=== design 1 ===
### src/rtl/muldiv_seq_pkg.sv
// Shared op codes, sequencer states and operand helpers for the HI/LO
// multiply/divide unit.
package muldiv_seq_pkg;

  localparam int DSIZE = 32;

  typedef enum logic [1:0] {
    MD_MULT  = 2'd0,
    MD_MULTU = 2'd1,
    MD_DIV   = 2'd2,
    MD_DIVU  = 2'd3
  } md_op_e;

  typedef enum logic [1:0] {
    MDS_IDLE = 2'd0,
    MDS_RUN  = 2'd1,
    MDS_FIX  = 2'd2
  } md_state_e;

  function automatic logic op_is_div(input logic [1:0] op);
    return op[1];
  endfunction

  function automatic logic op_is_signed(input logic [1:0] op);
    return ~op[0];
  endfunction

endpackage

### src/rtl/muldiv_seq_md_step.sv
// One iteration of the mul/div loop: shift-add for multiply, restoring
// trial-subtract for divide. acc is {hi_part, lo_part}.
module md_step #(
  parameter int DW = 32
) (
  input  logic            is_div,
  input  logic [2*DW-1:0] acc,
  input  logic [DW-1:0]   opnd,
  output logic [2*DW-1:0] acc_next
);

  logic [DW:0]   sum;
  logic [DW:0]   rem_sh;
  logic [DW+1:0] diff;

  // NOTE: every output of this block gets a default first so no path leaves
  // it unassigned, which would otherwise infer a latch.
  always_comb begin
    acc_next = acc;
    sum      = '0;
    rem_sh   = '0;
    diff     = '0;
    if (is_div) begin
      // Remainder shifted left with the next dividend bit pulled in.
      rem_sh = acc[2*DW-1:DW-1];
      diff   = {1'b0, rem_sh} - {2'b00, opnd};
      if (diff[DW+1])
        acc_next = {acc[2*DW-2:0], 1'b0};
      else
        acc_next = {diff[DW-1:0], acc[DW-2:0], 1'b1};
    end else begin
      sum      = {1'b0, acc[2*DW-1:DW]} + (acc[0] ? {1'b0, opnd} : {(DW+1){1'b0}});
      acc_next = {sum, acc[DW-1:1]};
    end
  end

endmodule

### src/rtl/muldiv_seq.sv
// Iterative MULT/MULTU/DIV/DIVU sequencer owning HI/LO, with MTHI/MTLO
// writes and the stall raised when EX collides with an operation in flight.
module muldiv_seq
  import muldiv_seq_pkg::*;
#(
  parameter int DW = DSIZE,
  parameter int CW = 6
) (
  input  logic          clk,
  input  logic          rst_n,
  input  logic          start,
  input  logic [1:0]    op,
  input  logic [DW-1:0] opa,
  input  logic [DW-1:0] opb,
  input  logic          hi_we,
  input  logic          lo_we,
  input  logic [DW-1:0] wdata,
  input  logic          hilo_rd,
  input  logic          flush,
  output logic          stall,
  output logic          busy,
  output logic [DW-1:0] hi,
  output logic [DW-1:0] lo
);

  localparam logic [CW-1:0] LAST = CW'(DW);

  md_state_e       state;
  logic [CW-1:0]   cnt;
  logic [2*DW-1:0] acc;
  logic [DW-1:0]   opnd;
  logic            is_div;
  logic            res_neg;
  logic            rem_neg;
  logic [2*DW-1:0] acc_next;
  logic            sa;
  logic            sb;
  logic [DW-1:0]   mag_a;
  logic [DW-1:0]   mag_b;

  // Magnitudes go through the unsigned DW-bit path, so -2^(DW-1) is exact.
  assign sa    = op_is_signed(op) & opa[DW-1];
  assign sb    = op_is_signed(op) & opb[DW-1];
  assign mag_a = sa ? -opa : opa;
  assign mag_b = sb ? -opb : opb;

  assign stall = busy & (hilo_rd | hi_we | lo_we | start);

  md_step #(.DW(DW)) u_step (
    .is_div   (is_div),
    .acc      (acc),
    .opnd     (opnd),
    .acc_next (acc_next)
  );

  // NOTE: all state uses non-blocking assignments so every register samples
  // pre-edge values regardless of statement order.
  always_ff @(posedge clk or negedge rst_n) begin
    if (!rst_n) begin
      state   <= MDS_IDLE;
      cnt     <= '0;
      acc     <= '0;
      opnd    <= '0;
      is_div  <= 1'b0;
      res_neg <= 1'b0;
      rem_neg <= 1'b0;
      busy    <= 1'b0;
      hi      <= '0;
      lo      <= '0;
    end else begin
      unique case (state)
        MDS_IDLE: begin
          if (start && !flush) begin
            is_div  <= op_is_div(op);
            opnd    <= op_is_div(op) ? mag_b : mag_a;
            acc     <= {{DW{1'b0}}, op_is_div(op) ? mag_a : mag_b};
            // Divide by zero keeps an all-ones quotient unnegated.
            res_neg <= (sa ^ sb) & ~(op_is_div(op) & (opb == '0));
            rem_neg <= sa;
            cnt     <= '0;
            busy    <= 1'b1;
            state   <= MDS_RUN;
          end else if (!flush) begin
            if (hi_we) hi <= wdata;
            if (lo_we) lo <= wdata;
          end
        end
        MDS_RUN: begin
          // DW steps at cnt 0..DW-1, then one settle cycle at cnt==DW.
          if (cnt == LAST) begin
            state <= MDS_FIX;
          end else begin
            acc <= acc_next;
            cnt <= cnt + 1'b1;
          end
        end
        MDS_FIX: begin
          if (is_div) begin
            hi <= rem_neg ? -acc[2*DW-1:DW] : acc[2*DW-1:DW];
            lo <= res_neg ? -acc[DW-1:0]    : acc[DW-1:0];
          end else begin
            {hi, lo} <= res_neg ? -acc : acc;
          end
          busy  <= 1'b0;
          state <= MDS_IDLE;
        end
        default: state <= MDS_IDLE;
      endcase
    end
  end

endmodule

### config.mk
export PLATFORM = sky130hd
export DESIGN_NAME = muldiv_seq
export DESIGN_NICKNAME = d
export VERILOG_FILES = /design/src/rtl/muldiv_seq_pkg.sv /design/src/rtl/muldiv_seq_md_step.sv /design/src/rtl/muldiv_seq.sv
export SDC_FILE = /design/constraint.sdc
export NUM_CORES = 1
export LEC_CHECK = 0
export CAP_MARGIN = 20
export CORE_MARGIN = 2
export CORE_UTILIZATION = 35
export DETAILED_ROUTE_END_ITERATION = 10
export GPL_ROUTABILITY_DRIVEN = 0
export SYNTH_ARGS = -nofsm -noshare
export SYNTH_HDL_FRONTEND = slang
export SYNTH_SLANG_ARGS = --single-unit
### constraint.sdc
create_clock -name clk -period 3.4 [get_ports clk]
set_input_delay 1.02 -clock clk [delete_from_list [all_inputs] [get_ports clk]]
set_output_delay 1.02 -clock clk [all_outputs]
set_load 0.03 [all_outputs]
=== design 2 ===
[config.mk]
export PLATFORM = sky130hd
export DESIGN_NAME = zion_clr_vld_pipe_dff
export DESIGN_NICKNAME = d
export VERILOG_FILES = /design/src/rtl/zion_clr_vld_pipe_dff.sv
export SDC_FILE = /design/constraint.sdc
export NUM_CORES = 1
export LEC_CHECK = 0
export CAP_MARGIN = 20
export CORE_MARGIN = 5
export CORE_UTILIZATION = 46
export DETAILED_ROUTE_END_ITERATION = 16
export PLACE_DENSITY = 0.87
export SYNTH_ARGS = -nofsm -noshare
export SYNTH_HDL_FRONTEND = slang
export SYNTH_SLANG_ARGS = --single-unit
[constraint.sdc]
create_clock -name clk -period 1.4 [get_ports clk]
set_input_delay 0.28 -clock clk [delete_from_list [all_inputs] [get_ports clk]]
set_output_delay 0.28 -clock clk [all_outputs]
set_load 0.005 [all_outputs]
[src/rtl/zion_clr_vld_pipe_dff.sv]
// ---------------------------------------------------------------------------
// zion_clr_vld_pipe_dff
//
// DEPTH-stage register pipeline with per-stage valid bits, a valid/ready
// handshake on both sides, bubble collapsing and a synchronous clear that
// reloads every data register with INI_DATA. Used to add registered latency
// between a producer and a consumer while still honouring backpressure, and
// to flush in-flight items on abort/redirect.
//
// Parameters
//   WIDTH_IN  : width of iDat (must equal WIDTH_OUT)
//   WIDTH_OUT : width of oDat
//   DEPTH     : number of register stages (>= 1)
//   INI_DATA  : data value loaded on reset (DAT_RST=1) and on clear
//   DAT_RST   : 1 = data registers async-reset to INI_DATA,
//               0 = data registers have no reset (valid bits always reset)
//
// Ports
//   clk  : clock, rising edge
//   rst  : asynchronous reset, active low
//   iClr : synchronous clear, active high; flushes every stage
//   iVld : upstream data valid
//   oRdy : ready to upstream (combinational from iRdy through the stages)
//   iDat : upstream data
//   oVld : downstream data valid (last stage, masked while clearing)
//   iRdy : ready from downstream; must not depend on oRdy
//   oDat : downstream data (last stage data register)
//   oCnt : number of occupied stages, 0..DEPTH
// ---------------------------------------------------------------------------
module zion_clr_vld_pipe_dff #(
    parameter int                   WIDTH_IN  = 8,
    parameter int                   WIDTH_OUT = 8,
    parameter int                   DEPTH     = 2,
    parameter logic [WIDTH_OUT-1:0] INI_DATA  = '0,
    parameter bit                   DAT_RST   = 1'b1
) (
    input  logic                         clk,
    input  logic                         rst,
    input  logic                         iClr,
    input  logic                         iVld,
    output logic                         oRdy,
    input  logic [WIDTH_IN-1:0]          iDat,
    output logic                         oVld,
    input  logic                         iRdy,
    output logic [WIDTH_OUT-1:0]         oDat,
    output logic [$clog2(DEPTH+1)-1:0]   oCnt
);

    localparam int CNT_W = $clog2(DEPTH + 1);

    // The pipeline never widens or narrows data, so a width mismatch or an
    // empty pipeline is a wiring mistake that must stop elaboration.
    generate
        if ((WIDTH_IN != WIDTH_OUT) || (DEPTH < 1)) begin : g_param_err
`ifdef CHECK_ERR_EXIT
            $fatal(1, "zion_clr_vld_pipe_dff: WIDTH_IN must equal WIDTH_OUT and DEPTH must be >= 1");
`else
            $error("zion_clr_vld_pipe_dff: WIDTH_IN must equal WIDTH_OUT and DEPTH must be >= 1");
`endif
        end
    endgenerate

    // Registered state: stage 0 is the input side, stage DEPTH-1 the output.
    logic [DEPTH-1:0]     vld_q;
    logic [WIDTH_OUT-1:0] dat_q [DEPTH];

    // Per-stage control derived from the current state.
    logic [DEPTH-1:0]     adv;     // stage content moves on this edge
    logic [DEPTH-1:0]     load;    // stage captures new content this edge
    logic                 rdy_in;  // stage 0 can take a new item
    logic [DEPTH-1:0]     vld_d;
    logic [DEPTH-1:0]     dat_en;
    logic [WIDTH_OUT-1:0] dat_d [DEPTH];

    // Ready chain, evaluated from the output towards the input. 'down' is
    // the "downstream of stage k has room" term; for the last stage it is
    // iRdy itself, for earlier stages it is an empty or advancing successor.
    // Keeping it in a local variable avoids a self-referencing adv vector.
    always_comb begin
        logic down;
        adv  = '0;
        down = iRdy;
        for (int k = DEPTH - 1; k >= 0; k--) begin
            adv[k] = vld_q[k] & down;
            down   = ~vld_q[k] | adv[k];
        end
        rdy_in = down;
    end

    assign oRdy = ~iClr & rdy_in;

    // A stage loads when its feeder hands over (or, for stage 0, when the
    // upstream transfer happens). Clear overrides everything, including a
    // simultaneous push or pop.
    always_comb begin
        load    = '0;
        vld_d   = vld_q;
        dat_en  = '0;
        load[0] = iVld & oRdy;
        for (int k = 1; k < DEPTH; k++) begin
            load[k] = adv[k-1];
        end
        for (int k = 0; k < DEPTH; k++) begin
            if (iClr) begin
                vld_d[k]  = 1'b0;
                dat_en[k] = 1'b1;
            end else if (load[k]) begin
                vld_d[k]  = 1'b1;
                dat_en[k] = 1'b1;
            end else if (adv[k]) begin
                // Content left and nothing replaced it: stage becomes a
                // bubble, data register keeps its stale value.
                vld_d[k]  = 1'b0;
            end
        end
    end

    // Data source mux: clear value, upstream data, or the previous stage.
    always_comb begin
        dat_d[0] = iClr ? INI_DATA : iDat;
        for (int k = 1; k < DEPTH; k++) begin
            dat_d[k] = iClr ? INI_DATA : dat_q[k-1];
        end
    end

    // ---- stage registers: valid bits (always reset) ----
    always_ff @(posedge clk or negedge rst) begin
        if (!rst) begin
            vld_q <= '0;
        end else begin
            vld_q <= vld_d;
        end
    end

    // ---- stage registers: data (reset optional) ----
    generate
        if (DAT_RST) begin : g_dat_rst
            always_ff @(posedge clk or negedge rst) begin
                if (!rst) begin
                    for (int k = 0; k < DEPTH; k++) begin
                        dat_q[k] <= INI_DATA;
                    end
                end else begin
                    for (int k = 0; k < DEPTH; k++) begin
                        if (dat_en[k]) begin
                            dat_q[k] <= dat_d[k];
                        end
                    end
                end
            end
        end else begin : g_dat_nrst
            always_ff @(posedge clk) begin
                for (int k = 0; k < DEPTH; k++) begin
                    if (dat_en[k]) begin
                        dat_q[k] <= dat_d[k];
                    end
                end
            end
        end
    endgenerate

    // Output side: valid is masked during clear so no transfer is counted
    // on the cycle the pipeline is being flushed.
    assign oVld = vld_q[DEPTH-1] & ~iClr;
    assign oDat = dat_q[DEPTH-1];

    // Occupancy from registered valid bits only.
    always_comb begin
        oCnt = '0;
        for (int k = 0; k < DEPTH; k++) begin
            oCnt = oCnt + CNT_W'(vld_q[k]);
        end
    end

endmodule

Figure 1. Metal layers overlaid (design 2).
Bar = 20 µm. Two of the layers only.
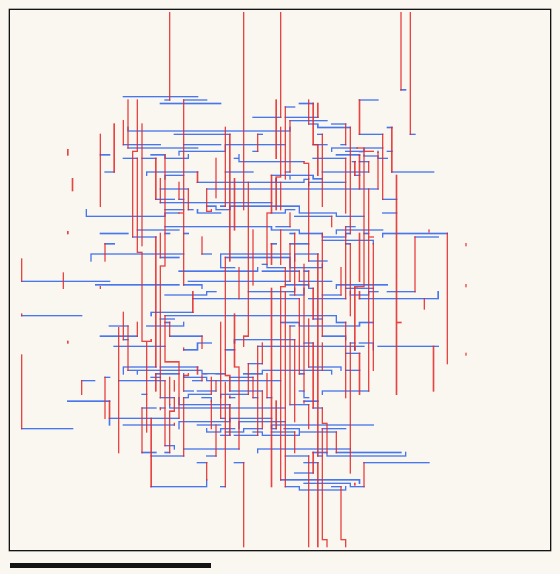
legend:
  met2:
    colour: red
    wire_length: 930 µm
  met1:
    colour: blue
    wire_length: 795 µm

==> flow_metrics.py, design 2 <==
# Synthesis and PnR figures
metrics = {
    "critical_path": {
        "crit_path_end": "oRdy",
        "worstSetupEndpointType": "output port",
        "reg2reg_from": "vld_q[0]",
        "worst_ep_arrival_time_ns": 1.18,
        "worstSetupPathDepth": 3,
        "critical-path-slowest-cell": "sky130_fd_sc_hd__dfrtp_1",
    },
    "floorplan": {
        "chipArea_um2": 2880,
        "floorplanUtilization": 0.4972,
        "die_width_um": 53.67,
    },
    "synth": {
        "syn_area_um2": 877.1,
        "yosys_top_cell_by_instances": "sky130_fd_sc_hd__dfrtp_1",
    },
    "final_timing": {
        "layout_setup_ws_ns": -0.05774,
        "worst_case_headroom_to_the_max_slew_limit": 0.8458,
        "finalSetupViolCount": 2,
        "grt_setup_unrepaired": "true",
        "timing_worst_slew_pin_value_ns": 0.2313,
    },
    "clock_network": {
        "clock_latency_late_sink_ns": 0.30,
        "cts-root-to-sink-buffers": 2,
        "cts_inserted_buffers": 3,
    },
    "place": {
        "globalplace.congestion": 0.7458,
    },
    "global_routing": {
        "grt_pass1_wl_mm": 3.194,
        "gr-total-overflow": 0,
    },
    "power_and_ir_drop": {
        "p_leak_nw": 0.5735,
        "power.switching_mw": 0.2553,
    },
    "finish": {
        "combAreaFraction": 0.2961,
        "non_clock_inverter_count": 1,
        "final_layout_size_suffix_gt1_frac": 0.2963,
        "layout_top_cells": "18 x sky130_fd_sc_hd__dfrtp_1, 10 x sky130_fd_sc_hd__nor2b_1, 10 x sky130_fd_sc_hd__a21oi_1, 10 x sky130_fd_sc_hd__dlygate4sd2_1, 10 x sky130_fd_sc_hd__clkdlybuf4s50_1",
    },
    "run_status": {
        "outcome": "finished, violations left",
        "violations_in_the_final_reports": "negative setup slack",
    },
}
design 2: metrics by stage:
stage	std cells	worst slack, ns	utilization	cell area [µm²]	TNS, ns
floorplan	82	0.1605	-	877.1	0
global placement	125	-0.5698	0.6312	1114	-3.768
detailed placement	125	-0.5476	0.6312	1114	-3.977
CTS	131	-0.05714	0.6589	1162	-0.1050
global route	133	-0.1367	0.6801	1200	-0.2307
finish	133	-0.05774	0.6801	1200	-0.1034
Figure 2. Clock distribution (design 1).
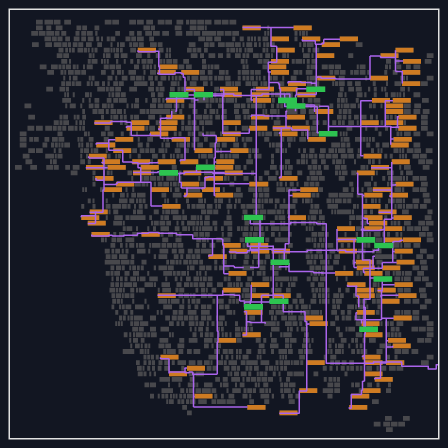
legend:
  cells driving clock nets:
    colour: green
    count: 17
  flip-flops:
    colour: orange
    count: 172
  clock wires:
    colour: purple
    length: 2,570 µm
flops lie: spread over the die

==> flow_metrics.py, design 1 <==
# Synthesis and PnR figures
metrics = {
    "clock_network": {
        "cts_inserted_buffers": 17,
        "worst_setup_hold_path_clk_slew_ns": 0.08,
    },
    "run_status": {
        "outcome": "complete, no violations",
    },
    "routing": {
        "detail_route.wirelength.met1_mm": 26.13,
        "num_vias": 15830,
    },
    "critical_path": {
        "worstSetupEndpointType": "flip-flop",
        "critical_path.cell_chain": "clkdlybuf4s50_1 > or4_4 > or4_4 > buf_6 > or3_4 > o41ai_4 > xor2_1 > o221ai_1",
        "timing_worst_setup_path_type": "in2reg",
        "reg2reg_from": "acc[12]",
    },
    "global_routing": {
        "first_global_vias": 14850,
        "globalRouteMet3Util": 0.04103,
    },
    "power_and_ir_drop": {
        "p_comb_frac": 0.705,
        "seq_power_share": 0.195,
    },
    "floorplan": {
        "design.core.area_um2": 41110,
    },
    "final_timing": {
        "finalSetupViolCount": 0,
        "setup_tns_ns": 0,
    },
    "synth": {
        "post_synth_most_frequent_cells": "212 x sky130_fd_sc_hd__nand2_1, 203 x sky130_fd_sc_hd__nor2_1, 194 x sky130_fd_sc_hd__o21ai_0",
    },
}
[design 1: flip-flops by register name, indices dropped and copies added, names as in the netlist]
name     count
is_div       1
hi          32
rem_neg      1
state        2
lo          32
acc         64
cnt          6
busy         1
opnd        32
res_neg      1
[design 1: area by class of cell]
class,count,area [µm²],share of cell area
clock buffers,17,425.4,0.02205
clock inverters,15,197.7,0.01025
inverters,64,240.2,0.01245
multi-input cells,1553,9911,0.5137
flip-flops and latches,172,4307,0.2232
well taps,532,665.6,0.03450
repair buffers,403,3547,0.1839

==> notes/layouts.md <==
Pictures saved along the way, in no particular order.

Power grid.
panel A
Bar = 20 µm. Pins as bars on the die edge. Tap cells in grey.
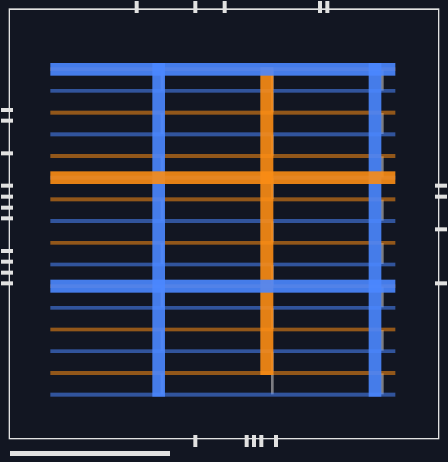
panel B
Bar = 50 µm. Pins as bars on the die edge. Tap cells in grey.
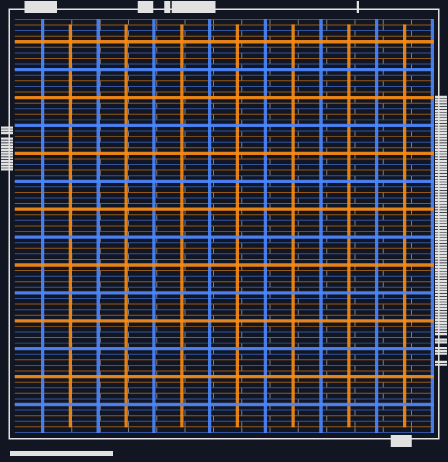
- largest die: panel B
design 2: panel A
design 1: panel B

Key to panel A:
legend:
  VSS:
    colour: blue
  VDD:
    colour: orange
met4 straps: 3
rows: 15


=== design 3 ===
Figure 3. Clock distribution (design 3).
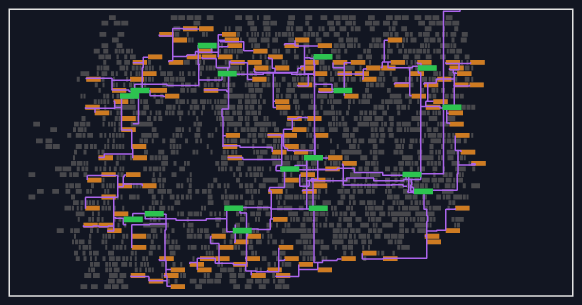

--- src/rtl/mul_unit_pkg.sv ---
// Shared definitions for the radix-2 RV32M multiplier: mode encodings, FSM states
// and helpers that decide which operands a mode treats as signed.
package mul_unit_pkg;

  localparam int DEF_XLEN = 32;

  typedef enum logic [1:0] {
    MUL_LO  = 2'b00,
    MUL_HSS = 2'b01,
    MUL_HSU = 2'b10,
    MUL_HUU = 2'b11
  } mul_mode_e;

  typedef enum logic [1:0] {
    S_IDLE = 2'b00,
    S_BUSY = 2'b01,
    S_DONE = 2'b10
  } state_e;

  function automatic logic rs1_is_signed(input mul_mode_e mode);
    return (mode == MUL_HSS) || (mode == MUL_HSU);
  endfunction

  function automatic logic rs2_is_signed(input mul_mode_e mode);
    return (mode == MUL_HSS);
  endfunction

endpackage

--- src/rtl/mul_unit.sv ---
// Multi-cycle RV32M multiplier: shift-add on operand magnitudes, one product bit per
// cycle, with a two's-complement sign fix applied as the result is loaded.
module mul_unit
  import mul_unit_pkg::*;
#(
  parameter int XLEN  = DEF_XLEN,
  parameter int CNT_W = $clog2(XLEN) + 1
) (
  input  logic            clk,
  input  logic            rst,
  input  logic            mul_valid,
  input  logic [1:0]      mul_mode,
  input  logic [XLEN-1:0] in_A,
  input  logic [XLEN-1:0] in_B,
  output logic            mul_ready,
  output logic [XLEN-1:0] mul_out
);

  state_e              state, next_state;
  mul_mode_e           mode_in, mode_q;
  logic [CNT_W-1:0]    count;
  logic [XLEN-1:0]     mcand;
  logic [2*XLEN-1:0]   product;
  logic                neg_flag;

  logic                sign_a, sign_b;
  logic [XLEN-1:0]     mag_a, mag_b;
  logic [XLEN:0]       sum;
  logic [2*XLEN-1:0]   step_product, fixed_product;
  logic                start, step_en, last_step;

  always_ff @(posedge clk) begin
    if (rst) state <= S_IDLE;
    else     state <= next_state;
  end

  // Abort (valid dropped mid-computation) takes priority over finishing.
  always_comb begin
    next_state = state;
    case (state)
      S_IDLE:  if (mul_valid) next_state = S_BUSY;
      S_BUSY: begin
        if (!mul_valid)                       next_state = S_IDLE;
        else if (count == CNT_W'(XLEN - 1))   next_state = S_DONE;
      end
      S_DONE:  next_state = S_IDLE;
      default: next_state = S_IDLE;
    endcase
  end

  always_comb begin
    start     = (state == S_IDLE) && mul_valid;
    step_en   = (state == S_BUSY) && mul_valid;
    last_step = step_en && (count == CNT_W'(XLEN - 1));
  end

  always_comb begin
    mode_in = mul_mode_e'(mul_mode);
    sign_a  = rs1_is_signed(mode_in) && in_A[XLEN-1];
    sign_b  = rs2_is_signed(mode_in) && in_B[XLEN-1];
    mag_a   = sign_a ? -in_A : in_A;
    mag_b   = sign_b ? -in_B : in_B;
  end

  // The multiplier sits in the low half and is consumed LSB-first as the product shifts in.
  always_comb begin
    sum           = {1'b0, product[2*XLEN-1:XLEN]} + (product[0] ? {1'b0, mcand} : '0);
    step_product  = {sum, product[XLEN-1:1]};
    fixed_product = neg_flag ? -step_product : step_product;
  end

  always_ff @(posedge clk) begin
    if (rst) begin
      mul_ready <= 1'b0;
      mul_out   <= '0;
      count     <= '0;
      mcand     <= '0;
      product   <= '0;
      mode_q    <= MUL_LO;
      neg_flag  <= 1'b0;
    end else begin
      mul_ready <= last_step;
      if (start) begin
        mcand    <= mag_b;
        product  <= {{XLEN{1'b0}}, mag_a};
        mode_q   <= mode_in;
        neg_flag <= sign_a ^ sign_b;
        count    <= '0;
      end else if (step_en) begin
        product <= step_product;
        count   <= count + CNT_W'(1);
        if (last_step)
          mul_out <= (mode_q == MUL_LO) ? fixed_product[XLEN-1:0]
                                        : fixed_product[2*XLEN-1:XLEN];
      end
    end
  end

endmodule
--- config.mk ---
export PLATFORM = sky130hd
export DESIGN_NAME = mul_unit
export DESIGN_NICKNAME = d
export VERILOG_FILES = /design/src/rtl/mul_unit_pkg.sv /design/src/rtl/mul_unit.sv
export SDC_FILE = /design/constraint.sdc
export NUM_CORES = 1
export LEC_CHECK = 0
export CORE_ASPECT_RATIO = 0.5
export CORE_MARGIN = 2
export CORE_UTILIZATION = 30
export CTS_CLUSTER_SIZE = 30
export DETAILED_ROUTE_END_ITERATION = 8
export GPL_TIMING_DRIVEN = 0
export SYNTH_ARGS = -nofsm -noshare
export SYNTH_HDL_FRONTEND = slang
export SYNTH_SLANG_ARGS = --single-unit
export TNS_END_PERCENT = 1
--- constraint.sdc ---
create_clock -name clk -period 4.32 [get_ports clk]
set_clock_uncertainty 0.2 [all_clocks]
set_input_delay 0.864 -clock clk [delete_from_list [all_inputs] [get_ports clk]]
set_output_delay 0.864 -clock clk [all_outputs]
set_load 0.02 [all_outputs]
=== design 4 ===
### src/rtl/imm_extend_stage.sv
// Registered immediate generator with a two-entry skid buffer between decode and execute.
// Optional feature macro: RVC_IMM_EN (enables the compressed CI immediate on immsrc 110).
module imm_extend_stage #(
  parameter int XLEN  = 32,
  parameter int FMT_W = 3
) (
  input  logic             clk,
  input  logic             reset,
  input  logic             flush,
  input  logic             in_valid,
  output logic             in_ready,
  input  logic [31:0]      instr,
  input  logic [FMT_W-1:0] immsrc,
  output logic             out_valid,
  input  logic             out_ready,
  output logic [XLEN-1:0]  immext,
  output logic             fmt_err
);

  localparam logic [FMT_W-1:0] FMT_I = FMT_W'(0);
  localparam logic [FMT_W-1:0] FMT_S = FMT_W'(1);
  localparam logic [FMT_W-1:0] FMT_B = FMT_W'(2);
  localparam logic [FMT_W-1:0] FMT_J = FMT_W'(3);
  localparam logic [FMT_W-1:0] FMT_U = FMT_W'(4);
  localparam logic [FMT_W-1:0] FMT_Z = FMT_W'(5);
  localparam logic [FMT_W-1:0] FMT_C = FMT_W'(6);

  logic [XLEN-1:0] imm_new;
  logic            err_new;

  logic            main_valid;
  logic [XLEN-1:0] main_imm;
  logic            main_err;
  logic            skid_valid;
  logic [XLEN-1:0] skid_imm;
  logic            skid_err;

  logic accept;
  logic emit;

  // Fill with the sign first and overwrite the low field, so no zero-width replication at any XLEN.
  always_comb begin
    imm_new = {XLEN{instr[31]}};
    err_new = 1'b0;
    case (immsrc)
      FMT_I: imm_new[11:0] = instr[31:20];
      FMT_S: imm_new[11:0] = {instr[31:25], instr[11:7]};
      FMT_B: imm_new[12:0] = {instr[31], instr[7], instr[30:25], instr[11:8], 1'b0};
      FMT_J: imm_new[20:0] = {instr[31], instr[19:12], instr[20], instr[30:21], 1'b0};
      FMT_U: imm_new[31:0] = {instr[31:12], 12'b0};
      FMT_Z: begin
        imm_new      = '0;
        imm_new[4:0] = instr[19:15];
      end
`ifdef RVC_IMM_EN
      FMT_C: begin
        imm_new      = {XLEN{instr[12]}};
        imm_new[4:0] = instr[6:2];
      end
`endif
      default: begin
        imm_new = '0;
        err_new = 1'b1;
      end
    endcase
  end

`ifdef RVC_IMM_EN
  logic unused_instr_bits;
  assign unused_instr_bits = ^instr[1:0];
`else
  logic unused_instr_bits;
  assign unused_instr_bits = ^{instr[6:0], FMT_C};
`endif

  assign in_ready  = ~skid_valid;
  assign accept    = in_valid & in_ready;
  assign emit      = main_valid & out_ready;
  assign out_valid = main_valid;
  assign immext    = main_imm;
  assign fmt_err   = main_err;

  // Skid holds an entry only while main is stalled; it drains into main before new input is taken.
  always_ff @(posedge clk or posedge reset) begin
    if (reset) begin
      main_valid <= 1'b0;
      main_imm   <= '0;
      main_err   <= 1'b0;
      skid_valid <= 1'b0;
      skid_imm   <= '0;
      skid_err   <= 1'b0;
    end else if (flush) begin
      main_valid <= 1'b0;
      skid_valid <= 1'b0;
    end else if (skid_valid) begin
      if (emit) begin
        main_imm   <= skid_imm;
        main_err   <= skid_err;
        skid_valid <= 1'b0;
      end
    end else if (accept) begin
      if (!main_valid || emit) begin
        main_valid <= 1'b1;
        main_imm   <= imm_new;
        main_err   <= err_new;
      end else begin
        skid_valid <= 1'b1;
        skid_imm   <= imm_new;
        skid_err   <= err_new;
      end
    end else if (emit) begin
      main_valid <= 1'b0;
    end
  end

endmodule
### config.mk
export PLATFORM = sky130hd
export DESIGN_NAME = imm_extend_stage
export DESIGN_NICKNAME = d
export VERILOG_FILES = /design/src/rtl/imm_extend_stage.sv
export SDC_FILE = /design/constraint.sdc
export NUM_CORES = 1
export LEC_CHECK = 0
export CAP_MARGIN = 20
export CORE_UTILIZATION = 50
export DETAILED_ROUTE_END_ITERATION = 8
export PLACE_DENSITY = 0.8
export SETUP_SLACK_MARGIN = 0.15
export SKIP_LAST_GASP = 1
export SLEW_MARGIN = 25
export SYNTH_ARGS = -nofsm -noshare
export SYNTH_HDL_FRONTEND = slang
export SYNTH_SLANG_ARGS = --single-unit
export TNS_END_PERCENT = 20
### constraint.sdc
create_clock -name clk -period 2.8 [get_ports clk]
set_input_delay 0.56 -clock clk [delete_from_list [all_inputs] [get_ports clk]]
set_output_delay 0.56 -clock clk [all_outputs]
set_load 0.01 [all_outputs]
=== design 5 ===
--- src/rtl/mem_stage_if.sv ---
// Data-memory request port between the MEM stage (master) and the data memory (slave).
interface mem_stage_if;
    logic        dmem_req;
    logic        dmem_we;
    logic [31:0] dmem_addr;
    logic [31:0] dmem_wdata;
    logic [31:0] dmem_rdata;
    logic        dmem_ack;

    modport master (
        output dmem_req,
        output dmem_we,
        output dmem_addr,
        output dmem_wdata,
        input  dmem_rdata,
        input  dmem_ack
    );

    modport slave (
        input  dmem_req,
        input  dmem_we,
        input  dmem_addr,
        input  dmem_wdata,
        output dmem_rdata,
        output dmem_ack
    );
endinterface

--- src/rtl/mem_stage.sv ---
// Pipeline MEM stage: issues load/store requests to data memory, stalls the front of the
// pipeline while an access is outstanding, and holds the MEM/WB register.
module mem_stage #(
    parameter int unsigned TIMEOUT = 255
) (
    input  logic        clk,
    input  logic        rst_n,

    input  logic        mem_MemWr_in,
    input  logic        mem_MemRead_in,
    input  logic [1:0]  mem_MemToReg_in,
    input  logic        mem_RegWrite_in,
    input  logic [4:0]  mem_RegWriteAddr_in,
    input  logic [31:0] mem_ALUOut_in,
    input  logic [31:0] mem_DataBus2_in,
    input  logic [31:0] mem_pc_plus_4_in,

    mem_stage_if.master dmem,

    output logic        mem_stall,

    output logic        mem_wb_RegWrite_out,
    output logic [1:0]  mem_wb_MemToReg_out,
    output logic [4:0]  mem_wb_RegWriteAddr_out,
    output logic [31:0] mem_wb_RegWriteData_out,

    output logic        mem_fault,
    output logic [31:0] mem_fault_addr
);

    typedef enum logic {
        StIdle = 1'b0,
        StBusy = 1'b1
    } state_e;

    localparam logic [7:0] TimeoutLast = 8'(TIMEOUT - 1);

    state_e      state_q, state_d;
    logic [7:0]  cnt_q, cnt_d;
    logic        req_q, req_d;
    logic        we_q, we_d;
    logic [31:0] addr_q, addr_d;
    logic [31:0] wdata_q, wdata_d;
    logic        wb_rw_q, wb_rw_d;
    logic [1:0]  wb_m2r_q, wb_m2r_d;
    logic [4:0]  wb_ra_q, wb_ra_d;
    logic [31:0] wb_data_q, wb_data_d;
    logic        fault_q, fault_d;
    logic [31:0] fault_addr_q, fault_addr_d;

    logic        access;
    logic        misaligned;
    logic        stall_raw;
    logic        wb_load;
    logic        wb_bubble;
    logic [31:0] alu_sel_data;

    assign access       = mem_MemWr_in | mem_MemRead_in;
    assign misaligned   = (mem_ALUOut_in[1:0] != 2'b00);
    // Select 01 only returns load data when it comes from a completed access.
    assign alu_sel_data = (mem_MemToReg_in == 2'b10) ? mem_pc_plus_4_in : mem_ALUOut_in;

    always_comb begin
        state_d      = state_q;
        cnt_d        = cnt_q;
        req_d        = req_q;
        we_d         = we_q;
        addr_d       = addr_q;
        wdata_d      = wdata_q;
        fault_d      = 1'b0;
        fault_addr_d = fault_addr_q;
        stall_raw    = 1'b0;
        wb_load      = 1'b0;
        wb_bubble    = 1'b0;

        unique case (state_q)
            StIdle: begin
                if (!access) begin
                    wb_load = 1'b1;
                end else if (misaligned) begin
                    fault_d      = 1'b1;
                    fault_addr_d = mem_ALUOut_in;
                    wb_bubble    = 1'b1;
                end else begin
                    stall_raw = 1'b1;
                    state_d   = StBusy;
                    req_d     = 1'b1;
                    we_d      = mem_MemWr_in;
                    addr_d    = mem_ALUOut_in;
                    wdata_d   = mem_DataBus2_in;
                    cnt_d     = 8'd0;
                end
            end
            StBusy: begin
                // Ack has priority over a timeout landing in the same cycle.
                if (dmem.dmem_ack) begin
                    req_d   = 1'b0;
                    state_d = StIdle;
                    wb_load = 1'b1;
                end else if (cnt_q == TimeoutLast) begin
                    req_d        = 1'b0;
                    state_d      = StIdle;
                    fault_d      = 1'b1;
                    fault_addr_d = addr_q;
                    wb_bubble    = 1'b1;
                end else begin
                    stall_raw = 1'b1;
                    cnt_d     = cnt_q + 8'd1;
                end
            end
            default: begin
                state_d = StIdle;
                req_d   = 1'b0;
            end
        endcase
    end

    // MEM/WB holds during a stall so a repeated write-back stays idempotent.
    always_comb begin
        wb_rw_d   = wb_rw_q;
        wb_m2r_d  = wb_m2r_q;
        wb_ra_d   = wb_ra_q;
        wb_data_d = wb_data_q;
        if (wb_bubble) begin
            wb_rw_d   = 1'b0;
            wb_m2r_d  = 2'b00;
            wb_ra_d   = 5'd0;
            wb_data_d = 32'd0;
        end else if (wb_load) begin
            wb_rw_d  = mem_RegWrite_in;
            wb_m2r_d = mem_MemToReg_in;
            wb_ra_d  = mem_RegWriteAddr_in;
            if (state_q == StBusy && mem_MemToReg_in == 2'b01) begin
                wb_data_d = dmem.dmem_rdata;
            end else begin
                wb_data_d = alu_sel_data;
            end
        end
    end

    always_ff @(posedge clk) begin
        if (!rst_n) begin
            state_q      <= StIdle;
            cnt_q        <= 8'd0;
            req_q        <= 1'b0;
            we_q         <= 1'b0;
            addr_q       <= 32'd0;
            wdata_q      <= 32'd0;
            wb_rw_q      <= 1'b0;
            wb_m2r_q     <= 2'b00;
            wb_ra_q      <= 5'd0;
            wb_data_q    <= 32'd0;
            fault_q      <= 1'b0;
            fault_addr_q <= 32'd0;
        end else begin
            state_q      <= state_d;
            cnt_q        <= cnt_d;
            req_q        <= req_d;
            we_q         <= we_d;
            addr_q       <= addr_d;
            wdata_q      <= wdata_d;
            wb_rw_q      <= wb_rw_d;
            wb_m2r_q     <= wb_m2r_d;
            wb_ra_q      <= wb_ra_d;
            wb_data_q    <= wb_data_d;
            fault_q      <= fault_d;
            fault_addr_q <= fault_addr_d;
        end
    end

    assign mem_stall = rst_n & stall_raw;

    assign dmem.dmem_req   = req_q;
    assign dmem.dmem_we    = we_q;
    assign dmem.dmem_addr  = addr_q;
    assign dmem.dmem_wdata = wdata_q;

    assign mem_wb_RegWrite_out     = wb_rw_q;
    assign mem_wb_MemToReg_out     = wb_m2r_q;
    assign mem_wb_RegWriteAddr_out = wb_ra_q;
    assign mem_wb_RegWriteData_out = wb_data_q;

    assign mem_fault      = fault_q;
    assign mem_fault_addr = fault_addr_q;

endmodule

--- src/flat_wrapper.sv ---
// flat-port wrapper written by rule: the top's interface ports become plain ports
module mem_stage_flat 
#(
    parameter int unsigned TIMEOUT = 255
)
  (clk, rst_n, mem_MemWr_in, mem_MemRead_in, mem_MemToReg_in, mem_RegWrite_in, mem_RegWriteAddr_in, mem_ALUOut_in, mem_DataBus2_in, mem_pc_plus_4_in, mem_stall, mem_wb_RegWrite_out, mem_wb_MemToReg_out, mem_wb_RegWriteAddr_out, mem_wb_RegWriteData_out, mem_fault, mem_fault_addr, dmem_dmem_req, dmem_dmem_we, dmem_dmem_addr, dmem_dmem_wdata, dmem_dmem_rdata, dmem_dmem_ack);
  mem_stage_if dmem_i ();
  input  logic clk;
  input  logic rst_n;
  input  logic mem_MemWr_in;
  input  logic mem_MemRead_in;
  input  logic [1:0] mem_MemToReg_in;
  input  logic mem_RegWrite_in;
  input  logic [4:0] mem_RegWriteAddr_in;
  input  logic [31:0] mem_ALUOut_in;
  input  logic [31:0] mem_DataBus2_in;
  input  logic [31:0] mem_pc_plus_4_in;
  output logic mem_stall;
  output logic mem_wb_RegWrite_out;
  output logic [1:0] mem_wb_MemToReg_out;
  output logic [4:0] mem_wb_RegWriteAddr_out;
  output logic [31:0] mem_wb_RegWriteData_out;
  output logic mem_fault;
  output logic [31:0] mem_fault_addr;
  output wire logic [$bits(dmem_i.dmem_req)-1:0] dmem_dmem_req;
  output wire logic [$bits(dmem_i.dmem_we)-1:0] dmem_dmem_we;
  output wire logic [$bits(dmem_i.dmem_addr)-1:0] dmem_dmem_addr;
  output wire logic [$bits(dmem_i.dmem_wdata)-1:0] dmem_dmem_wdata;
  input wire logic [$bits(dmem_i.dmem_rdata)-1:0] dmem_dmem_rdata;
  input wire logic [$bits(dmem_i.dmem_ack)-1:0] dmem_dmem_ack;
  assign dmem_dmem_req = dmem_i.dmem_req;
  assign dmem_dmem_we = dmem_i.dmem_we;
  assign dmem_dmem_addr = dmem_i.dmem_addr;
  assign dmem_dmem_wdata = dmem_i.dmem_wdata;
  assign dmem_i.dmem_rdata = dmem_dmem_rdata;
  assign dmem_i.dmem_ack = dmem_dmem_ack;
  mem_stage #(.TIMEOUT(TIMEOUT)) u_core (.clk(clk), .rst_n(rst_n), .mem_MemWr_in(mem_MemWr_in), .mem_MemRead_in(mem_MemRead_in), .mem_MemToReg_in(mem_MemToReg_in), .mem_RegWrite_in(mem_RegWrite_in), .mem_RegWriteAddr_in(mem_RegWriteAddr_in), .mem_ALUOut_in(mem_ALUOut_in), .mem_DataBus2_in(mem_DataBus2_in), .mem_pc_plus_4_in(mem_pc_plus_4_in), .dmem(dmem_i), .mem_stall(mem_stall), .mem_wb_RegWrite_out(mem_wb_RegWrite_out), .mem_wb_MemToReg_out(mem_wb_MemToReg_out), .mem_wb_RegWriteAddr_out(mem_wb_RegWriteAddr_out), .mem_wb_RegWriteData_out(mem_wb_RegWriteData_out), .mem_fault(mem_fault), .mem_fault_addr(mem_fault_addr));
endmodule
--- config.mk ---
export PLATFORM = sky130hd
export DESIGN_NAME = mem_stage_flat
export DESIGN_NICKNAME = d
export VERILOG_FILES = /design/src/rtl/mem_stage_if.sv /design/src/rtl/mem_stage.sv /design/src/flat_wrapper.sv
export SDC_FILE = /design/constraint.sdc
export NUM_CORES = 1
export LEC_CHECK = 0
export CAP_MARGIN = 40
export CORE_AREA = 2 2 131 133
export CTS_BUF_LIST = sky130_fd_sc_hd__clkbuf_8
export DETAILED_ROUTE_END_ITERATION = 6
export DIE_AREA = 0 0 133 135
export PLACE_DENSITY = 0.85
export SLEW_MARGIN = 20
export SYNTH_ARGS = -nofsm -noshare
export SYNTH_HDL_FRONTEND = slang
export SYNTH_SLANG_ARGS = --single-unit
--- constraint.sdc ---
create_clock -name clk -period 1.7 [get_ports clk]
set_input_delay 0.17 -clock clk [delete_from_list [all_inputs] [get_ports clk]]
set_output_delay 0.17 -clock clk [all_outputs]
set_load 0.05 [all_outputs]

==> gallery <==
Power grid.
(a)
Bar = 100 µm. Pins as bars on the die edge. Tap cells in grey.
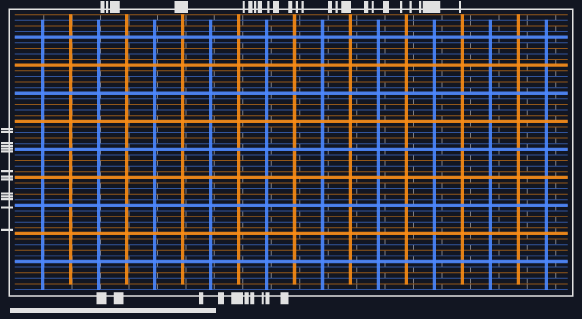
(b)
Bar = 50 µm. Pins as bars on the die edge. Tap cells in grey.
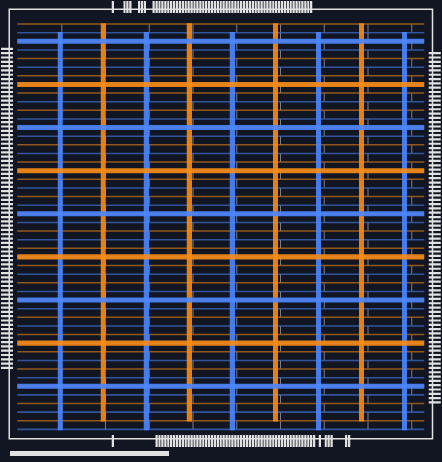
(c)
Bar = 20 µm. Pins as bars on the die edge. Tap cells in grey.
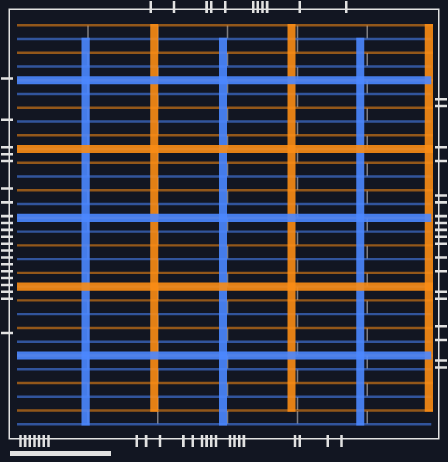
| picture | from |
|---|---|
| (a) | design 3 |
| (c) | design 4 |
| (b) | design 5 |
The one with the largest die is (a).
The one with the smallest die is (c).

Figure 4. Metal layers overlaid (design 3).
Bar = 100 µm. Two of the layers only.
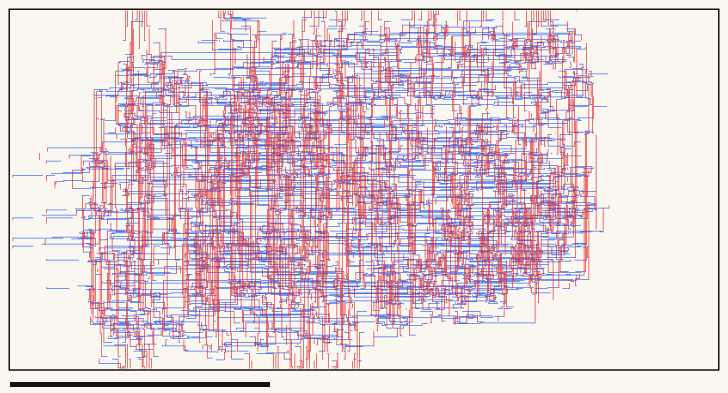
legend:
  met1:
    colour: blue
    wire_length: 19,300 µm
  met2:
    colour: red
    wire_length: 17,800 µm

Figure 5. Cell classes on the final placement (design 3).
Bar = 100 µm.
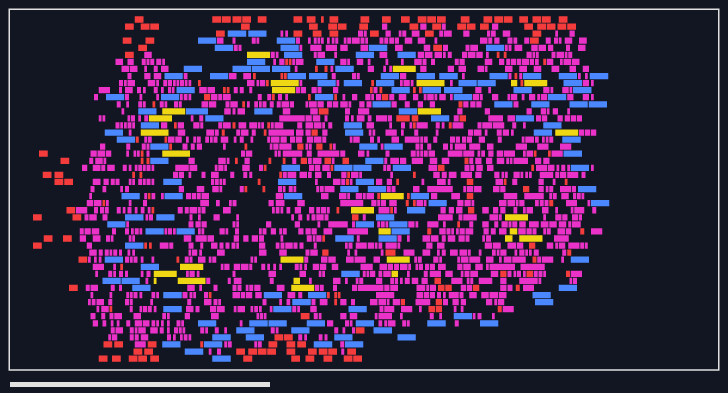
legend:
  flops:
    colour: blue
    cells: 140
  clock drivers and dummy loads:
    colour: yellow
    cells: 29
  other buffers and delay cells:
    colour: red
    cells: 225
  all other logic:
    colour: magenta
    cells: 1,284

About Figure 3:
legend:
  clock wires:
    colour: purple
    length: 2,290 µm
  cells driving clock nets:
    colour: green
    count: 17
  flip-flops:
    colour: orange
    count: 140
routed clock nets: 18

==> flow_metrics.py, design 3 <==
# Synthesis and PnR figures
metrics = {
    "synth": {
        "postSynth.asyncResetShare": 0,
        "synthDominantAreaCellType": "sky130_fd_sc_hd__dfxtp_1",
        "xor_share": 0.08255,
        "yosys_top_cell_by_instances": "sky130_fd_sc_hd__nand2_1",
    },
    "clock_network": {
        "cts-root-to-sink-buffers": 2,
    },
    "run_status": {
        "violations_in_the_final_reports": "negative setup slack",
        "outcome": "finished, violations left",
    },
    "power_and_ir_drop": {
        "p_comb_frac": 0.212,
        "powerDensity_nw_per_um2": 283.2,
    },
    "final_timing": {
        "layout_setup_ws_ns": -0.06087,
        "final-hold-violation-count": 0,
        "finalSetupViolCount": 1,
        "period_minus_slack_ns": 4.381,
    },
    "place": {
        "placedCellCount": 2108,
    },
    "global_routing": {
        "grt_util_met1": 0.3027,
    },
    "critical_path": {
        "category_of_the_worst_setup_path_launch_point": "flip-flop",
        "reg2reg_from": "product[0]",
    },
    "routing": {
        "route.detailed.drc": 0,
        "met3RoutedLength_mm": 3.165,
    },
}
design 3: path summary, 6_finish.rpt:
| kind | depth (start not counted) | to | slack, ns |
|---|---|---|---|
| worst max-delay path | 16 | mul_out[30] | -0.06 |
| worst max register to register | 16 | mul_out[30] | -0.06 |
| worst min-delay path | 2 | mul_out[28] | 0.24 |
| worst min register to register | 2 | mul_out[28] | 0.24 |
design 3: registers in the layout, indices dropped and copies added (netlist names):
register and flops:
mcand 32, mul_ready 1, mul_out 32, state 2
count 6, mode_q 2, neg_flag 1, product 64
Figure 6. Cell classes on the final placement (design 4).
Bar = 20 µm.
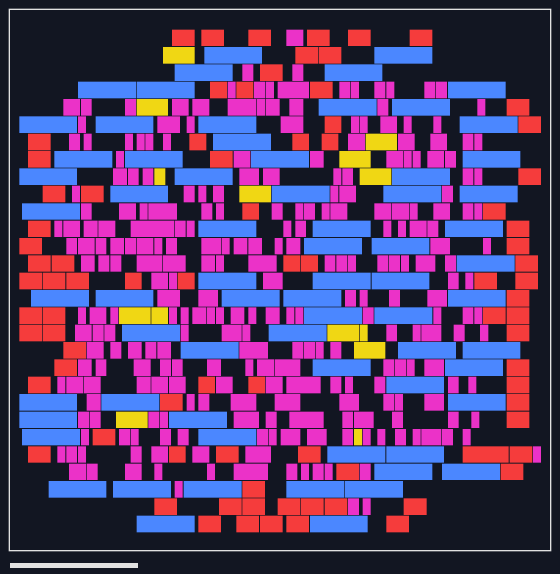
legend:
  all other logic:
    colour: magenta
    cells: 266
  other buffers and delay cells:
    colour: red
    cells: 82
  flops:
    colour: blue
    cells: 68
  clock drivers and dummy loads:
    colour: yellow
    cells: 14

==> flow_metrics.py, design 4 <==
# Synthesis and PnR figures
metrics = {
    "run_status": {
        "outcome": "complete, no violations",
    },
    "finish": {
        "logic_area_um2": 1533,
        "final_cell_count_no_fill": 507,
        "clock_cell_area_share": 0.03670,
    },
    "routing": {
        "num_vias": 2911,
        "initial_drt_markers": 164,
    },
    "global_routing": {
        "gr-total-overflow": 0,
        "grt_max_degree": 69,
    },
    "final_timing": {
        "finalCritPeriodShare": 0.7835,
    },
    "critical_path": {
        "critical_path.cell_chain": "clkdlybuf4s50_1 > buf_4 > nor3b_2 > and2_1 > a221oi_1 > o21ai_0",
        "worst_ep_arrival_time_ns": 2.41,
        "reg2reg_from": "out_valid",
        "worstReg2RegEnd": "immext[28]",
    },
    "clock_network": {
        "cts-root-to-sink-buffers": 2,
    },
    "place": {
        "placedCellCount": 493,
    },
    "power_and_ir_drop": {
        "power.group.top": "registers",
        "powerDensity_nw_per_um2": 608.1,
        "clockPowerShare": 0.263,
    },
    "synth": {
        "synth_largest_type_area_fraction": 0.4987,
    },
}
==> design 4: registers in the layout (all words and copies together) (netlist names) <==
signal,cells
fmt_err,1
immext,32
out_valid,1
skid_err,1
skid_imm,32
skid_valid,1
==> design 4: cell families (layout without fill, tap and decap cells) <==
family,Yosys count,count (layout),share of synthesized area
muxes,11,11,0.03887
buffers and inverters,35,99,0.05207
AOI/OAI and AO/OA,131,131,0.2391
and+or+nand+nor,121,121,0.1713
DFF,68,68,0.4987
==> design 4: metal layers <==
layer	track usage	part of all wire
met1	0.3175	0.46
met2	0.3910	0.48
met3	0.04130	0.050
met4	0.08783	0.018
met5	0	0
Figure 7. Cell placement (design 5).
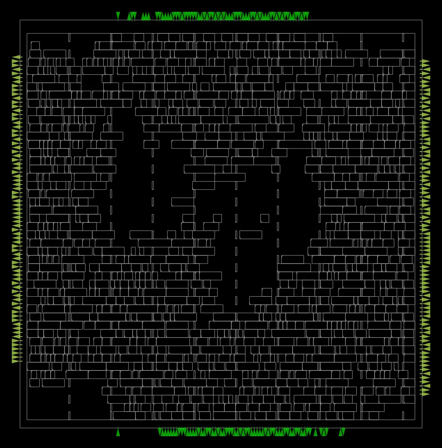
sequential portion of the cell area: 0.2770
placeable core region: 16,410 µm²
row count: 47
flip-flop and latch count: 148
Cell Count, Final, Fillers Out: 1,297

Figure 8. Cell classes on the final placement (design 5).
Bar = 50 µm.
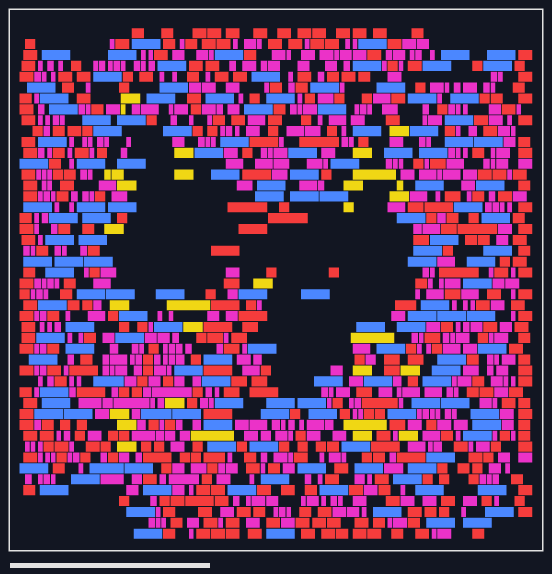
legend:
  flops:
    colour: blue
    cells: 148
  all other logic:
    colour: magenta
    cells: 525
  other buffers and delay cells:
    colour: red
    cells: 374
  clock drivers and dummy loads:
    colour: yellow
    cells: 30

==> flow_metrics.py, design 5 <==
# Synthesis and PnR figures
metrics = {
    "finish": {
        "clockBufferCount": 20,
        "signal_buffers": 374,
        "final_core_utilization": 0.6532,
    },
    "synth": {
        "post_synth_most_frequent_cells": "165 x sky130_fd_sc_hd__nand2_1, 148 x sky130_fd_sc_hd__dfxtp_1, 102 x sky130_fd_sc_hd__a21oi_1",
        "xor_share": 0,
        "synth.lib_cells_used.distinct": 40,
        "yosys_top_cell_by_instances": "sky130_fd_sc_hd__nand2_1",
        "top_cells_by_area": "sky130_fd_sc_hd__dfxtp_1 47%, sky130_fd_sc_hd__mux2i_1 11%, sky130_fd_sc_hd__nand2_1 9.8%, sky130_fd_sc_hd__a21oi_1 8.1%, sky130_fd_sc_hd__nor2_1 4.4%",
    },
    "final_timing": {
        "fin_skew_ns": 0.01024,
        "layout_setup_ws_ns": -0.1789,
        "finalCritPeriodShare": 1.105,
        "finalSetupViolCount": 71,
        "grt_setup_unrepaired": "true",
    },
    "critical_path": {
        "timing.critical_path.required_ns": 2.04,
        "worstReg2RegEnd": "u_core.mem_wb_RegWriteData_out[29]",
        "worstSetupStartpoint": "u_core.cnt_q[0]",
    },
    "clock_network": {
        "post_cts_setup_buffers": 23,
        "worst_setup_hold_path_clk_slew_ns": 0.08,
    },
    "floorplan": {
        "tapCellCount": 220,
    },
    "run_status": {
        "outcome": "finished, violations left",
        "violations_in_the_final_reports": "negative setup slack",
    },
    "power_and_ir_drop": {
        "power.switching_mw": 2.838,
    },
    "routing": {
        "drt_pre_antenna_iters": 5,
    },
    "place": {
        "postPlaceCellArea_um2": 9644,
    },
}
[design 5: critical path, cell delays in order (launching register included)]
cell and delay [ns]:
sky130_fd_sc_hd__dfxtp_2 0.33, sky130_fd_sc_hd__inv_2 0.07, sky130_fd_sc_hd__ha_4 0.11, sky130_fd_sc_hd__nand4_1 0.12
sky130_fd_sc_hd__buf_4 0.18, sky130_fd_sc_hd__o32ai_4 0.29, sky130_fd_sc_hd__buf_6 0.15, sky130_fd_sc_hd__buf_6 0.09
sky130_fd_sc_hd__or2_4 0.17, sky130_fd_sc_hd__clkbuf_16 0.20, sky130_fd_sc_hd__a21oi_1 0.05

=== design 6 ===
Figure 9. Clock distribution (design 6).
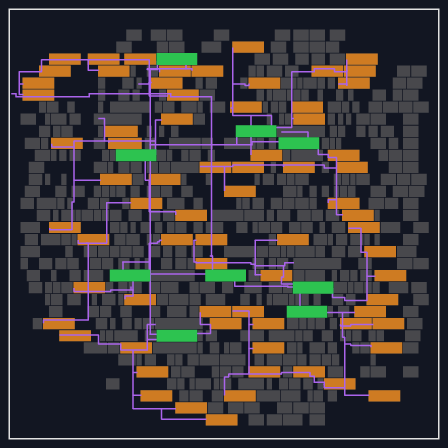

<file path="config.mk">
export PLATFORM = sky130hd
export DESIGN_NAME = exhaustive_pattern_sequencer_flat
export DESIGN_NICKNAME = d
export VERILOG_FILES = /design/src/rtl/exhaustive_pattern_sequencer_if.sv /design/src/rtl/exhaustive_pattern_sequencer.sv /design/src/flat_wrapper.sv
export SDC_FILE = /design/constraint.sdc
export NUM_CORES = 1
export LEC_CHECK = 0
export CAP_MARGIN = 20
export CORE_MARGIN = 2
export CORE_UTILIZATION = 40
export CTS_BUF_LIST = sky130_fd_sc_hd__clkbuf_16
export CTS_CLUSTER_SIZE = 30
export DETAILED_ROUTE_END_ITERATION = 6
export PLACE_DENSITY = 0.71
export SYNTH_ARGS = -nofsm -noshare
export SYNTH_HDL_FRONTEND = slang
export SYNTH_SLANG_ARGS = --single-unit
</file>
<file path="constraint.sdc">
create_clock -name clk -period 1.8 [get_ports clk]
set_input_delay 0.36 -clock clk [delete_from_list [all_inputs] [get_ports clk]]
set_output_delay 0.36 -clock clk [all_outputs]
set_load 0.02 [all_outputs]
</file>
<file path="src/rtl/exhaustive_pattern_sequencer_if.sv">
// Bus between the test controller (which also hosts the CUT) and the
// exhaustive pattern sequencer.
//   master : controller/CUT side. It drives start, abort, golden_sig,
//            cut_resp and exp_resp, and observes pat and the result outputs.
//   slave  : sequencer side. It is the mirror of master.
// Signals:
//   start/abort      run control
//   golden_sig       expected final MISR signature
//   pat              vector applied to the CUT inputs
//   cut_resp         CUT outputs for pat
//   exp_resp         expected CUT outputs for pat
//   busy/done        run status; done is a one-cycle completion pulse
//   result_valid     results below are from a completed run
//   pass             fail_cnt==0 and signature==golden_sig
//   signature        MISR contents
//   fail_cnt         number of mismatching patterns
//   first_fail_*     first mismatching pattern index and its valid flag
interface exhaustive_pattern_sequencer_if #(
  parameter int N_IN   = 15,
  parameter int N_OUT  = 2,
  parameter int MISR_W = 16
);
  logic              start;
  logic              abort;
  logic [MISR_W-1:0] golden_sig;
  logic [N_IN-1:0]   pat;
  logic [N_OUT-1:0]  cut_resp;
  logic [N_OUT-1:0]  exp_resp;
  logic              busy;
  logic              done;
  logic              result_valid;
  logic              pass;
  logic [MISR_W-1:0] signature;
  logic [N_IN:0]     fail_cnt;
  logic              first_fail_valid;
  logic [N_IN-1:0]   first_fail_pat;

  modport master (
    output start, abort, golden_sig, cut_resp, exp_resp,
    input  pat, busy, done, result_valid, pass, signature, fail_cnt,
           first_fail_valid, first_fail_pat
  );

  modport slave (
    input  start, abort, golden_sig, cut_resp, exp_resp,
    output pat, busy, done, result_valid, pass, signature, fail_cnt,
           first_fail_valid, first_fail_pat
  );
endinterface

</file>
<file path="src/rtl/exhaustive_pattern_sequencer.sv">
// Exhaustive pattern sequencer for a combinational circuit-under-test.
// After start, every input vector 0 .. 2^N_IN-1 is applied in ascending
// order. Each vector is held for one APPLY cycle, SETTLE_CYC settle cycles
// and one CAPTURE cycle. On the capture edge the CUT response is folded
// into a MISR and compared with the expected response. When the last
// vector has been captured the block spends one DONE cycle, then publishes
// done/result_valid/pass on the edge that returns it to IDLE.
// Ports:
//   clk  rising-edge clock
//   rst  synchronous active-high reset
//   bus  exhaustive_pattern_sequencer_if.slave (control, CUT and results)
module exhaustive_pattern_sequencer #(
  parameter int          N_IN       = 15,
  parameter int          N_OUT      = 2,
  parameter int          SETTLE_CYC = 1,
  parameter int          MISR_W     = 16,
  parameter logic [31:0] MISR_POLY  = 32'h0000_100B
) (
  input  logic clk,
  input  logic rst,
  exhaustive_pattern_sequencer_if.slave bus
);

  typedef enum logic [2:0] {
    S_IDLE    = 3'd0,
    S_APPLY   = 3'd1,
    S_SETTLE  = 3'd2,
    S_CAPTURE = 3'd3,
    S_DONE    = 3'd4
  } state_t;

  localparam int                SW          = (SETTLE_CYC > 1) ? $clog2(SETTLE_CYC) : 1;
  localparam logic [SW-1:0]     SETTLE_LAST = SW'((SETTLE_CYC > 0) ? SETTLE_CYC - 1 : 0);
  localparam logic [MISR_W-1:0] POLY        = MISR_W'(MISR_POLY);

  state_t            state, state_nxt;
  logic [SW-1:0]     settle_cnt;

  logic              do_start;
  logic              do_capture;
  logic              do_finish;

  logic [N_IN-1:0]   pat_r;
  logic [MISR_W-1:0] sig_r;
  logic [N_IN:0]     fail_cnt_r;
  logic              ffv_r;
  logic [N_IN-1:0]   ffp_r;
  logic              busy_r;
  logic              done_r;
  logic              rv_r;
  logic              pass_r;

  // One MISR step: shift, fold in the feedback taps when the MSB falls
  // out, then XOR the zero-extended response into the low bits.
  function automatic logic [MISR_W-1:0] misr_next(input logic [MISR_W-1:0] sig,
                                                  input logic [N_OUT-1:0]  resp);
    misr_next = {sig[MISR_W-2:0], 1'b0} ^ (sig[MISR_W-1] ? POLY : '0) ^ MISR_W'(resp);
  endfunction

  always_ff @(posedge clk) begin
    if (rst) state <= S_IDLE;
    else     state <= state_nxt;
  end

  // abort only matters while a run is active; in IDLE it also vetoes start.
  always_comb begin
    state_nxt = state;
    unique case (state)
      S_IDLE:    if (bus.start && !bus.abort) state_nxt = S_APPLY;
      S_APPLY:   if (bus.abort)               state_nxt = S_IDLE;
                 else if (SETTLE_CYC > 0)     state_nxt = S_SETTLE;
                 else                         state_nxt = S_CAPTURE;
      S_SETTLE:  if (bus.abort)               state_nxt = S_IDLE;
                 else if (settle_cnt == SETTLE_LAST) state_nxt = S_CAPTURE;
      S_CAPTURE: if (bus.abort)               state_nxt = S_IDLE;
                 else if (&pat_r)             state_nxt = S_DONE;
                 else                         state_nxt = S_APPLY;
      S_DONE:                                 state_nxt = S_IDLE;
      default:                                state_nxt = S_IDLE;
    endcase
  end

  always_comb begin
    do_start   = (state == S_IDLE) && bus.start && !bus.abort;
    do_capture = (state == S_CAPTURE) && !bus.abort;
    do_finish  = (state == S_DONE);
  end

  always_ff @(posedge clk) begin
    if (rst || state != S_SETTLE) settle_cnt <= '0;
    else                          settle_cnt <= settle_cnt + 1'b1;
  end

  always_ff @(posedge clk) begin
    if (rst) begin
      pat_r      <= '0;
      sig_r      <= '0;
      fail_cnt_r <= '0;
      ffv_r      <= 1'b0;
      ffp_r      <= '0;
      busy_r     <= 1'b0;
      done_r     <= 1'b0;
      rv_r       <= 1'b0;
      pass_r     <= 1'b0;
    end else begin
      done_r <= 1'b0;
      busy_r <= (state_nxt == S_APPLY) || (state_nxt == S_SETTLE) ||
                (state_nxt == S_CAPTURE);
      if (do_start) begin
        pat_r      <= '0;
        sig_r      <= '0;
        fail_cnt_r <= '0;
        ffv_r      <= 1'b0;
        ffp_r      <= '0;
        rv_r       <= 1'b0;
        pass_r     <= 1'b0;
      end
      if (do_capture) begin
        sig_r <= misr_next(sig_r, bus.cut_resp);
        if (bus.cut_resp != bus.exp_resp) begin
          fail_cnt_r <= fail_cnt_r + 1'b1;
          if (!ffv_r) begin
            ffv_r <= 1'b1;
            ffp_r <= pat_r;
          end
        end
        // The last vector stays on pat; it is not wrapped back to zero.
        if (!(&pat_r)) pat_r <= pat_r + 1'b1;
      end
      // The DONE cycle sees the post-capture signature and count.
      if (do_finish) begin
        done_r <= 1'b1;
        rv_r   <= 1'b1;
        pass_r <= (fail_cnt_r == '0) && (sig_r == bus.golden_sig);
      end
    end
  end

  assign bus.pat              = pat_r;
  assign bus.signature        = sig_r;
  assign bus.fail_cnt         = fail_cnt_r;
  assign bus.first_fail_valid = ffv_r;
  assign bus.first_fail_pat   = ffp_r;
  assign bus.busy             = busy_r;
  assign bus.done             = done_r;
  assign bus.result_valid     = rv_r;
  assign bus.pass             = pass_r;

endmodule

</file>
<file path="src/flat_wrapper.sv">
// flat-port wrapper written by rule: the top's interface ports become plain ports
module exhaustive_pattern_sequencer_flat 
#(
  parameter int          N_IN       = 15,
  parameter int          N_OUT      = 2,
  parameter int          SETTLE_CYC = 1,
  parameter int          MISR_W     = 16,
  parameter logic [31:0] MISR_POLY  = 32'h0000_100B
)
  (clk, rst, bus_start, bus_abort, bus_golden_sig, bus_cut_resp, bus_exp_resp, bus_pat, bus_busy, bus_done, bus_result_valid, bus_pass, bus_signature, bus_fail_cnt, bus_first_fail_valid, bus_first_fail_pat);
  exhaustive_pattern_sequencer_if #(.N_IN(N_IN), .N_OUT(N_OUT), .MISR_W(MISR_W)) bus_i ();
  input  logic clk;
  input  logic rst;
  input wire logic [$bits(bus_i.start)-1:0] bus_start;
  input wire logic [$bits(bus_i.abort)-1:0] bus_abort;
  input wire logic [$bits(bus_i.golden_sig)-1:0] bus_golden_sig;
  input wire logic [$bits(bus_i.cut_resp)-1:0] bus_cut_resp;
  input wire logic [$bits(bus_i.exp_resp)-1:0] bus_exp_resp;
  output wire logic [$bits(bus_i.pat)-1:0] bus_pat;
  output wire logic [$bits(bus_i.busy)-1:0] bus_busy;
  output wire logic [$bits(bus_i.done)-1:0] bus_done;
  output wire logic [$bits(bus_i.result_valid)-1:0] bus_result_valid;
  output wire logic [$bits(bus_i.pass)-1:0] bus_pass;
  output wire logic [$bits(bus_i.signature)-1:0] bus_signature;
  output wire logic [$bits(bus_i.fail_cnt)-1:0] bus_fail_cnt;
  output wire logic [$bits(bus_i.first_fail_valid)-1:0] bus_first_fail_valid;
  output wire logic [$bits(bus_i.first_fail_pat)-1:0] bus_first_fail_pat;
  assign bus_i.start = bus_start;
  assign bus_i.abort = bus_abort;
  assign bus_i.golden_sig = bus_golden_sig;
  assign bus_i.cut_resp = bus_cut_resp;
  assign bus_i.exp_resp = bus_exp_resp;
  assign bus_pat = bus_i.pat;
  assign bus_busy = bus_i.busy;
  assign bus_done = bus_i.done;
  assign bus_result_valid = bus_i.result_valid;
  assign bus_pass = bus_i.pass;
  assign bus_signature = bus_i.signature;
  assign bus_fail_cnt = bus_i.fail_cnt;
  assign bus_first_fail_valid = bus_i.first_fail_valid;
  assign bus_first_fail_pat = bus_i.first_fail_pat;
  exhaustive_pattern_sequencer #(.N_IN(N_IN), .N_OUT(N_OUT), .SETTLE_CYC(SETTLE_CYC), .MISR_W(MISR_W), .MISR_POLY(MISR_POLY)) u_core (.clk(clk), .rst(rst), .bus(bus_i));
endmodule
</file>
=== design 7 ===
### config.mk
export PLATFORM = sky130hd
export DESIGN_NAME = lcd_value_formatter
export DESIGN_NICKNAME = d
export VERILOG_FILES = /design/src/rtl/lcd_pkg.sv /design/src/rtl/bin2bcd_seq.sv /design/src/rtl/lcd_value_formatter.sv
export SDC_FILE = /design/constraint.sdc
export NUM_CORES = 1
export LEC_CHECK = 0
export CORE_MARGIN = 1.5
export CORE_UTILIZATION = 60
export DETAILED_ROUTE_END_ITERATION = 10
export GPL_TIMING_DRIVEN = 0
export PLACE_DENSITY = 0.82
export SLEW_MARGIN = 10
export SYNTH_ARGS = -nofsm -noshare
export SYNTH_HDL_FRONTEND = slang
export SYNTH_SLANG_ARGS = --single-unit
### constraint.sdc
create_clock -name iCLK -period 3.35 [get_ports iCLK]
set_clock_uncertainty 0.05 [all_clocks]
set_input_delay 0.67 -clock iCLK [delete_from_list [all_inputs] [get_ports iCLK]]
set_output_delay 0.67 -clock iCLK [all_outputs]
set_load 0.01 [all_outputs]
### src/rtl/lcd_pkg.sv
// Shared constants, page layout indices and helpers for the LCD text path.
package lcd_pkg;

  localparam int unsigned VALUE_W = 8;
  localparam int unsigned BCD_W   = 12;
  localparam int unsigned IDX_W   = 5;
  localparam int unsigned CNT_W   = 3;

  localparam logic [7:0] ASCII_SPACE = 8'h20;
  localparam logic [7:0] ASCII_ZERO  = 8'h30;
  localparam logic [7:0] ASCII_ONE   = 8'h31;
  localparam logic [7:0] ASCII_MINUS = 8'h2D;
  localparam logic [7:0] ASCII_A     = 8'h41;
  localparam logic [7:0] ASCII_COLON = 8'h3A;
  localparam logic [7:0] ASCII_O     = 8'h4F;
  localparam logic [7:0] ASCII_U     = 8'h55;
  localparam logic [7:0] ASCII_T     = 8'h54;
  localparam logic [7:0] ASCII_H     = 8'h48;
  localparam logic [7:0] ASCII_E     = 8'h45;
  localparam logic [7:0] ASCII_X     = 8'h58;

  localparam logic [IDX_W-1:0] IDX_SIGN = 5'd5;
  localparam logic [IDX_W-1:0] IDX_DEC  = 5'd6;
  localparam logic [IDX_W-1:0] IDX_HEX  = 5'd20;
  localparam logic [IDX_W-1:0] IDX_BIN  = 5'd23;

  typedef enum logic [1:0] {
    ST_IDLE,
    ST_SHIFT,
    ST_COMMIT
  } state_e;

  // Nibble to ASCII; also used for decimal digits, which never exceed 9.
  function automatic logic [7:0] hex_char(input logic [3:0] d);
    return (d < 4'd10) ? ASCII_ZERO + 8'(d) : ASCII_A + 8'(d - 4'd10);
  endfunction

  // 8'h80 negates to itself, which reads as 128 unsigned.
  function automatic logic [VALUE_W-1:0] magnitude(input logic [VALUE_W-1:0] v,
                                                   input logic is_signed);
    return (is_signed && v[VALUE_W-1]) ? VALUE_W'(-v) : v;
  endfunction

endpackage

### src/rtl/bin2bcd_seq.sv
// Sequential 8-bit double-dabble: one add-3/shift step per cycle, 8 steps per start.
module bin2bcd_seq
  import lcd_pkg::*;
(
  input  logic               clk,
  input  logic               rst_n,
  input  logic               start,
  input  logic [VALUE_W-1:0] bin,
  output logic               done_c,
  output logic [BCD_W-1:0]   bcd
);

  logic [VALUE_W-1:0]       shreg;
  logic [CNT_W-1:0]         cnt;
  logic                     active;
  logic [BCD_W-1:0]         adj_c;
  logic [BCD_W+VALUE_W-1:0] shift_c;

  function automatic logic [3:0] add3(input logic [3:0] n);
    return (n >= 4'd5) ? n + 4'd3 : n;
  endfunction

  assign adj_c   = {add3(bcd[11:8]), add3(bcd[7:4]), add3(bcd[3:0])};
  assign shift_c = {adj_c, shreg} << 1;
  // High during the final step, so the caller can commit on the following edge.
  assign done_c  = active && (cnt == CNT_W'(7));

  always_ff @(posedge clk or negedge rst_n) begin
    if (!rst_n) begin
      shreg  <= '0;
      bcd    <= '0;
      cnt    <= '0;
      active <= 1'b0;
    end else if (start) begin
      shreg  <= bin;
      bcd    <= '0;
      cnt    <= '0;
      active <= 1'b1;
    end else if (active) begin
      {bcd, shreg} <= shift_c;
      cnt          <= cnt + CNT_W'(1);
      if (cnt == CNT_W'(7)) active <= 1'b0;
    end
  end

endmodule

### src/rtl/lcd_value_formatter.sv
// Captures a byte, converts it to decimal in the background and serves a 2x16 ASCII page
// built only from committed registers.
module lcd_value_formatter
  import lcd_pkg::*;
#(
  parameter bit SIGNED      = 1'b0,
  parameter bit BLANK_ZEROS = 1'b1
) (
  input  logic               iCLK,
  input  logic               iRST_N,
  input  logic [VALUE_W-1:0] iVALUE,
  input  logic               iVALID,
  input  logic [IDX_W-1:0]   iMSG_INDEX,
  output logic [7:0]         oMSG_ASCII,
  output logic               oBUSY,
  output logic               oDONE
);

  state_e             state;
  logic               pend_valid;
  logic [VALUE_W-1:0] pend_value;
  logic [VALUE_W-1:0] conv_value;
  logic               conv_neg;
  logic [VALUE_W-1:0] com_value;
  logic               com_neg;
  logic [BCD_W-1:0]   com_bcd;
  logic [BCD_W-1:0]   conv_bcd;
  logic               conv_done_c;
  logic               start_c;
  logic [VALUE_W-1:0] start_val_c;
  logic [7:0]         char_c;
  logic [2:0]         bit_sel_c;
  logic [3:0]         hund, tens, units;

  assign hund  = com_bcd[11:8];
  assign tens  = com_bcd[7:4];
  assign units = com_bcd[3:0];

  bin2bcd_seq u_bin2bcd (
    .clk    (iCLK),
    .rst_n  (iRST_N),
    .start  (start_c),
    .bin    (magnitude(start_val_c, SIGNED)),
    .done_c (conv_done_c),
    .bcd    (conv_bcd)
  );

  // Start source: a fresh strobe beats an older pending value.
  always_comb begin
    start_c     = 1'b0;
    start_val_c = iVALUE;
    case (state)
      ST_IDLE: begin
        if (iVALID) begin
          start_c = 1'b1;
        end else if (pend_valid) begin
          start_c     = 1'b1;
          start_val_c = pend_value;
        end
      end
      ST_COMMIT: begin
        if (pend_valid) begin
          start_c = 1'b1;
          if (!iVALID) start_val_c = pend_value;
        end
      end
      default: ;
    endcase
  end

  always_ff @(posedge iCLK or negedge iRST_N) begin
    if (!iRST_N) begin
      state      <= ST_IDLE;
      pend_valid <= 1'b0;
      pend_value <= '0;
      conv_value <= '0;
      conv_neg   <= 1'b0;
      com_value  <= '0;
      com_neg    <= 1'b0;
      com_bcd    <= '0;
      oMSG_ASCII <= ASCII_SPACE;
      oBUSY      <= 1'b0;
      oDONE      <= 1'b0;
    end else begin
      oDONE      <= 1'b0;
      oMSG_ASCII <= char_c;
      if (start_c) begin
        conv_value <= start_val_c;
        conv_neg   <= SIGNED && start_val_c[VALUE_W-1];
      end
      case (state)
        ST_IDLE: begin
          oBUSY <= start_c;
          if (start_c) begin
            state      <= ST_SHIFT;
            pend_valid <= 1'b0;
          end
        end
        ST_SHIFT: begin
          oBUSY <= 1'b1;
          if (iVALID) begin
            pend_valid <= 1'b1;
            pend_value <= iVALUE;
          end
          if (conv_done_c) state <= ST_COMMIT;
        end
        ST_COMMIT: begin
          com_value <= conv_value;
          com_neg   <= conv_neg;
          com_bcd   <= conv_bcd;
          oDONE     <= 1'b1;
          oBUSY     <= start_c || iVALID;
          if (start_c) begin
            state      <= ST_SHIFT;
            pend_valid <= 1'b0;
          end else begin
            state <= ST_IDLE;
            if (iVALID) begin
              pend_valid <= 1'b1;
              pend_value <= iVALUE;
            end
          end
        end
        default: begin
          state <= ST_IDLE;
          oBUSY <= 1'b0;
        end
      endcase
    end
  end

  // Character mux over the committed value.
  always_comb begin
    char_c    = ASCII_SPACE;
    bit_sel_c = 3'(IDX_BIN + 5'd7 - iMSG_INDEX);
    case (iMSG_INDEX)
      5'd0:            char_c = ASCII_O;
      5'd1:            char_c = ASCII_U;
      5'd2:            char_c = ASCII_T;
      5'd3:            char_c = ASCII_COLON;
      5'd16:           char_c = ASCII_H;
      5'd17:           char_c = ASCII_E;
      5'd18:           char_c = ASCII_X;
      5'd19:           char_c = ASCII_COLON;
      IDX_SIGN:        if (com_neg) char_c = ASCII_MINUS;
      IDX_DEC:         if (!(BLANK_ZEROS && hund == 4'd0)) char_c = hex_char(hund);
      IDX_DEC + 5'd1:  if (!(BLANK_ZEROS && hund == 4'd0 && tens == 4'd0)) char_c = hex_char(tens);
      IDX_DEC + 5'd2:  char_c = hex_char(units);
      IDX_HEX:         char_c = hex_char(com_value[7:4]);
      IDX_HEX + 5'd1:  char_c = hex_char(com_value[3:0]);
      default: begin
        if (iMSG_INDEX >= IDX_BIN && iMSG_INDEX <= IDX_BIN + 5'd7)
          char_c = com_value[bit_sel_c] ? ASCII_ONE : ASCII_ZERO;
      end
    endcase
  end

endmodule

=== design 8 ===
`config.mk`:
```
export PLATFORM = sky130hd
export DESIGN_NAME = prio_event_encoder
export DESIGN_NICKNAME = d
export VERILOG_FILES = /design/src/rtl/prio_enc_pkg.sv /design/src/rtl/prio_enc_comb.sv /design/src/rtl/prio_event_encoder.sv
export SDC_FILE = /design/constraint.sdc
export NUM_CORES = 1
export LEC_CHECK = 0
export CORE_UTILIZATION = 30
export CTS_BUF_LIST = sky130_fd_sc_hd__clkbuf_8
export DETAILED_ROUTE_END_ITERATION = 6
export SYNTH_ARGS = -nofsm -noshare
export SYNTH_HDL_FRONTEND = slang
export SYNTH_SLANG_ARGS = --single-unit
```
`constraint.sdc`:
```
create_clock -name clk -period 3.5 [get_ports clk]
set_input_delay 0.35 -clock clk [delete_from_list [all_inputs] [get_ports clk]]
set_output_delay 0.35 -clock clk [all_outputs]
set_load 0.01 [all_outputs]
```
`src/rtl/prio_enc_pkg.sv`:
```
// Shared types and helpers for the registered priority event encoder.
package prio_enc_pkg;

  typedef enum logic {IDLE, HOLD} state_t;

  localparam int PRIO_N_MAX = 64;

  // One-hot vector of idx, all-zero when idx lies outside 0..n-1.
  function automatic logic [PRIO_N_MAX-1:0] onehot(input int idx, input int n);
    logic [PRIO_N_MAX-1:0] v;
    v = '0;
    if (idx >= 0 && idx < n)
      v = {{(PRIO_N_MAX-1){1'b0}}, 1'b1} << idx;
    return v;
  endfunction

endpackage

```
`src/rtl/prio_enc_comb.sv`:
```
// Combinational circular search: first set bit of vec scanning downward from start,
// wrapping from 0 to N-1.
module prio_enc_comb #(
  parameter int N = 8,
  localparam int W = $clog2(N)
) (
  input  logic [N-1:0] vec,
  input  logic [W-1:0] start,
  output logic [W-1:0] idx,
  output logic         found
);

  logic [W-1:0] pos;

  always_comb begin
    idx   = '0;
    found = 1'b0;
    pos   = start;
    for (int k = 0; k < N; k++) begin
      if (!found && vec[pos]) begin
        idx   = pos;
        found = 1'b1;
      end
      pos = (pos == '0) ? W'(N-1) : pos - W'(1);
    end
  end

endmodule

```
`src/rtl/prio_event_encoder.sv`:
```
// Pending-event register with masked priority selection on a valid/ready output.
// Optional build macro: ROUND_ROBIN_EN (rotating priority, last served line lowest).
module prio_event_encoder
  import prio_enc_pkg::*;
#(
  parameter int N = 8,
  localparam int W = $clog2(N)
) (
  input  logic         clk,
  input  logic         rst,
  input  logic [N-1:0] req,
  input  logic [N-1:0] mask,
  input  logic         out_ready,
  input  logic         ovf_clr,
  output logic         out_valid,
  output logic [W-1:0] out_idx,
  output logic [N-1:0] pending,
  output logic         ovf
);

  state_t       state;
  logic         hs;
  logic [N-1:0] pop_vec;
  logic [N-1:0] cand;
  logic [W-1:0] start;
  logic [W-1:0] sel_idx;
  logic         sel_found;

  assign hs      = out_valid & out_ready;
  assign pop_vec = hs ? N'(onehot(int'(out_idx), N)) : '0;
  // The line being popped this edge must not be re-offered from the stale pending bit.
  assign cand    = pending & mask & ~pop_vec;

`ifdef ROUND_ROBIN_EN
  logic [W-1:0] rr_ptr;

  assign start = (rr_ptr == '0) ? W'(N-1) : rr_ptr - W'(1);

  always_ff @(posedge clk) begin
    if (rst)
      rr_ptr <= W'(N-1);
    else if (hs)
      rr_ptr <= out_idx;
  end
`else
  assign start = W'(N-1);
`endif

  prio_enc_comb #(.N(N)) u_sel (
    .vec   (cand),
    .start (start),
    .idx   (sel_idx),
    .found (sel_found)
  );

  always_ff @(posedge clk) begin
    if (rst) begin
      state     <= IDLE;
      out_valid <= 1'b0;
      out_idx   <= '0;
      pending   <= '0;
      ovf       <= 1'b0;
    end else begin
      // A req on the popped bit keeps that bit pending.
      pending <= (pending & ~pop_vec) | req;

      if (|(req & pending & ~pop_vec))
        ovf <= 1'b1;
      else if (ovf_clr)
        ovf <= 1'b0;

      case (state)
        IDLE: begin
          if (sel_found) begin
            out_idx   <= sel_idx;
            out_valid <= 1'b1;
            state     <= HOLD;
          end
        end
        HOLD: begin
          if (out_ready) begin
            if (sel_found) begin
              out_idx <= sel_idx;
            end else begin
              out_valid <= 1'b0;
              state     <= IDLE;
            end
          end
        end
        default: begin
          out_valid <= 1'b0;
          state     <= IDLE;
        end
      endcase
    end
  end

endmodule

```
Figure 10. Power grid (design 8).
Bar = 20 µm. Pins as bars on the die edge. Tap cells in grey.
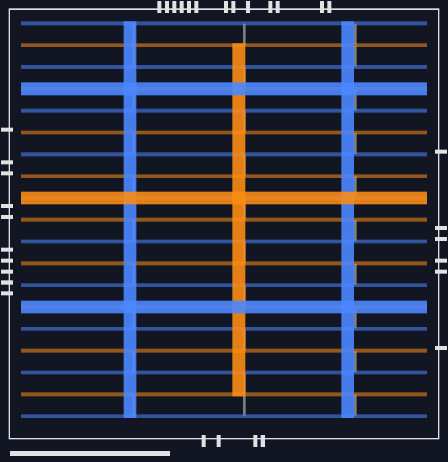
legend:
  VDD:
    colour: orange
  VSS:
    colour: blue
met1 rails: 19
rows: 18

==> flow_metrics.py, design 8 <==
# Synthesis and PnR figures
metrics = {
    "synth": {
        "synth_net_count": 106,
        "ys_seq_frac": 0.3544,
        "synth-seq-cells": 14,
        "xor_share": 0,
        "ys_sh_aoi": 0.4051,
        "synth.yosys.chip_area_um2": 790.8,
        "synth.lib_cells_used.distinct": 34,
    },
    "finish": {
        "num_antenna_cells": 0,
        "reg_top3": "pending (8), out_idx (3)",
        "final_design_area_no_fill_um2": 1196,
        "clock_cell_area_share": 0.04602,
    },
    "run": {
        "log.warning_count": 26,
    },
    "critical_path": {
        "critical_path.cell_chain": "clkdlybuf4s50_1 > or3b_1 > o21a_2 > a2111oi_4 > a21oi_2 > mux2_4",
        "worstReg2RegEnd": "out_idx[1]",
        "cp_num_buf_inv": 1,
        "worst_ep_arrival_time_ns": 2.55,
        "setup.reg_to_reg.worst_slack_ns": 1.37,
    },
    "clock_network": {
        "post_cts_setup_buffers": 0,
        "clock_latency_late_sink_ns": 0.24,
    },
    "final_timing": {
        "timing.fmax_mhz": 414.0,
        "fin_skew_ns": 0.003491,
        "finalCritPeriodShare": 0.6901,
        "grt_setup_unrepaired": "false",
    },
    "power_and_ir_drop": {
        "power.share.switching": 0.2729,
        "p_comb_frac": 0.277,
        "power.group.top": "registers",
    },
    "global_routing": {
        "first_global_vias": 740,
    },
    "run_status": {
        "outcome": "complete, no violations",
    },
    "place": {
        "pre_cts_slack_ns": 0.8500,
    },
}
## design 8: routing by layer
layer | up-vias | track usage | share of wire | wire (µm)
met5 | - | 0 | 0 | 0
met4 | 0 | 0.03947 | 0.0065 | 13
met3 | 2 | 0.04310 | 0.052 | 104
met2 | 26 | 0.2542 | 0.47 | 926
met1 | 362 | 0.2095 | 0.47 | 945
li1 | 394 | - | - | -
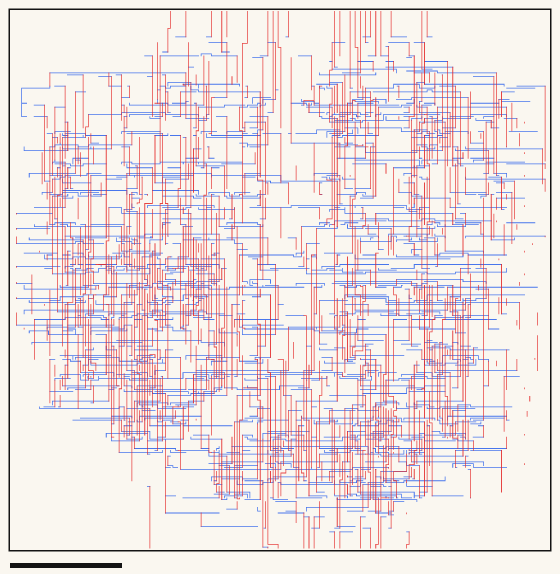
Figure 11: design 6, metal layers overlaid.
Bar = 20 µm. Two of the layers only.
legend:
  met1:
    colour: blue
    wire_length: 4,600 µm
  met2:
    colour: red
    wire_length: 5,250 µm

## Picture notes: Figure 9
legend:
  flip-flops:
    colour: orange
    count: 71
  clock wires:
    colour: purple
    length: 929 µm
  cells driving clock nets:
    colour: green
    count: 9
routed clock nets: 10
flops lie: spread over the die

==> flow_metrics.py, design 6 <==
# Synthesis and PnR figures
metrics = {
    "run_status": {
        "outcome": "complete, no violations",
    },
    "critical_path": {
        "critical_path.cell_chain": "clkdlybuf4s50_1",
    },
    "clock_network": {
        "cts_sinks": 71,
        "clock_latency_late_sink_ns": 0.33,
    },
    "routing": {
        "initial_drt_markers": 166,
        "met3RoutedLength_um": 650,
        "wl_per_cell_um": 16.23,
        "drt-vias-per-instance": 5.521,
    },
    "power_and_ir_drop": {
        "clockPowerShare": 0.542,
    },
    "finish": {
        "layout_top_cell": "sky130_fd_sc_hd__dfxtp_1",
        "layout.comb_gates.multi_input": 300,
        "logic_area_um2": 1961,
        "signal_buffers": 160,
    },
    "global_routing": {
        "gr-total-overflow": 0,
        "globalRouteMet3Util": 0.05058,
    },
    "synth": {
        "syn-instance-count": 405,
    },
    "floorplan": {
        "io_pins": 91,
    },
    "place": {
        "dp.final_hpwl_mm": 7.432,
    },
    "final_timing": {
        "setup_tns_ns": 0,
    },
}
## design 6: state kept, by name (all words and copies together) (netlist names), 3 cells and up
name	count
u_core.bus.first_fail_pat	15
u_core.state	3
u_core.bus.fail_cnt	16
u_core.bus.pat	15
u_core.bus.signature	16
## design 6: metrics by stage
stage | hold WS (ns) | util | instances
finish | 0.4581 | 0.6504 | 657
global route | 0.4896 | 0.6504 | 657
CTS | 0.4532 | 0.6343 | 654
detailed placement | 0.4473 | 0.5901 | 636
global placement | 0.4345 | 0.5901 | 636
floorplan | 0.5160 | - | 405
Figure 12. Metal layers overlaid (design 7).
Bar = 20 µm. Two of the layers only.
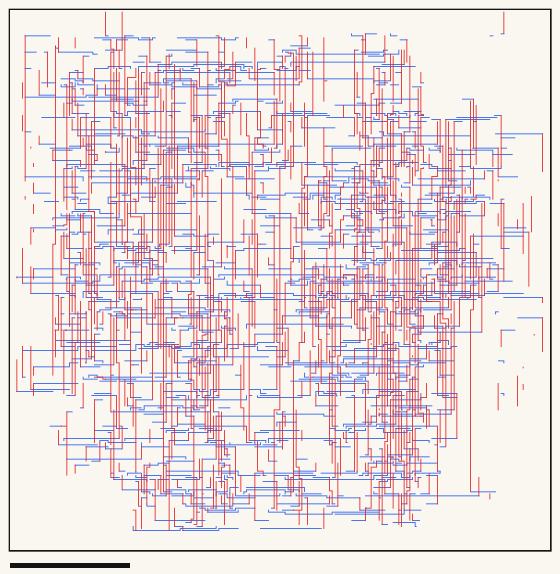
legend:
  met2:
    colour: red
    wire_length: 4,750 µm
  met1:
    colour: blue
    wire_length: 3,900 µm

==> flow_metrics.py, design 7 <==
# Synthesis and PnR figures
metrics = {
    "global_routing": {
        "gr-total-overflow": 0,
        "number_of_antenna_violations_at_the_first_check_in_global_routing": 0,
        "grt_max_degree": 66,
        "first_global_vias": 3560,
    },
    "critical_path": {
        "worst_ep_arrival_time_ns": 2.98,
    },
    "finish": {
        "seq_share": 0.3538,
        "num_antenna_cells": 0,
        "final_design_area_no_fill_um2": 5096,
        "layout.comb_gates.multi_input": 360,
        "logic_area_um2": 2495,
    },
    "synth": {
        "synth-seq-cells": 72,
        "syn_area_per_cell_um2": 9.337,
        "ys_sh_aoi": 0.1243,
        "postSynth.asyncResetShare": 1.000,
        "yosysWarnings": 0,
        "ys_seq_frac": 0.3989,
        "synth.yosys.chip_area_um2": 4519,
    },
    "routing": {
        "drt-vias-per-instance": 5.716,
        "totalWireLength_mm": 9.192,
        "wl_per_cell_um": 14.75,
    },
    "final_timing": {
        "timing.fmax_mhz": 360.1,
    },
    "power_and_ir_drop": {
        "power.group.top": "combinational cells",
        "comb_cell_power_mw": 1.89,
    },
    "place": {
        "pre_cts_slack_ns": 0.2335,
    },
    "run_status": {
        "outcome": "complete, no violations",
    },
    "clock_network": {
        "cts-root-to-sink-buffers": 2,
    },
}
## design 7: worst paths after layout
kind,start,end,slack (ns),cells after the start
max reg2reg,state[0],u_bin2bcd.cnt[0],0.66,8
max in group asynchronous,iRST_N,pend_value[7],2.64,2
max,iMSG_INDEX[0],oMSG_ASCII[0],0.57,8
min,iRST_N,oMSG_ASCII[6],0.08,1
min in group iCLK,conv_value[5],com_value[5],0.43,2
min reg2reg,conv_value[5],com_value[5],0.43,2

=== design 9 ===
===== src/rtl/winner_decoder.sv =====
// winner_decoder: debounces the fastest-finger code, latches the first winner, drives LEDs and buzzer
module winner_decoder #(
    parameter int N_CONT       = 10,
    parameter int DEBOUNCE_CYC = 4,
    parameter int BUZZ_CYC     = 50
) (
    input  logic              clk,
    input  logic              rst_n,
    input  logic [3:0]        binary_in,
    input  logic              arm,
    input  logic              clear,
    output logic [N_CONT-1:0] led_n,
    output logic [3:0]        winner,
    output logic              winner_valid,
    output logic              buzzer,
    output logic              armed
);
    localparam int CW = $clog2(DEBOUNCE_CYC + 1);
    localparam int BW = $clog2(BUZZ_CYC + 1);
    localparam logic [3:0] NC = 4'(N_CONT);
    localparam logic [N_CONT-1:0] ONE = N_CONT'(1);
    typedef enum logic [1:0] {IDLE, ARMED, DEBOUNCE, LOCKED} state_t;
    state_t state;
    logic [3:0] code_q, cand;
    logic [CW-1:0] cnt;
    logic [BW-1:0] buzz_cnt;
    logic valid, do_lock;
    assign valid = code_q < NC;
    // lock fires straight from ARMED when a single sample suffices, else at the end of a stable run
    always_comb begin
        do_lock = !clear && ((state == ARMED && valid && DEBOUNCE_CYC == 1) ||
                             (state == DEBOUNCE && code_q == cand && cnt == CW'(DEBOUNCE_CYC - 1)));
    end
    // input register, round FSM and registered outputs; clear overrides everything else
    always_ff @(posedge clk or negedge rst_n) begin
        if (!rst_n) begin
            state        <= IDLE;
            code_q       <= 4'hF;
            cand         <= 4'hF;
            cnt          <= '0;
            buzz_cnt     <= '0;
            led_n        <= '1;
            winner       <= 4'hF;
            winner_valid <= 1'b0;
            buzzer       <= 1'b0;
            armed        <= 1'b0;
        end else begin
            code_q <= binary_in;
            if (buzzer) begin
                if (buzz_cnt == '0) buzzer <= 1'b0;
                else buzz_cnt <= buzz_cnt - BW'(1);
            end
            if (clear) begin
                state        <= IDLE;
                cnt          <= '0;
                buzz_cnt     <= '0;
                led_n        <= '1;
                winner       <= 4'hF;
                winner_valid <= 1'b0;
                buzzer       <= 1'b0;
                armed        <= 1'b0;
            end else if (do_lock) begin
                state        <= LOCKED;
                cnt          <= '0;
                winner       <= code_q;
                winner_valid <= 1'b1;
                led_n        <= ~(ONE << code_q);
                buzzer       <= 1'b1;
                buzz_cnt     <= BW'(BUZZ_CYC - 1);
                armed        <= 1'b0;
            end else begin
                case (state)
                    IDLE: if (arm) begin
                        state <= ARMED;
                        armed <= 1'b1;
                    end
                    ARMED: if (valid) begin
                        state <= DEBOUNCE;
                        cand  <= code_q;
                        cnt   <= CW'(1);
                    end
                    DEBOUNCE: if (code_q != cand) begin
                        state <= ARMED;
                        cnt   <= '0;
                    end else begin
                        cnt <= cnt + CW'(1);
                    end
                    default: ;
                endcase
            end
        end
    end
endmodule


===== config.mk =====
export PLATFORM = sky130hd
export DESIGN_NAME = winner_decoder
export DESIGN_NICKNAME = d
export VERILOG_FILES = /design/src/rtl/winner_decoder.sv
export SDC_FILE = /design/constraint.sdc
export NUM_CORES = 1
export LEC_CHECK = 0
export ABC_AREA = 1
export CORE_UTILIZATION = 58
export DETAILED_ROUTE_END_ITERATION = 16
export PLACE_DENSITY = 0.9
export SLEW_MARGIN = 20
export SYNTH_ARGS = -nofsm -noshare
export SYNTH_HDL_FRONTEND = slang
export SYNTH_SLANG_ARGS = --single-unit

===== constraint.sdc =====
create_clock -name clk -period 3.23 [get_ports clk]
set_input_delay 0.646 -clock clk [delete_from_list [all_inputs] [get_ports clk]]
set_output_delay 0.646 -clock clk [all_outputs]
set_load 0.05 [all_outputs]

=== design 10 ===
**src/rtl/control_pipe_unit_if.sv**
```systemverilog
// Bundle of ID-stage inputs and per-stage control outputs of control_pipe_unit.
// The master side drives the decoded instruction fields, the slave side is the control unit.
interface control_pipe_unit_if #(
    parameter int NB_OP  = 6,
    parameter int NB_REG = 5,
    parameter int NB_CNT = 16
);
    logic              i_valid;
    logic [NB_OP-1:0]  i_opcode;
    logic [NB_OP-1:0]  i_funct;
    logic [NB_REG-1:0] i_rs;
    logic [NB_REG-1:0] i_rt;
    logic              i_stall;
    logic              i_flush;

    logic              o_hazard;

    logic              o_ex_valid;
    logic              o_ex_jump;
    logic              o_ex_link;
    logic              o_ex_branch;
    logic              o_ex_bne;
    logic              o_ex_regDst;
    logic              o_ex_immediate;
    logic              o_ex_illegal;
    logic [1:0]        o_ex_aluSrc;
    logic [1:0]        o_ex_aluOp;

    logic              o_mem_valid;
    logic              o_mem_memRead;
    logic              o_mem_memWrite;
    logic              o_mem_sign;
    logic [1:0]        o_mem_width;

    logic              o_wb_valid;
    logic              o_wb_regWrite;
    logic              o_wb_mem2Reg;

    logic [NB_CNT-1:0] o_retired;

    modport master (
        output i_valid, i_opcode, i_funct, i_rs, i_rt, i_stall, i_flush,
        input  o_hazard,
        input  o_ex_valid, o_ex_jump, o_ex_link, o_ex_branch, o_ex_bne,
               o_ex_regDst, o_ex_immediate, o_ex_illegal, o_ex_aluSrc, o_ex_aluOp,
        input  o_mem_valid, o_mem_memRead, o_mem_memWrite, o_mem_sign, o_mem_width,
        input  o_wb_valid, o_wb_regWrite, o_wb_mem2Reg,
        input  o_retired
    );

    modport slave (
        input  i_valid, i_opcode, i_funct, i_rs, i_rt, i_stall, i_flush,
        output o_hazard,
        output o_ex_valid, o_ex_jump, o_ex_link, o_ex_branch, o_ex_bne,
               o_ex_regDst, o_ex_immediate, o_ex_illegal, o_ex_aluSrc, o_ex_aluOp,
        output o_mem_valid, o_mem_memRead, o_mem_memWrite, o_mem_sign, o_mem_width,
        output o_wb_valid, o_wb_regWrite, o_wb_mem2Reg,
        output o_retired
    );
endinterface

```
**src/rtl/control_pipe_unit.sv**
```systemverilog
// Pipelined MIPS control unit: decodes in ID, carries control through ID/EX, EX/MEM, MEM/WB,
// inserts bubbles for load-use hazards and flushes, and counts retired instructions.
module control_pipe_unit #(
    parameter int NB_OP  = 6,
    parameter int NB_REG = 5,
    parameter int NB_CNT = 16
) (
    input logic                clk,
    input logic                i_reset,
    control_pipe_unit_if.slave bus
);

    localparam logic [NB_OP-1:0] OP_RTYPE = NB_OP'(6'b000000);
    localparam logic [NB_OP-1:0] OP_J     = NB_OP'(6'b000010);
    localparam logic [NB_OP-1:0] OP_JAL   = NB_OP'(6'b000011);
    localparam logic [NB_OP-1:0] OP_BEQ   = NB_OP'(6'b000100);
    localparam logic [NB_OP-1:0] OP_BNE   = NB_OP'(6'b000101);
    localparam logic [NB_OP-1:0] OP_ADDI  = NB_OP'(6'b001000);
    localparam logic [NB_OP-1:0] OP_ANDI  = NB_OP'(6'b001100);
    localparam logic [NB_OP-1:0] OP_ORI   = NB_OP'(6'b001101);
    localparam logic [NB_OP-1:0] OP_XORI  = NB_OP'(6'b001110);
    localparam logic [NB_OP-1:0] OP_LUI   = NB_OP'(6'b001111);
    localparam logic [NB_OP-1:0] OP_LB    = NB_OP'(6'b100000);
    localparam logic [NB_OP-1:0] OP_LH    = NB_OP'(6'b100001);
    localparam logic [NB_OP-1:0] OP_LW    = NB_OP'(6'b100011);
    localparam logic [NB_OP-1:0] OP_LBU   = NB_OP'(6'b100100);
    localparam logic [NB_OP-1:0] OP_LHU   = NB_OP'(6'b100101);
    localparam logic [NB_OP-1:0] OP_SB    = NB_OP'(6'b101000);
    localparam logic [NB_OP-1:0] OP_SH    = NB_OP'(6'b101001);
    localparam logic [NB_OP-1:0] OP_SW    = NB_OP'(6'b101011);

    localparam logic [NB_OP-1:0] FN_JR    = NB_OP'(6'b001000);
    localparam logic [NB_OP-1:0] FN_JALR  = NB_OP'(6'b001001);

    localparam logic [1:0] ALU_ADD   = 2'b00;
    localparam logic [1:0] ALU_SUB   = 2'b01;
    localparam logic [1:0] ALU_FUNCT = 2'b10;
    localparam logic [1:0] ALU_LOGIC = 2'b11;

    localparam logic [1:0] SRC_SEXT  = 2'b01;
    localparam logic [1:0] SRC_ZEXT  = 2'b10;
    localparam logic [1:0] SRC_UPPER = 2'b11;

    localparam logic [1:0] W_BYTE = 2'b00;
    localparam logic [1:0] W_HALF = 2'b01;
    localparam logic [1:0] W_WORD = 2'b11;

    typedef struct packed {
        logic       valid;
        logic       jump;
        logic       link;
        logic       branch;
        logic       bne;
        logic       regDst;
        logic       immediate;
        logic       illegal;
        logic [1:0] aluSrc;
        logic [1:0] aluOp;
        logic       memRead;
        logic       memWrite;
        logic       sign;
        logic [1:0] width;
        logic       regWrite;
        logic       mem2Reg;
    } ctrl_t;

    typedef struct packed {
        ctrl_t             ctrl;
        logic [NB_REG-1:0] rt;
    } idEx_t;

    typedef struct packed {
        logic       valid;
        logic       memRead;
        logic       memWrite;
        logic       sign;
        logic [1:0] width;
        logic       regWrite;
        logic       mem2Reg;
    } exMem_t;

    typedef struct packed {
        logic valid;
        logic regWrite;
        logic mem2Reg;
    } memWb_t;

    ctrl_t             decoded;
    logic              hazard;
    idEx_t             idEx_q,    idEx_d;
    exMem_t            exMem_q,   exMem_d;
    memWb_t            memWb_q,   memWb_d;
    logic [NB_CNT-1:0] retired_q, retired_d;

    // Combinational decode; an empty ID slot yields an all-zero bundle, never an illegal flag.
    always_comb begin
        decoded = '0;
        if (bus.i_valid) begin
            decoded.valid = 1'b1;
            case (bus.i_opcode)
                OP_RTYPE: begin
                    decoded.regDst   = 1'b1;
                    decoded.regWrite = 1'b1;
                    decoded.aluOp    = ALU_FUNCT;
                    if (bus.i_funct == FN_JR) begin
                        decoded.jump     = 1'b1;
                        decoded.regWrite = 1'b0;
                    end else if (bus.i_funct == FN_JALR) begin
                        decoded.jump = 1'b1;
                        decoded.link = 1'b1;
                    end
                end
                OP_LW, OP_LH, OP_LHU, OP_LB, OP_LBU: begin
                    decoded.memRead  = 1'b1;
                    decoded.mem2Reg  = 1'b1;
                    decoded.regWrite = 1'b1;
                    decoded.aluSrc   = SRC_SEXT;
                    case (bus.i_opcode)
                        OP_LW:   begin decoded.width = W_WORD; decoded.sign = 1'b1; end
                        OP_LH:   begin decoded.width = W_HALF; decoded.sign = 1'b1; end
                        OP_LHU:  decoded.width = W_HALF;
                        OP_LB:   begin decoded.width = W_BYTE; decoded.sign = 1'b1; end
                        default: decoded.width = W_BYTE;
                    endcase
                end
                OP_SW, OP_SH, OP_SB: begin
                    decoded.memWrite = 1'b1;
                    decoded.aluSrc   = SRC_SEXT;
                    case (bus.i_opcode)
                        OP_SW:   decoded.width = W_WORD;
                        OP_SH:   decoded.width = W_HALF;
                        default: decoded.width = W_BYTE;
                    endcase
                end
                OP_BEQ: begin
                    decoded.branch = 1'b1;
                    decoded.aluOp  = ALU_SUB;
                end
                OP_BNE: begin
                    decoded.branch = 1'b1;
                    decoded.bne    = 1'b1;
                    decoded.aluOp  = ALU_SUB;
                end
                OP_ADDI: begin
                    decoded.regWrite  = 1'b1;
                    decoded.immediate = 1'b1;
                    decoded.aluSrc    = SRC_SEXT;
                    decoded.aluOp     = ALU_ADD;
                end
                OP_ANDI, OP_ORI, OP_XORI: begin
                    decoded.regWrite  = 1'b1;
                    decoded.immediate = 1'b1;
                    decoded.aluSrc    = SRC_ZEXT;
                    decoded.aluOp     = ALU_LOGIC;
                end
                OP_LUI: begin
                    decoded.regWrite  = 1'b1;
                    decoded.immediate = 1'b1;
                    decoded.aluSrc    = SRC_UPPER;
                    decoded.aluOp     = ALU_LOGIC;
                end
                OP_J: begin
                    decoded.jump = 1'b1;
                end
                OP_JAL: begin
                    decoded.jump     = 1'b1;
                    decoded.link     = 1'b1;
                    decoded.regWrite = 1'b1;
                end
                default: begin
                    decoded.illegal = 1'b1;
                end
            endcase
        end
    end

    // Register 0 is never written, so a load targeting it cannot create a dependency.
    assign hazard = bus.i_valid
                  & idEx_q.ctrl.valid
                  & idEx_q.ctrl.memRead
                  & (idEx_q.rt != '0)
                  & ((idEx_q.rt == bus.i_rs) | (idEx_q.rt == bus.i_rt));

    // Stage advance: a stall freezes everything; otherwise flush beats hazard when choosing a bubble.
    always_comb begin
        idEx_d    = idEx_q;
        exMem_d   = exMem_q;
        memWb_d   = memWb_q;
        retired_d = retired_q;
        if (!bus.i_stall) begin
            if (bus.i_flush || hazard) begin
                idEx_d = '0;
            end else begin
                idEx_d.ctrl = decoded;
                idEx_d.rt   = bus.i_rt;
            end

            exMem_d.valid    = idEx_q.ctrl.valid;
            exMem_d.memRead  = idEx_q.ctrl.memRead;
            exMem_d.memWrite = idEx_q.ctrl.memWrite;
            exMem_d.sign     = idEx_q.ctrl.sign;
            exMem_d.width    = idEx_q.ctrl.width;
            exMem_d.regWrite = idEx_q.ctrl.regWrite;
            exMem_d.mem2Reg  = idEx_q.ctrl.mem2Reg;

            memWb_d.valid    = exMem_q.valid;
            memWb_d.regWrite = exMem_q.regWrite;
            memWb_d.mem2Reg  = exMem_q.mem2Reg;

            if (memWb_q.valid) begin
                retired_d = retired_q + NB_CNT'(1);
            end
        end
    end

    always_ff @(posedge clk or negedge i_reset) begin
        if (!i_reset) begin
            idEx_q    <= '0;
            exMem_q   <= '0;
            memWb_q   <= '0;
            retired_q <= '0;
        end else begin
            idEx_q    <= idEx_d;
            exMem_q   <= exMem_d;
            memWb_q   <= memWb_d;
            retired_q <= retired_d;
        end
    end

    assign bus.o_hazard       = hazard;

    assign bus.o_ex_valid     = idEx_q.ctrl.valid;
    assign bus.o_ex_jump      = idEx_q.ctrl.jump;
    assign bus.o_ex_link      = idEx_q.ctrl.link;
    assign bus.o_ex_branch    = idEx_q.ctrl.branch;
    assign bus.o_ex_bne       = idEx_q.ctrl.bne;
    assign bus.o_ex_regDst    = idEx_q.ctrl.regDst;
    assign bus.o_ex_immediate = idEx_q.ctrl.immediate;
    assign bus.o_ex_illegal   = idEx_q.ctrl.illegal;
    assign bus.o_ex_aluSrc    = idEx_q.ctrl.aluSrc;
    assign bus.o_ex_aluOp     = idEx_q.ctrl.aluOp;

    assign bus.o_mem_valid    = exMem_q.valid;
    assign bus.o_mem_memRead  = exMem_q.memRead;
    assign bus.o_mem_memWrite = exMem_q.memWrite;
    assign bus.o_mem_sign     = exMem_q.sign;
    assign bus.o_mem_width    = exMem_q.width;

    assign bus.o_wb_valid     = memWb_q.valid;
    assign bus.o_wb_regWrite  = memWb_q.regWrite;
    assign bus.o_wb_mem2Reg   = memWb_q.mem2Reg;

    assign bus.o_retired      = retired_q;

endmodule
```
**src/flat_wrapper.sv**
```systemverilog
// flat-port wrapper written by rule: the top's interface ports become plain ports
module control_pipe_unit_flat 
#(
    parameter int NB_OP  = 6,
    parameter int NB_REG = 5,
    parameter int NB_CNT = 16
)
  (clk, i_reset, bus_i_valid, bus_i_opcode, bus_i_funct, bus_i_rs, bus_i_rt, bus_i_stall, bus_i_flush, bus_o_hazard, bus_o_ex_valid, bus_o_ex_jump, bus_o_ex_link, bus_o_ex_branch, bus_o_ex_bne, bus_o_ex_regDst, bus_o_ex_immediate, bus_o_ex_illegal, bus_o_ex_aluSrc, bus_o_ex_aluOp, bus_o_mem_valid, bus_o_mem_memRead, bus_o_mem_memWrite, bus_o_mem_sign, bus_o_mem_width, bus_o_wb_valid, bus_o_wb_regWrite, bus_o_wb_mem2Reg, bus_o_retired);
  control_pipe_unit_if #(.NB_OP(NB_OP), .NB_REG(NB_REG), .NB_CNT(NB_CNT)) bus_i ();
  input logic clk;
  input logic i_reset;
  input wire logic [$bits(bus_i.i_valid)-1:0] bus_i_valid;
  input wire logic [$bits(bus_i.i_opcode)-1:0] bus_i_opcode;
  input wire logic [$bits(bus_i.i_funct)-1:0] bus_i_funct;
  input wire logic [$bits(bus_i.i_rs)-1:0] bus_i_rs;
  input wire logic [$bits(bus_i.i_rt)-1:0] bus_i_rt;
  input wire logic [$bits(bus_i.i_stall)-1:0] bus_i_stall;
  input wire logic [$bits(bus_i.i_flush)-1:0] bus_i_flush;
  output wire logic [$bits(bus_i.o_hazard)-1:0] bus_o_hazard;
  output wire logic [$bits(bus_i.o_ex_valid)-1:0] bus_o_ex_valid;
  output wire logic [$bits(bus_i.o_ex_jump)-1:0] bus_o_ex_jump;
  output wire logic [$bits(bus_i.o_ex_link)-1:0] bus_o_ex_link;
  output wire logic [$bits(bus_i.o_ex_branch)-1:0] bus_o_ex_branch;
  output wire logic [$bits(bus_i.o_ex_bne)-1:0] bus_o_ex_bne;
  output wire logic [$bits(bus_i.o_ex_regDst)-1:0] bus_o_ex_regDst;
  output wire logic [$bits(bus_i.o_ex_immediate)-1:0] bus_o_ex_immediate;
  output wire logic [$bits(bus_i.o_ex_illegal)-1:0] bus_o_ex_illegal;
  output wire logic [$bits(bus_i.o_ex_aluSrc)-1:0] bus_o_ex_aluSrc;
  output wire logic [$bits(bus_i.o_ex_aluOp)-1:0] bus_o_ex_aluOp;
  output wire logic [$bits(bus_i.o_mem_valid)-1:0] bus_o_mem_valid;
  output wire logic [$bits(bus_i.o_mem_memRead)-1:0] bus_o_mem_memRead;
  output wire logic [$bits(bus_i.o_mem_memWrite)-1:0] bus_o_mem_memWrite;
  output wire logic [$bits(bus_i.o_mem_sign)-1:0] bus_o_mem_sign;
  output wire logic [$bits(bus_i.o_mem_width)-1:0] bus_o_mem_width;
  output wire logic [$bits(bus_i.o_wb_valid)-1:0] bus_o_wb_valid;
  output wire logic [$bits(bus_i.o_wb_regWrite)-1:0] bus_o_wb_regWrite;
  output wire logic [$bits(bus_i.o_wb_mem2Reg)-1:0] bus_o_wb_mem2Reg;
  output wire logic [$bits(bus_i.o_retired)-1:0] bus_o_retired;
  assign bus_i.i_valid = bus_i_valid;
  assign bus_i.i_opcode = bus_i_opcode;
  assign bus_i.i_funct = bus_i_funct;
  assign bus_i.i_rs = bus_i_rs;
  assign bus_i.i_rt = bus_i_rt;
  assign bus_i.i_stall = bus_i_stall;
  assign bus_i.i_flush = bus_i_flush;
  assign bus_o_hazard = bus_i.o_hazard;
  assign bus_o_ex_valid = bus_i.o_ex_valid;
  assign bus_o_ex_jump = bus_i.o_ex_jump;
  assign bus_o_ex_link = bus_i.o_ex_link;
  assign bus_o_ex_branch = bus_i.o_ex_branch;
  assign bus_o_ex_bne = bus_i.o_ex_bne;
  assign bus_o_ex_regDst = bus_i.o_ex_regDst;
  assign bus_o_ex_immediate = bus_i.o_ex_immediate;
  assign bus_o_ex_illegal = bus_i.o_ex_illegal;
  assign bus_o_ex_aluSrc = bus_i.o_ex_aluSrc;
  assign bus_o_ex_aluOp = bus_i.o_ex_aluOp;
  assign bus_o_mem_valid = bus_i.o_mem_valid;
  assign bus_o_mem_memRead = bus_i.o_mem_memRead;
  assign bus_o_mem_memWrite = bus_i.o_mem_memWrite;
  assign bus_o_mem_sign = bus_i.o_mem_sign;
  assign bus_o_mem_width = bus_i.o_mem_width;
  assign bus_o_wb_valid = bus_i.o_wb_valid;
  assign bus_o_wb_regWrite = bus_i.o_wb_regWrite;
  assign bus_o_wb_mem2Reg = bus_i.o_wb_mem2Reg;
  assign bus_o_retired = bus_i.o_retired;
  control_pipe_unit #(.NB_OP(NB_OP), .NB_REG(NB_REG), .NB_CNT(NB_CNT)) u_core (.clk(clk), .i_reset(i_reset), .bus(bus_i));
endmodule
```
**config.mk**
```make
export PLATFORM = sky130hd
export DESIGN_NAME = control_pipe_unit_flat
export DESIGN_NICKNAME = d
export VERILOG_FILES = /design/src/rtl/control_pipe_unit_if.sv /design/src/rtl/control_pipe_unit.sv /design/src/flat_wrapper.sv
export SDC_FILE = /design/constraint.sdc
export NUM_CORES = 1
export LEC_CHECK = 0
export CAP_MARGIN = 20
export CORE_MARGIN = 2
export CORE_UTILIZATION = 41
export DETAILED_ROUTE_END_ITERATION = 10
export GPL_TIMING_DRIVEN = 0
export PLACE_DENSITY_LB_ADDON = 0.08
export SLEW_MARGIN = 20
export SYNTH_ARGS = -nofsm -noshare
export SYNTH_HDL_FRONTEND = slang
export SYNTH_SLANG_ARGS = --single-unit
```
**constraint.sdc**
```tcl
create_clock -name clk -period 3.1 [get_ports clk]
set_input_delay 0.93 -clock clk [delete_from_list [all_inputs] [get_ports clk]]
set_output_delay 0.93 -clock clk [all_outputs]
set_load 0.03 [all_outputs]
```
=== design 11 ===
$ cat config.mk
export PLATFORM = sky130hd
export DESIGN_NAME = conv1_window_rx
export DESIGN_NICKNAME = d
export VERILOG_FILES = /design/src/rtl/cnn_pkg.sv /design/src/rtl/conv1_window_rx_row_delay.sv /design/src/rtl/conv1_window_rx.sv
export SDC_FILE = /design/constraint.sdc
export NUM_CORES = 1
export LEC_CHECK = 0
export CORE_MARGIN = 2
export CORE_UTILIZATION = 45
export DETAILED_ROUTE_END_ITERATION = 8
export PLACE_DENSITY = 0.6
export SYNTH_ARGS = -nofsm -noshare
export SYNTH_HDL_FRONTEND = slang
export SYNTH_SLANG_ARGS = --single-unit
export TNS_END_PERCENT = 5
$ cat constraint.sdc
create_clock -name clk -period 60.6 [get_ports clk]
set_input_delay 12.12 -clock clk [delete_from_list [all_inputs] [get_ports clk]]
set_output_delay 12.12 -clock clk [all_outputs]
set_load 0.1 [all_outputs]
$ cat src/rtl/cnn_pkg.sv
`default_nettype none
// +----------------------------------------------------------------------+
// | cnn_pkg                                                              |
// | Frame geometry, kernel size and window packing shared by the CNN.    |
// | Revision: 1.0                                                        |
// +----------------------------------------------------------------------+
package cnn_pkg;

    localparam int IMG_W = 28;
    localparam int IMG_H = 28;
    localparam int K     = 5;
    localparam int PIX_W = 8;

    localparam int WIN_N = K * K;
    localparam int WIN_W = WIN_N * PIX_W;

    typedef logic [PIX_W-1:0] pix_t;

    // Element index inside a flat window / weight bus; r=0 is the oldest row.
    function automatic int win_idx(input int r, input int c);
        return r * K + c;
    endfunction

endpackage
`default_nettype wire

$ cat src/rtl/conv1_window_rx_row_delay.sv
`default_nettype none
// +----------------------------------------------------------------------+
// | row_delay                                                            |
// | Enable-gated delay of exactly one image row (DEPTH accepted pixels). |
// | Revision: 1.0                                                        |
// +----------------------------------------------------------------------+
module row_delay
    import cnn_pkg::*;
#(
    parameter int WIDTH = PIX_W,
    parameter int DEPTH = IMG_W
) (
    input  logic             clk,
    input  logic             i_en,
    input  logic [WIDTH-1:0] i_data,
    output logic [WIDTH-1:0] o_data
);

    // Contents are never cleared; the window gating keeps stale data out.
    logic [WIDTH-1:0] r_mem [0:DEPTH-1];

    always_ff @(posedge clk) begin
        if (i_en) begin
            r_mem[0] <= i_data;
            for (int i = 1; i < DEPTH; i++) begin
                r_mem[i] <= r_mem[i-1];
            end
        end
    end

    assign o_data = r_mem[DEPTH-1];

endmodule
`default_nettype wire

$ cat src/rtl/conv1_window_rx.sv
`default_nettype none
// +----------------------------------------------------------------------+
// | conv1_window_rx                                                      |
// | Raster pixel stream in, every KxK neighbourhood out as a flat window.|
// | Revision: 1.0                                                        |
// +----------------------------------------------------------------------+
module conv1_window_rx
    import cnn_pkg::*;
(
    input  logic             clk,
    input  logic             rst,
    input  logic             valid_in,
    input  logic [PIX_W-1:0] data_in,
    output logic [0:WIN_W-1] window,
    output logic             valid_out,
    output logic             frame_done
);

    localparam int c_col_w = $clog2(IMG_W);
    localparam int c_row_w = $clog2(IMG_H);

    localparam logic [c_col_w-1:0] c_col_last  = c_col_w'(IMG_W - 1);
    localparam logic [c_row_w-1:0] c_row_last  = c_row_w'(IMG_H - 1);
    localparam logic [c_col_w-1:0] c_col_first = c_col_w'(K - 1);
    localparam logic [c_row_w-1:0] c_row_first = c_row_w'(K - 1);

    logic [c_col_w-1:0] r_col;
    logic [c_row_w-1:0] r_row;

    pix_t r_win      [0:K-1][0:K-1];
    pix_t w_win_next [0:K-1][0:K-1];
    pix_t w_line_q   [0:K-2];
    pix_t w_tap      [0:K-1];

    logic [0:WIN_W-1] w_win_flat;
    logic             w_accept;
    logic             w_qual;
    logic             w_last;

    // Reset beats a coincident pixel, so the pixel must not touch any state.
    assign w_accept = valid_in && !rst;
    assign w_qual   = w_accept && (r_row >= c_row_first) && (r_col >= c_col_first);
    assign w_last   = (r_row == c_row_last) && (r_col == c_col_last);

    generate
        for (genvar j = 0; j < K - 1; j++) begin : g_line
            if (j == 0) begin : g_head
                row_delay #(
                    .WIDTH (PIX_W),
                    .DEPTH (IMG_W)
                ) u_row_delay (
                    .clk    (clk),
                    .i_en   (w_accept),
                    .i_data (data_in),
                    .o_data (w_line_q[j])
                );
            end else begin : g_chain
                row_delay #(
                    .WIDTH (PIX_W),
                    .DEPTH (IMG_W)
                ) u_row_delay (
                    .clk    (clk),
                    .i_en   (w_accept),
                    .i_data (w_line_q[j-1]),
                    .o_data (w_line_q[j])
                );
            end
        end
    endgenerate

    // The deepest delay line holds the oldest row, which becomes window row 0.
    always_comb begin
        w_tap[K-1] = data_in;
        for (int j = 0; j < K - 1; j++) begin
            w_tap[K-2-j] = w_line_q[j];
        end
    end

    always_comb begin
        w_win_next = r_win;
        for (int r = 0; r < K; r++) begin
            for (int c = 0; c < K - 1; c++) begin
                w_win_next[r][c] = r_win[r][c+1];
            end
            w_win_next[r][K-1] = w_tap[r];
        end
    end

    always_comb begin
        w_win_flat = '0;
        for (int r = 0; r < K; r++) begin
            for (int c = 0; c < K; c++) begin
                w_win_flat[PIX_W*win_idx(r, c) +: PIX_W] = w_win_next[r][c];
            end
        end
    end

    always_ff @(posedge clk) begin
        if (w_accept) begin
            r_win <= w_win_next;
        end
    end

    always_ff @(posedge clk) begin
        if (rst) begin
            r_col      <= '0;
            r_row      <= '0;
            valid_out  <= 1'b0;
            frame_done <= 1'b0;
            window     <= '0;
        end else begin
            valid_out  <= w_qual;
            frame_done <= w_qual && w_last;
            if (w_qual) begin
                window <= w_win_flat;
            end
            if (w_accept) begin
                if (r_col == c_col_last) begin
                    r_col <= '0;
                    r_row <= (r_row == c_row_last) ? '0 : r_row + 1'b1;
                end else begin
                    r_col <= r_col + 1'b1;
                end
            end
        end
    end

endmodule
`default_nettype wire

Figure 13. Cell classes on the final placement (design 9).
Bar = 20 µm.
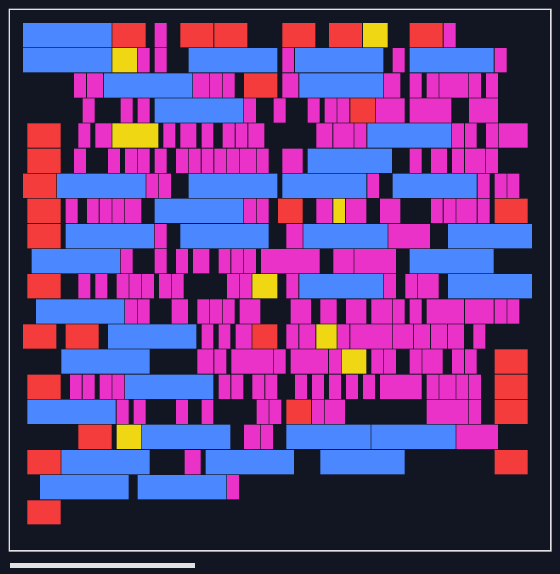
legend:
  clock drivers and dummy loads:
    colour: yellow
    cells: 8
  flops:
    colour: blue
    cells: 36
  all other logic:
    colour: magenta
    cells: 183
  other buffers and delay cells:
    colour: red
    cells: 28

==> flow_metrics.py, design 9 <==
# Synthesis and PnR figures
metrics = {
    "run_status": {
        "outcome": "finished, violations left",
        "violations_in_the_final_reports": "design-rule violations",
    },
    "floorplan": {
        "design.core.area_um2": 3028,
    },
    "global_routing": {
        "grt_pass1_wl_mm": 6.506,
    },
    "synth": {
        "ys_seq_frac": 0.5017,
        "syn_area_um2": 1851,
        "synth-cells-yosys": 224,
        "yosysWarnings": 0,
        "multiplexer_fraction_of_the_synthesized_cell_area": 0.006085,
        "synth.lib_cells_used.distinct": 26,
    },
    "power_and_ir_drop": {
        "clockPowerShare": 0.228,
    },
    "place": {
        "dp.final_hpwl_mm": 2.703,
    },
    "critical_path": {
        "cp_top_family": "buffers and inverters",
        "worstSetupEndpointType": "output port",
    },
    "finish": {
        "non_clock_inverter_count": 23,
        "clock_cell_area_share": 0.02794,
        "final_nets": 269,
        "combAreaFraction": 0.3615,
        "final_design_area_no_fill_um2": 2195,
    },
    "routing": {
        "initial_drt_markers": 93,
        "totalWireLength_mm": 3.773,
        "route.detailed.drc": 1,
    },
    "final_timing": {
        "final-hold-violation-count": 0,
    },
}
==> design 9: final timing paths <==
path	from	end	slack (ns)	cells after the start
min reg2reg	led_n[7]	led_n[7]	0.49	2
max reg2reg	code_q[2]	led_n[9]	1.37	9
min	led_n[7]	led_n[7]	0.49	2
min in group asynchronous	rst_n	buzz_cnt[4]	0.63	1
max	led_n[1]	led_n[1]	0.87	1
max in group asynchronous	rst_n	cand[1]	1.92	2
Figure 14. Clock distribution (design 10).
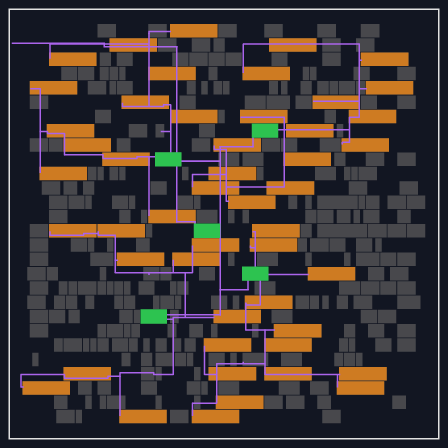
legend:
  flip-flops:
    colour: orange
    count: 49
  cells driving clock nets:
    colour: green
    count: 5
  clock wires:
    colour: purple
    length: 611 µm
flops lie: spread over the die
routed clock nets: 6

==> flow_metrics.py, design 10 <==
# Synthesis and PnR figures
metrics = {
    "synth": {
        "top_cells_by_area": "sky130_fd_sc_hd__dfrtp_1 50%, sky130_fd_sc_hd__xor2_1 5.3%, sky130_fd_sc_hd__mux2_2 5.0%, sky130_fd_sc_hd__nand2_1 4.6%, sky130_fd_sc_hd__xnor2_1 3.6%",
    },
    "global_routing": {
        "grt_max_degree": 50,
    },
    "final_timing": {
        "layout_setup_ws_ns": 0.07529,
    },
    "finish": {
        "buffer_area_frac": 0.2130,
        "numSequentialCells": 49,
        "final_core_utilization": 0.5573,
        "fillerInstances": 540,
    },
    "floorplan": {
        "chipArea_um2": 6635,
        "design.core.area_um2": 5851,
    },
    "min_path": {
        "timing.hold.worst.start": "u_core.bus.o_retired[15]",
    },
    "run": {
        "max-cap-violations": 0,
    },
    "place": {
        "postPlaceCellArea_um2": 3142,
    },
    "routing": {
        "wl_per_cell_um": 13.80,
        "totalWireLength_mm": 5.256,
    },
    "run_status": {
        "outcome": "complete, no violations",
    },
    "clock_network": {
        "tritoncts_clock_tree": "built",
        "postCtsHoldBufs": 0,
    },
}
-- design 10: critical path, stage by stage --
cell and delay [ns]:
sky130_fd_sc_hd__clkdlybuf4s50_1 0.50, sky130_fd_sc_hd__xor2_1 0.19, sky130_fd_sc_hd__nor3_2 0.07, sky130_fd_sc_hd__a22oi_2 0.17, sky130_fd_sc_hd__nor2_1 0.06, sky130_fd_sc_hd__buf_4 0.17
-- design 10: layer usage --
layer	track usage	vias up	routed length, µm	part of all wire
li1	-	950	-	-
met1	0.2381	913	2605	0.50
met2	0.2598	56	2266	0.43
met3	0.03846	7	319	0.061
met4	0.05085	0	65	0.012
met5	0	-	0	0
Figure 15. Cell classes on the final placement (design 11).
Bar = 100 µm.
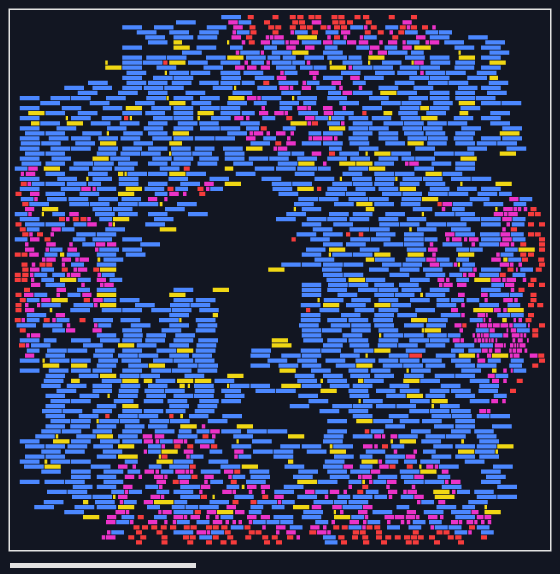
legend:
  flops:
    colour: blue
    cells: 1,140
  other buffers and delay cells:
    colour: red
    cells: 226
  clock drivers and dummy loads:
    colour: yellow
    cells: 207
  all other logic:
    colour: magenta
    cells: 455

Figure 16. Power grid (design 11).
Bar = 100 µm. Pins as bars on the die edge. Tap cells in grey.
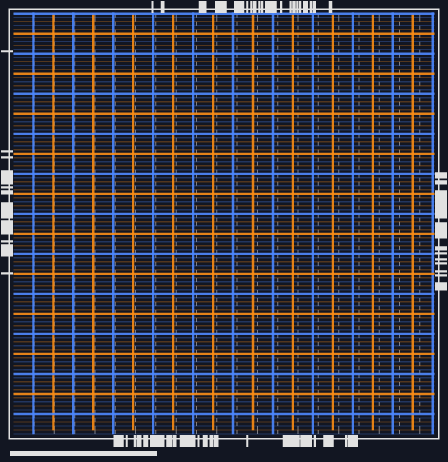
legend:
  VSS:
    colour: blue
  VDD:
    colour: orange
rows: 105
tap cells: 1,070
met5 straps: 21
met1 rails: 106
signal pins: 213

==> flow_metrics.py, design 11 <==
# Synthesis and PnR figures
metrics = {
    "min_path": {
        "timing.hold.worst.start": "g_line[3].g_chain.u_row_delay.r_mem[1][9]",
        "hold-path-endpoint": "g_line[3].g_chain.u_row_delay.r_mem[1][17]",
    },
    "floorplan": {
        "die_width_um": 290.9,
        "io_pins": 213,
        "floorplanUtilization": 0.4531,
    },
    "place": {
        "dp.final_hpwl_mm": 28.66,
        "portBuffers": 212,
    },
    "final_timing": {
        "finalCritPeriodShare": 0.2696,
        "timing.fmax_mhz": 61.22,
        "timing_worst_slew_pin_value_ns": 1.139,
    },
    "finish": {
        "final_nets": 1947,
        "layout.comb_gates.multi_input": 447,
    },
    "synth": {
        "syn_area_um2": 37030,
    },
    "run_status": {
        "outcome": "complete, no violations",
    },
    "clock_network": {
        "clock_latency_late_sink_ns": 0.64,
    },
    "critical_path": {
        "crit_top_cell": "sky130_fd_sc_hd__buf_4",
    },
    "power_and_ir_drop": {
        "intPower_mw": 1.268,
    },
}
## design 11: stage by stage
step	area, µm²	total power, mW	worst slack [ns]
4_1_cts	43830	1.590	44.23
5_1_grt	43830	1.624	43.79
6_report	43830	1.566	44.26
3_5_place_dp	40240	0.9136	43.45
3_3_place_gp	40240	0.9126	43.67
2_1_floorplan	37030	0.9278	28.98
## design 11: logic make-up (layout without fill, tap and decap cells)
kind of cell,Yosys count,after routing,synth area share
fa+ha+maj,4,4,0.001352
xor+xnor,1,1,0.0002366
compound gates,15,15,0.002805
flops,1140,1140,0.8672
buf+inv,56,441,0.01122
mux,200,200,0.07886
simple gates,227,227,0.03835

==> screenshots <==
Metal layers overlaid.
Plate I
Bar = 100 µm. Two of the layers only.
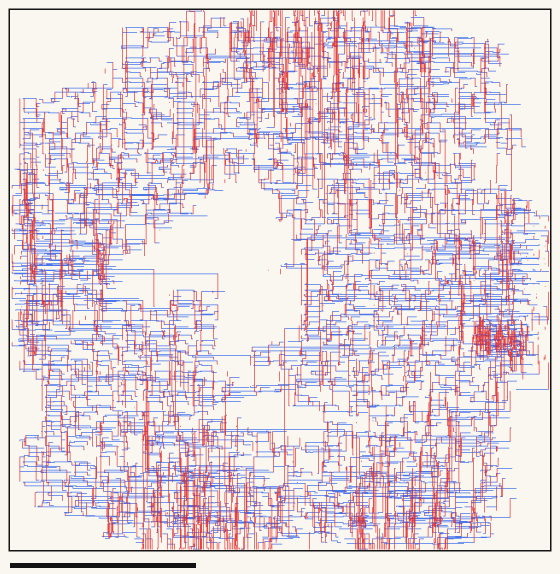
Plate II
Bar = 20 µm. Two of the layers only.
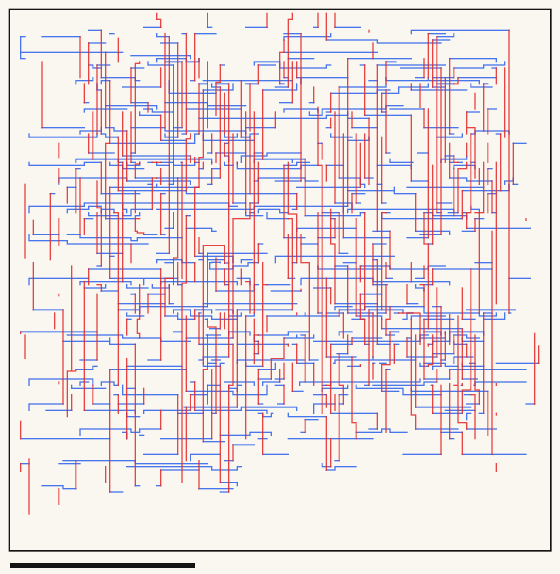
Plate III
Bar = 20 µm. Two of the layers only.
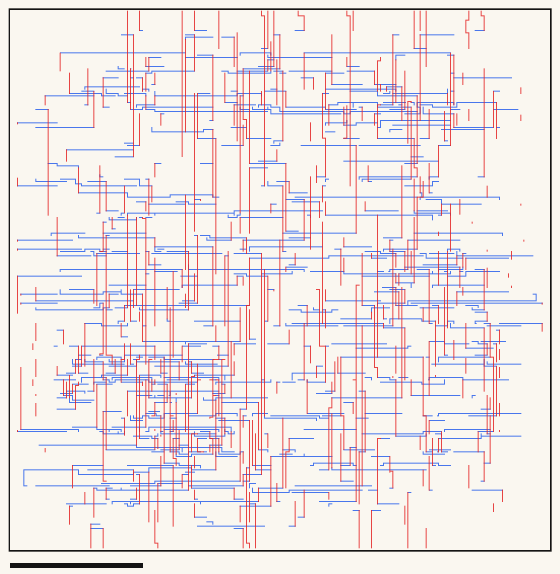
Plate I is design 11.
Plate II is design 9.
Plate III is design 10.
- most wire: Plate I

Key to Plate I:
legend:
  met2:
    colour: red
    wire_length: 24.4 mm
  met1:
    colour: blue
    wire_length: 26.5 mm



## Gallery

Power grid.
Bar = 20 µm. Pins as bars on the die edge. Tap cells in grey.
image #1
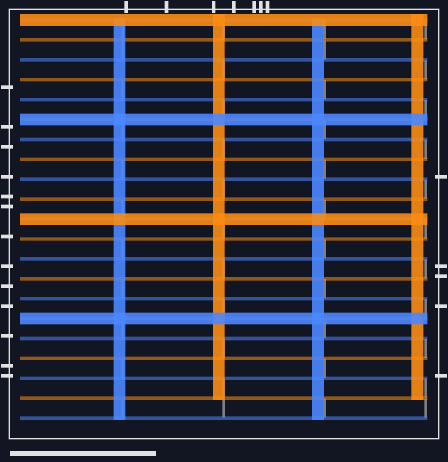
image #2
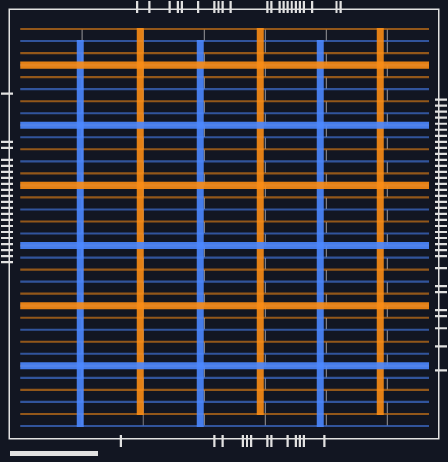
image #3
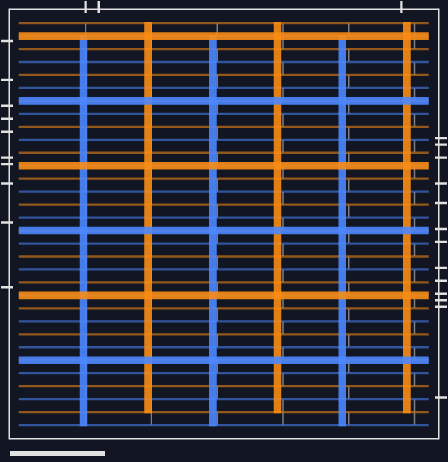
image #4
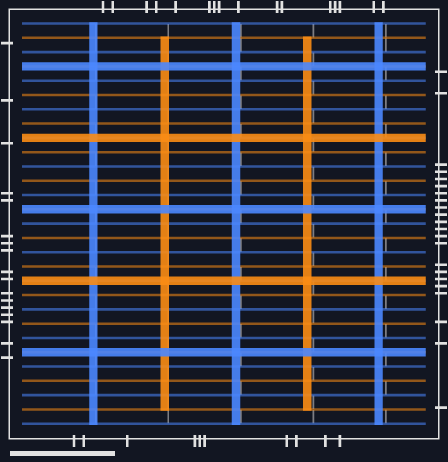
image #4: design 10
image #2: design 6
image #1: design 9
image #3: design 7
The one with the most pins is image #2.
The one with the smallest die is image #1.

Key to image #4:
legend:
  VSS:
    colour: blue
  VDD:
    colour: orange
tap cells: 75
met5 straps: 5
met1 rails: 29
met4 straps: 5


==> layout pictures side by side <==
Cell classes on the final placement.
shot_01.png
Bar = 20 µm.
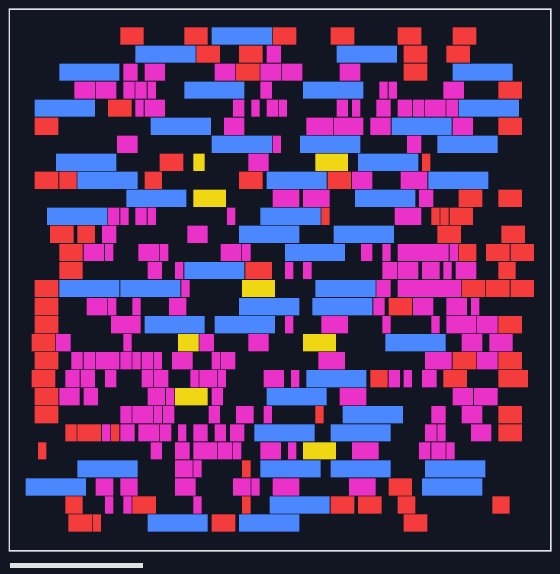
shot_02.png
Bar = 20 µm.
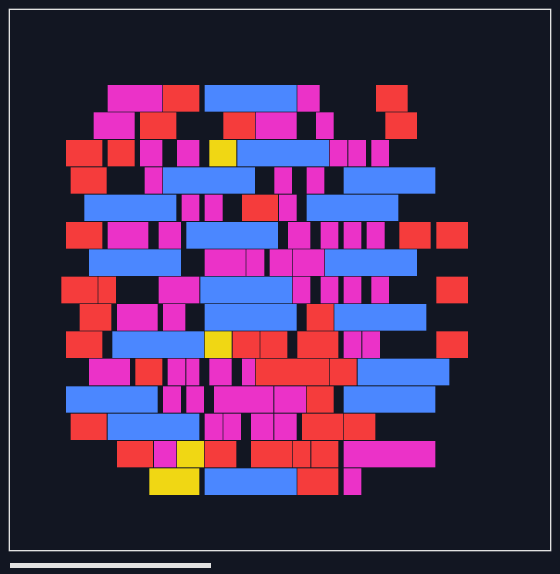
shot_03.png
Bar = 50 µm.
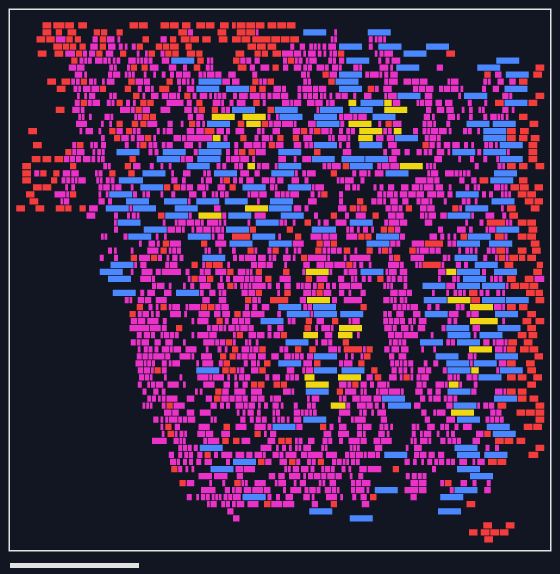
shot_04.png
Bar = 20 µm.
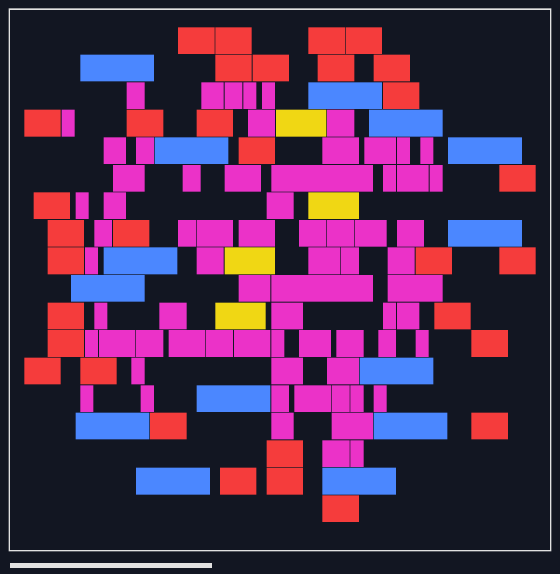
shot_05.png
Bar = 20 µm.
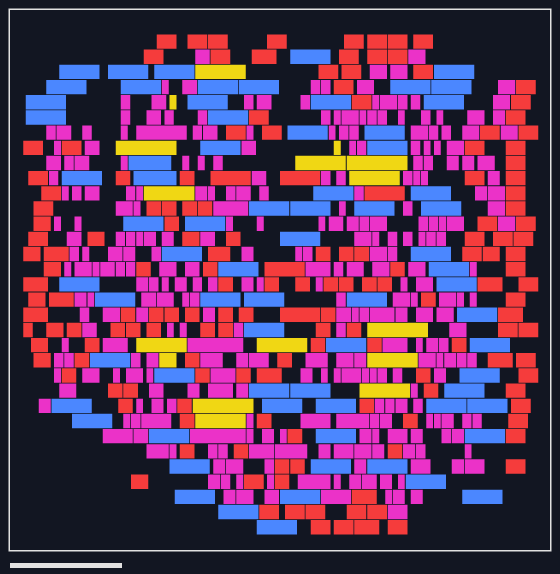
shot_06.png
Bar = 20 µm.
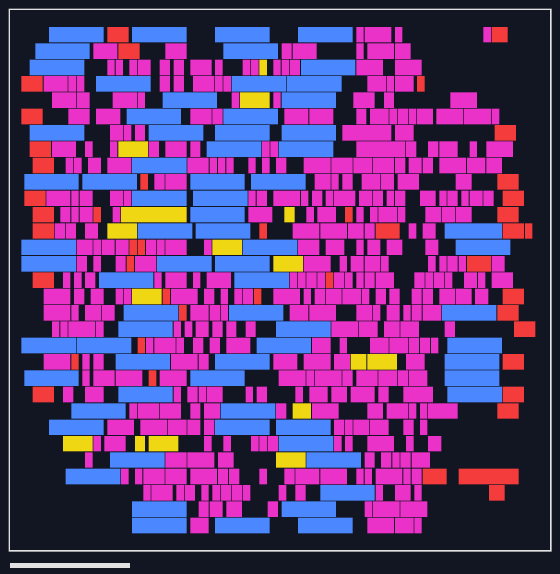
For design 6, see shot_05.png.
For design 10, see shot_01.png.
For design 1, see shot_03.png.
For design 8, see shot_04.png.
For design 7, see shot_06.png.
For design 2, see shot_02.png.
Of these, most sequential cells: shot_03.png
Of these, largest die: shot_03.png

Key to shot_01.png:
legend:
  other buffers and delay cells:
    colour: red
    cells: 78
  flops:
    colour: blue
    cells: 49
  clock drivers and dummy loads:
    colour: yellow
    cells: 8
  all other logic:
    colour: magenta
    cells: 171

No activity file was given, so power comes from the tool's default toggle rates.
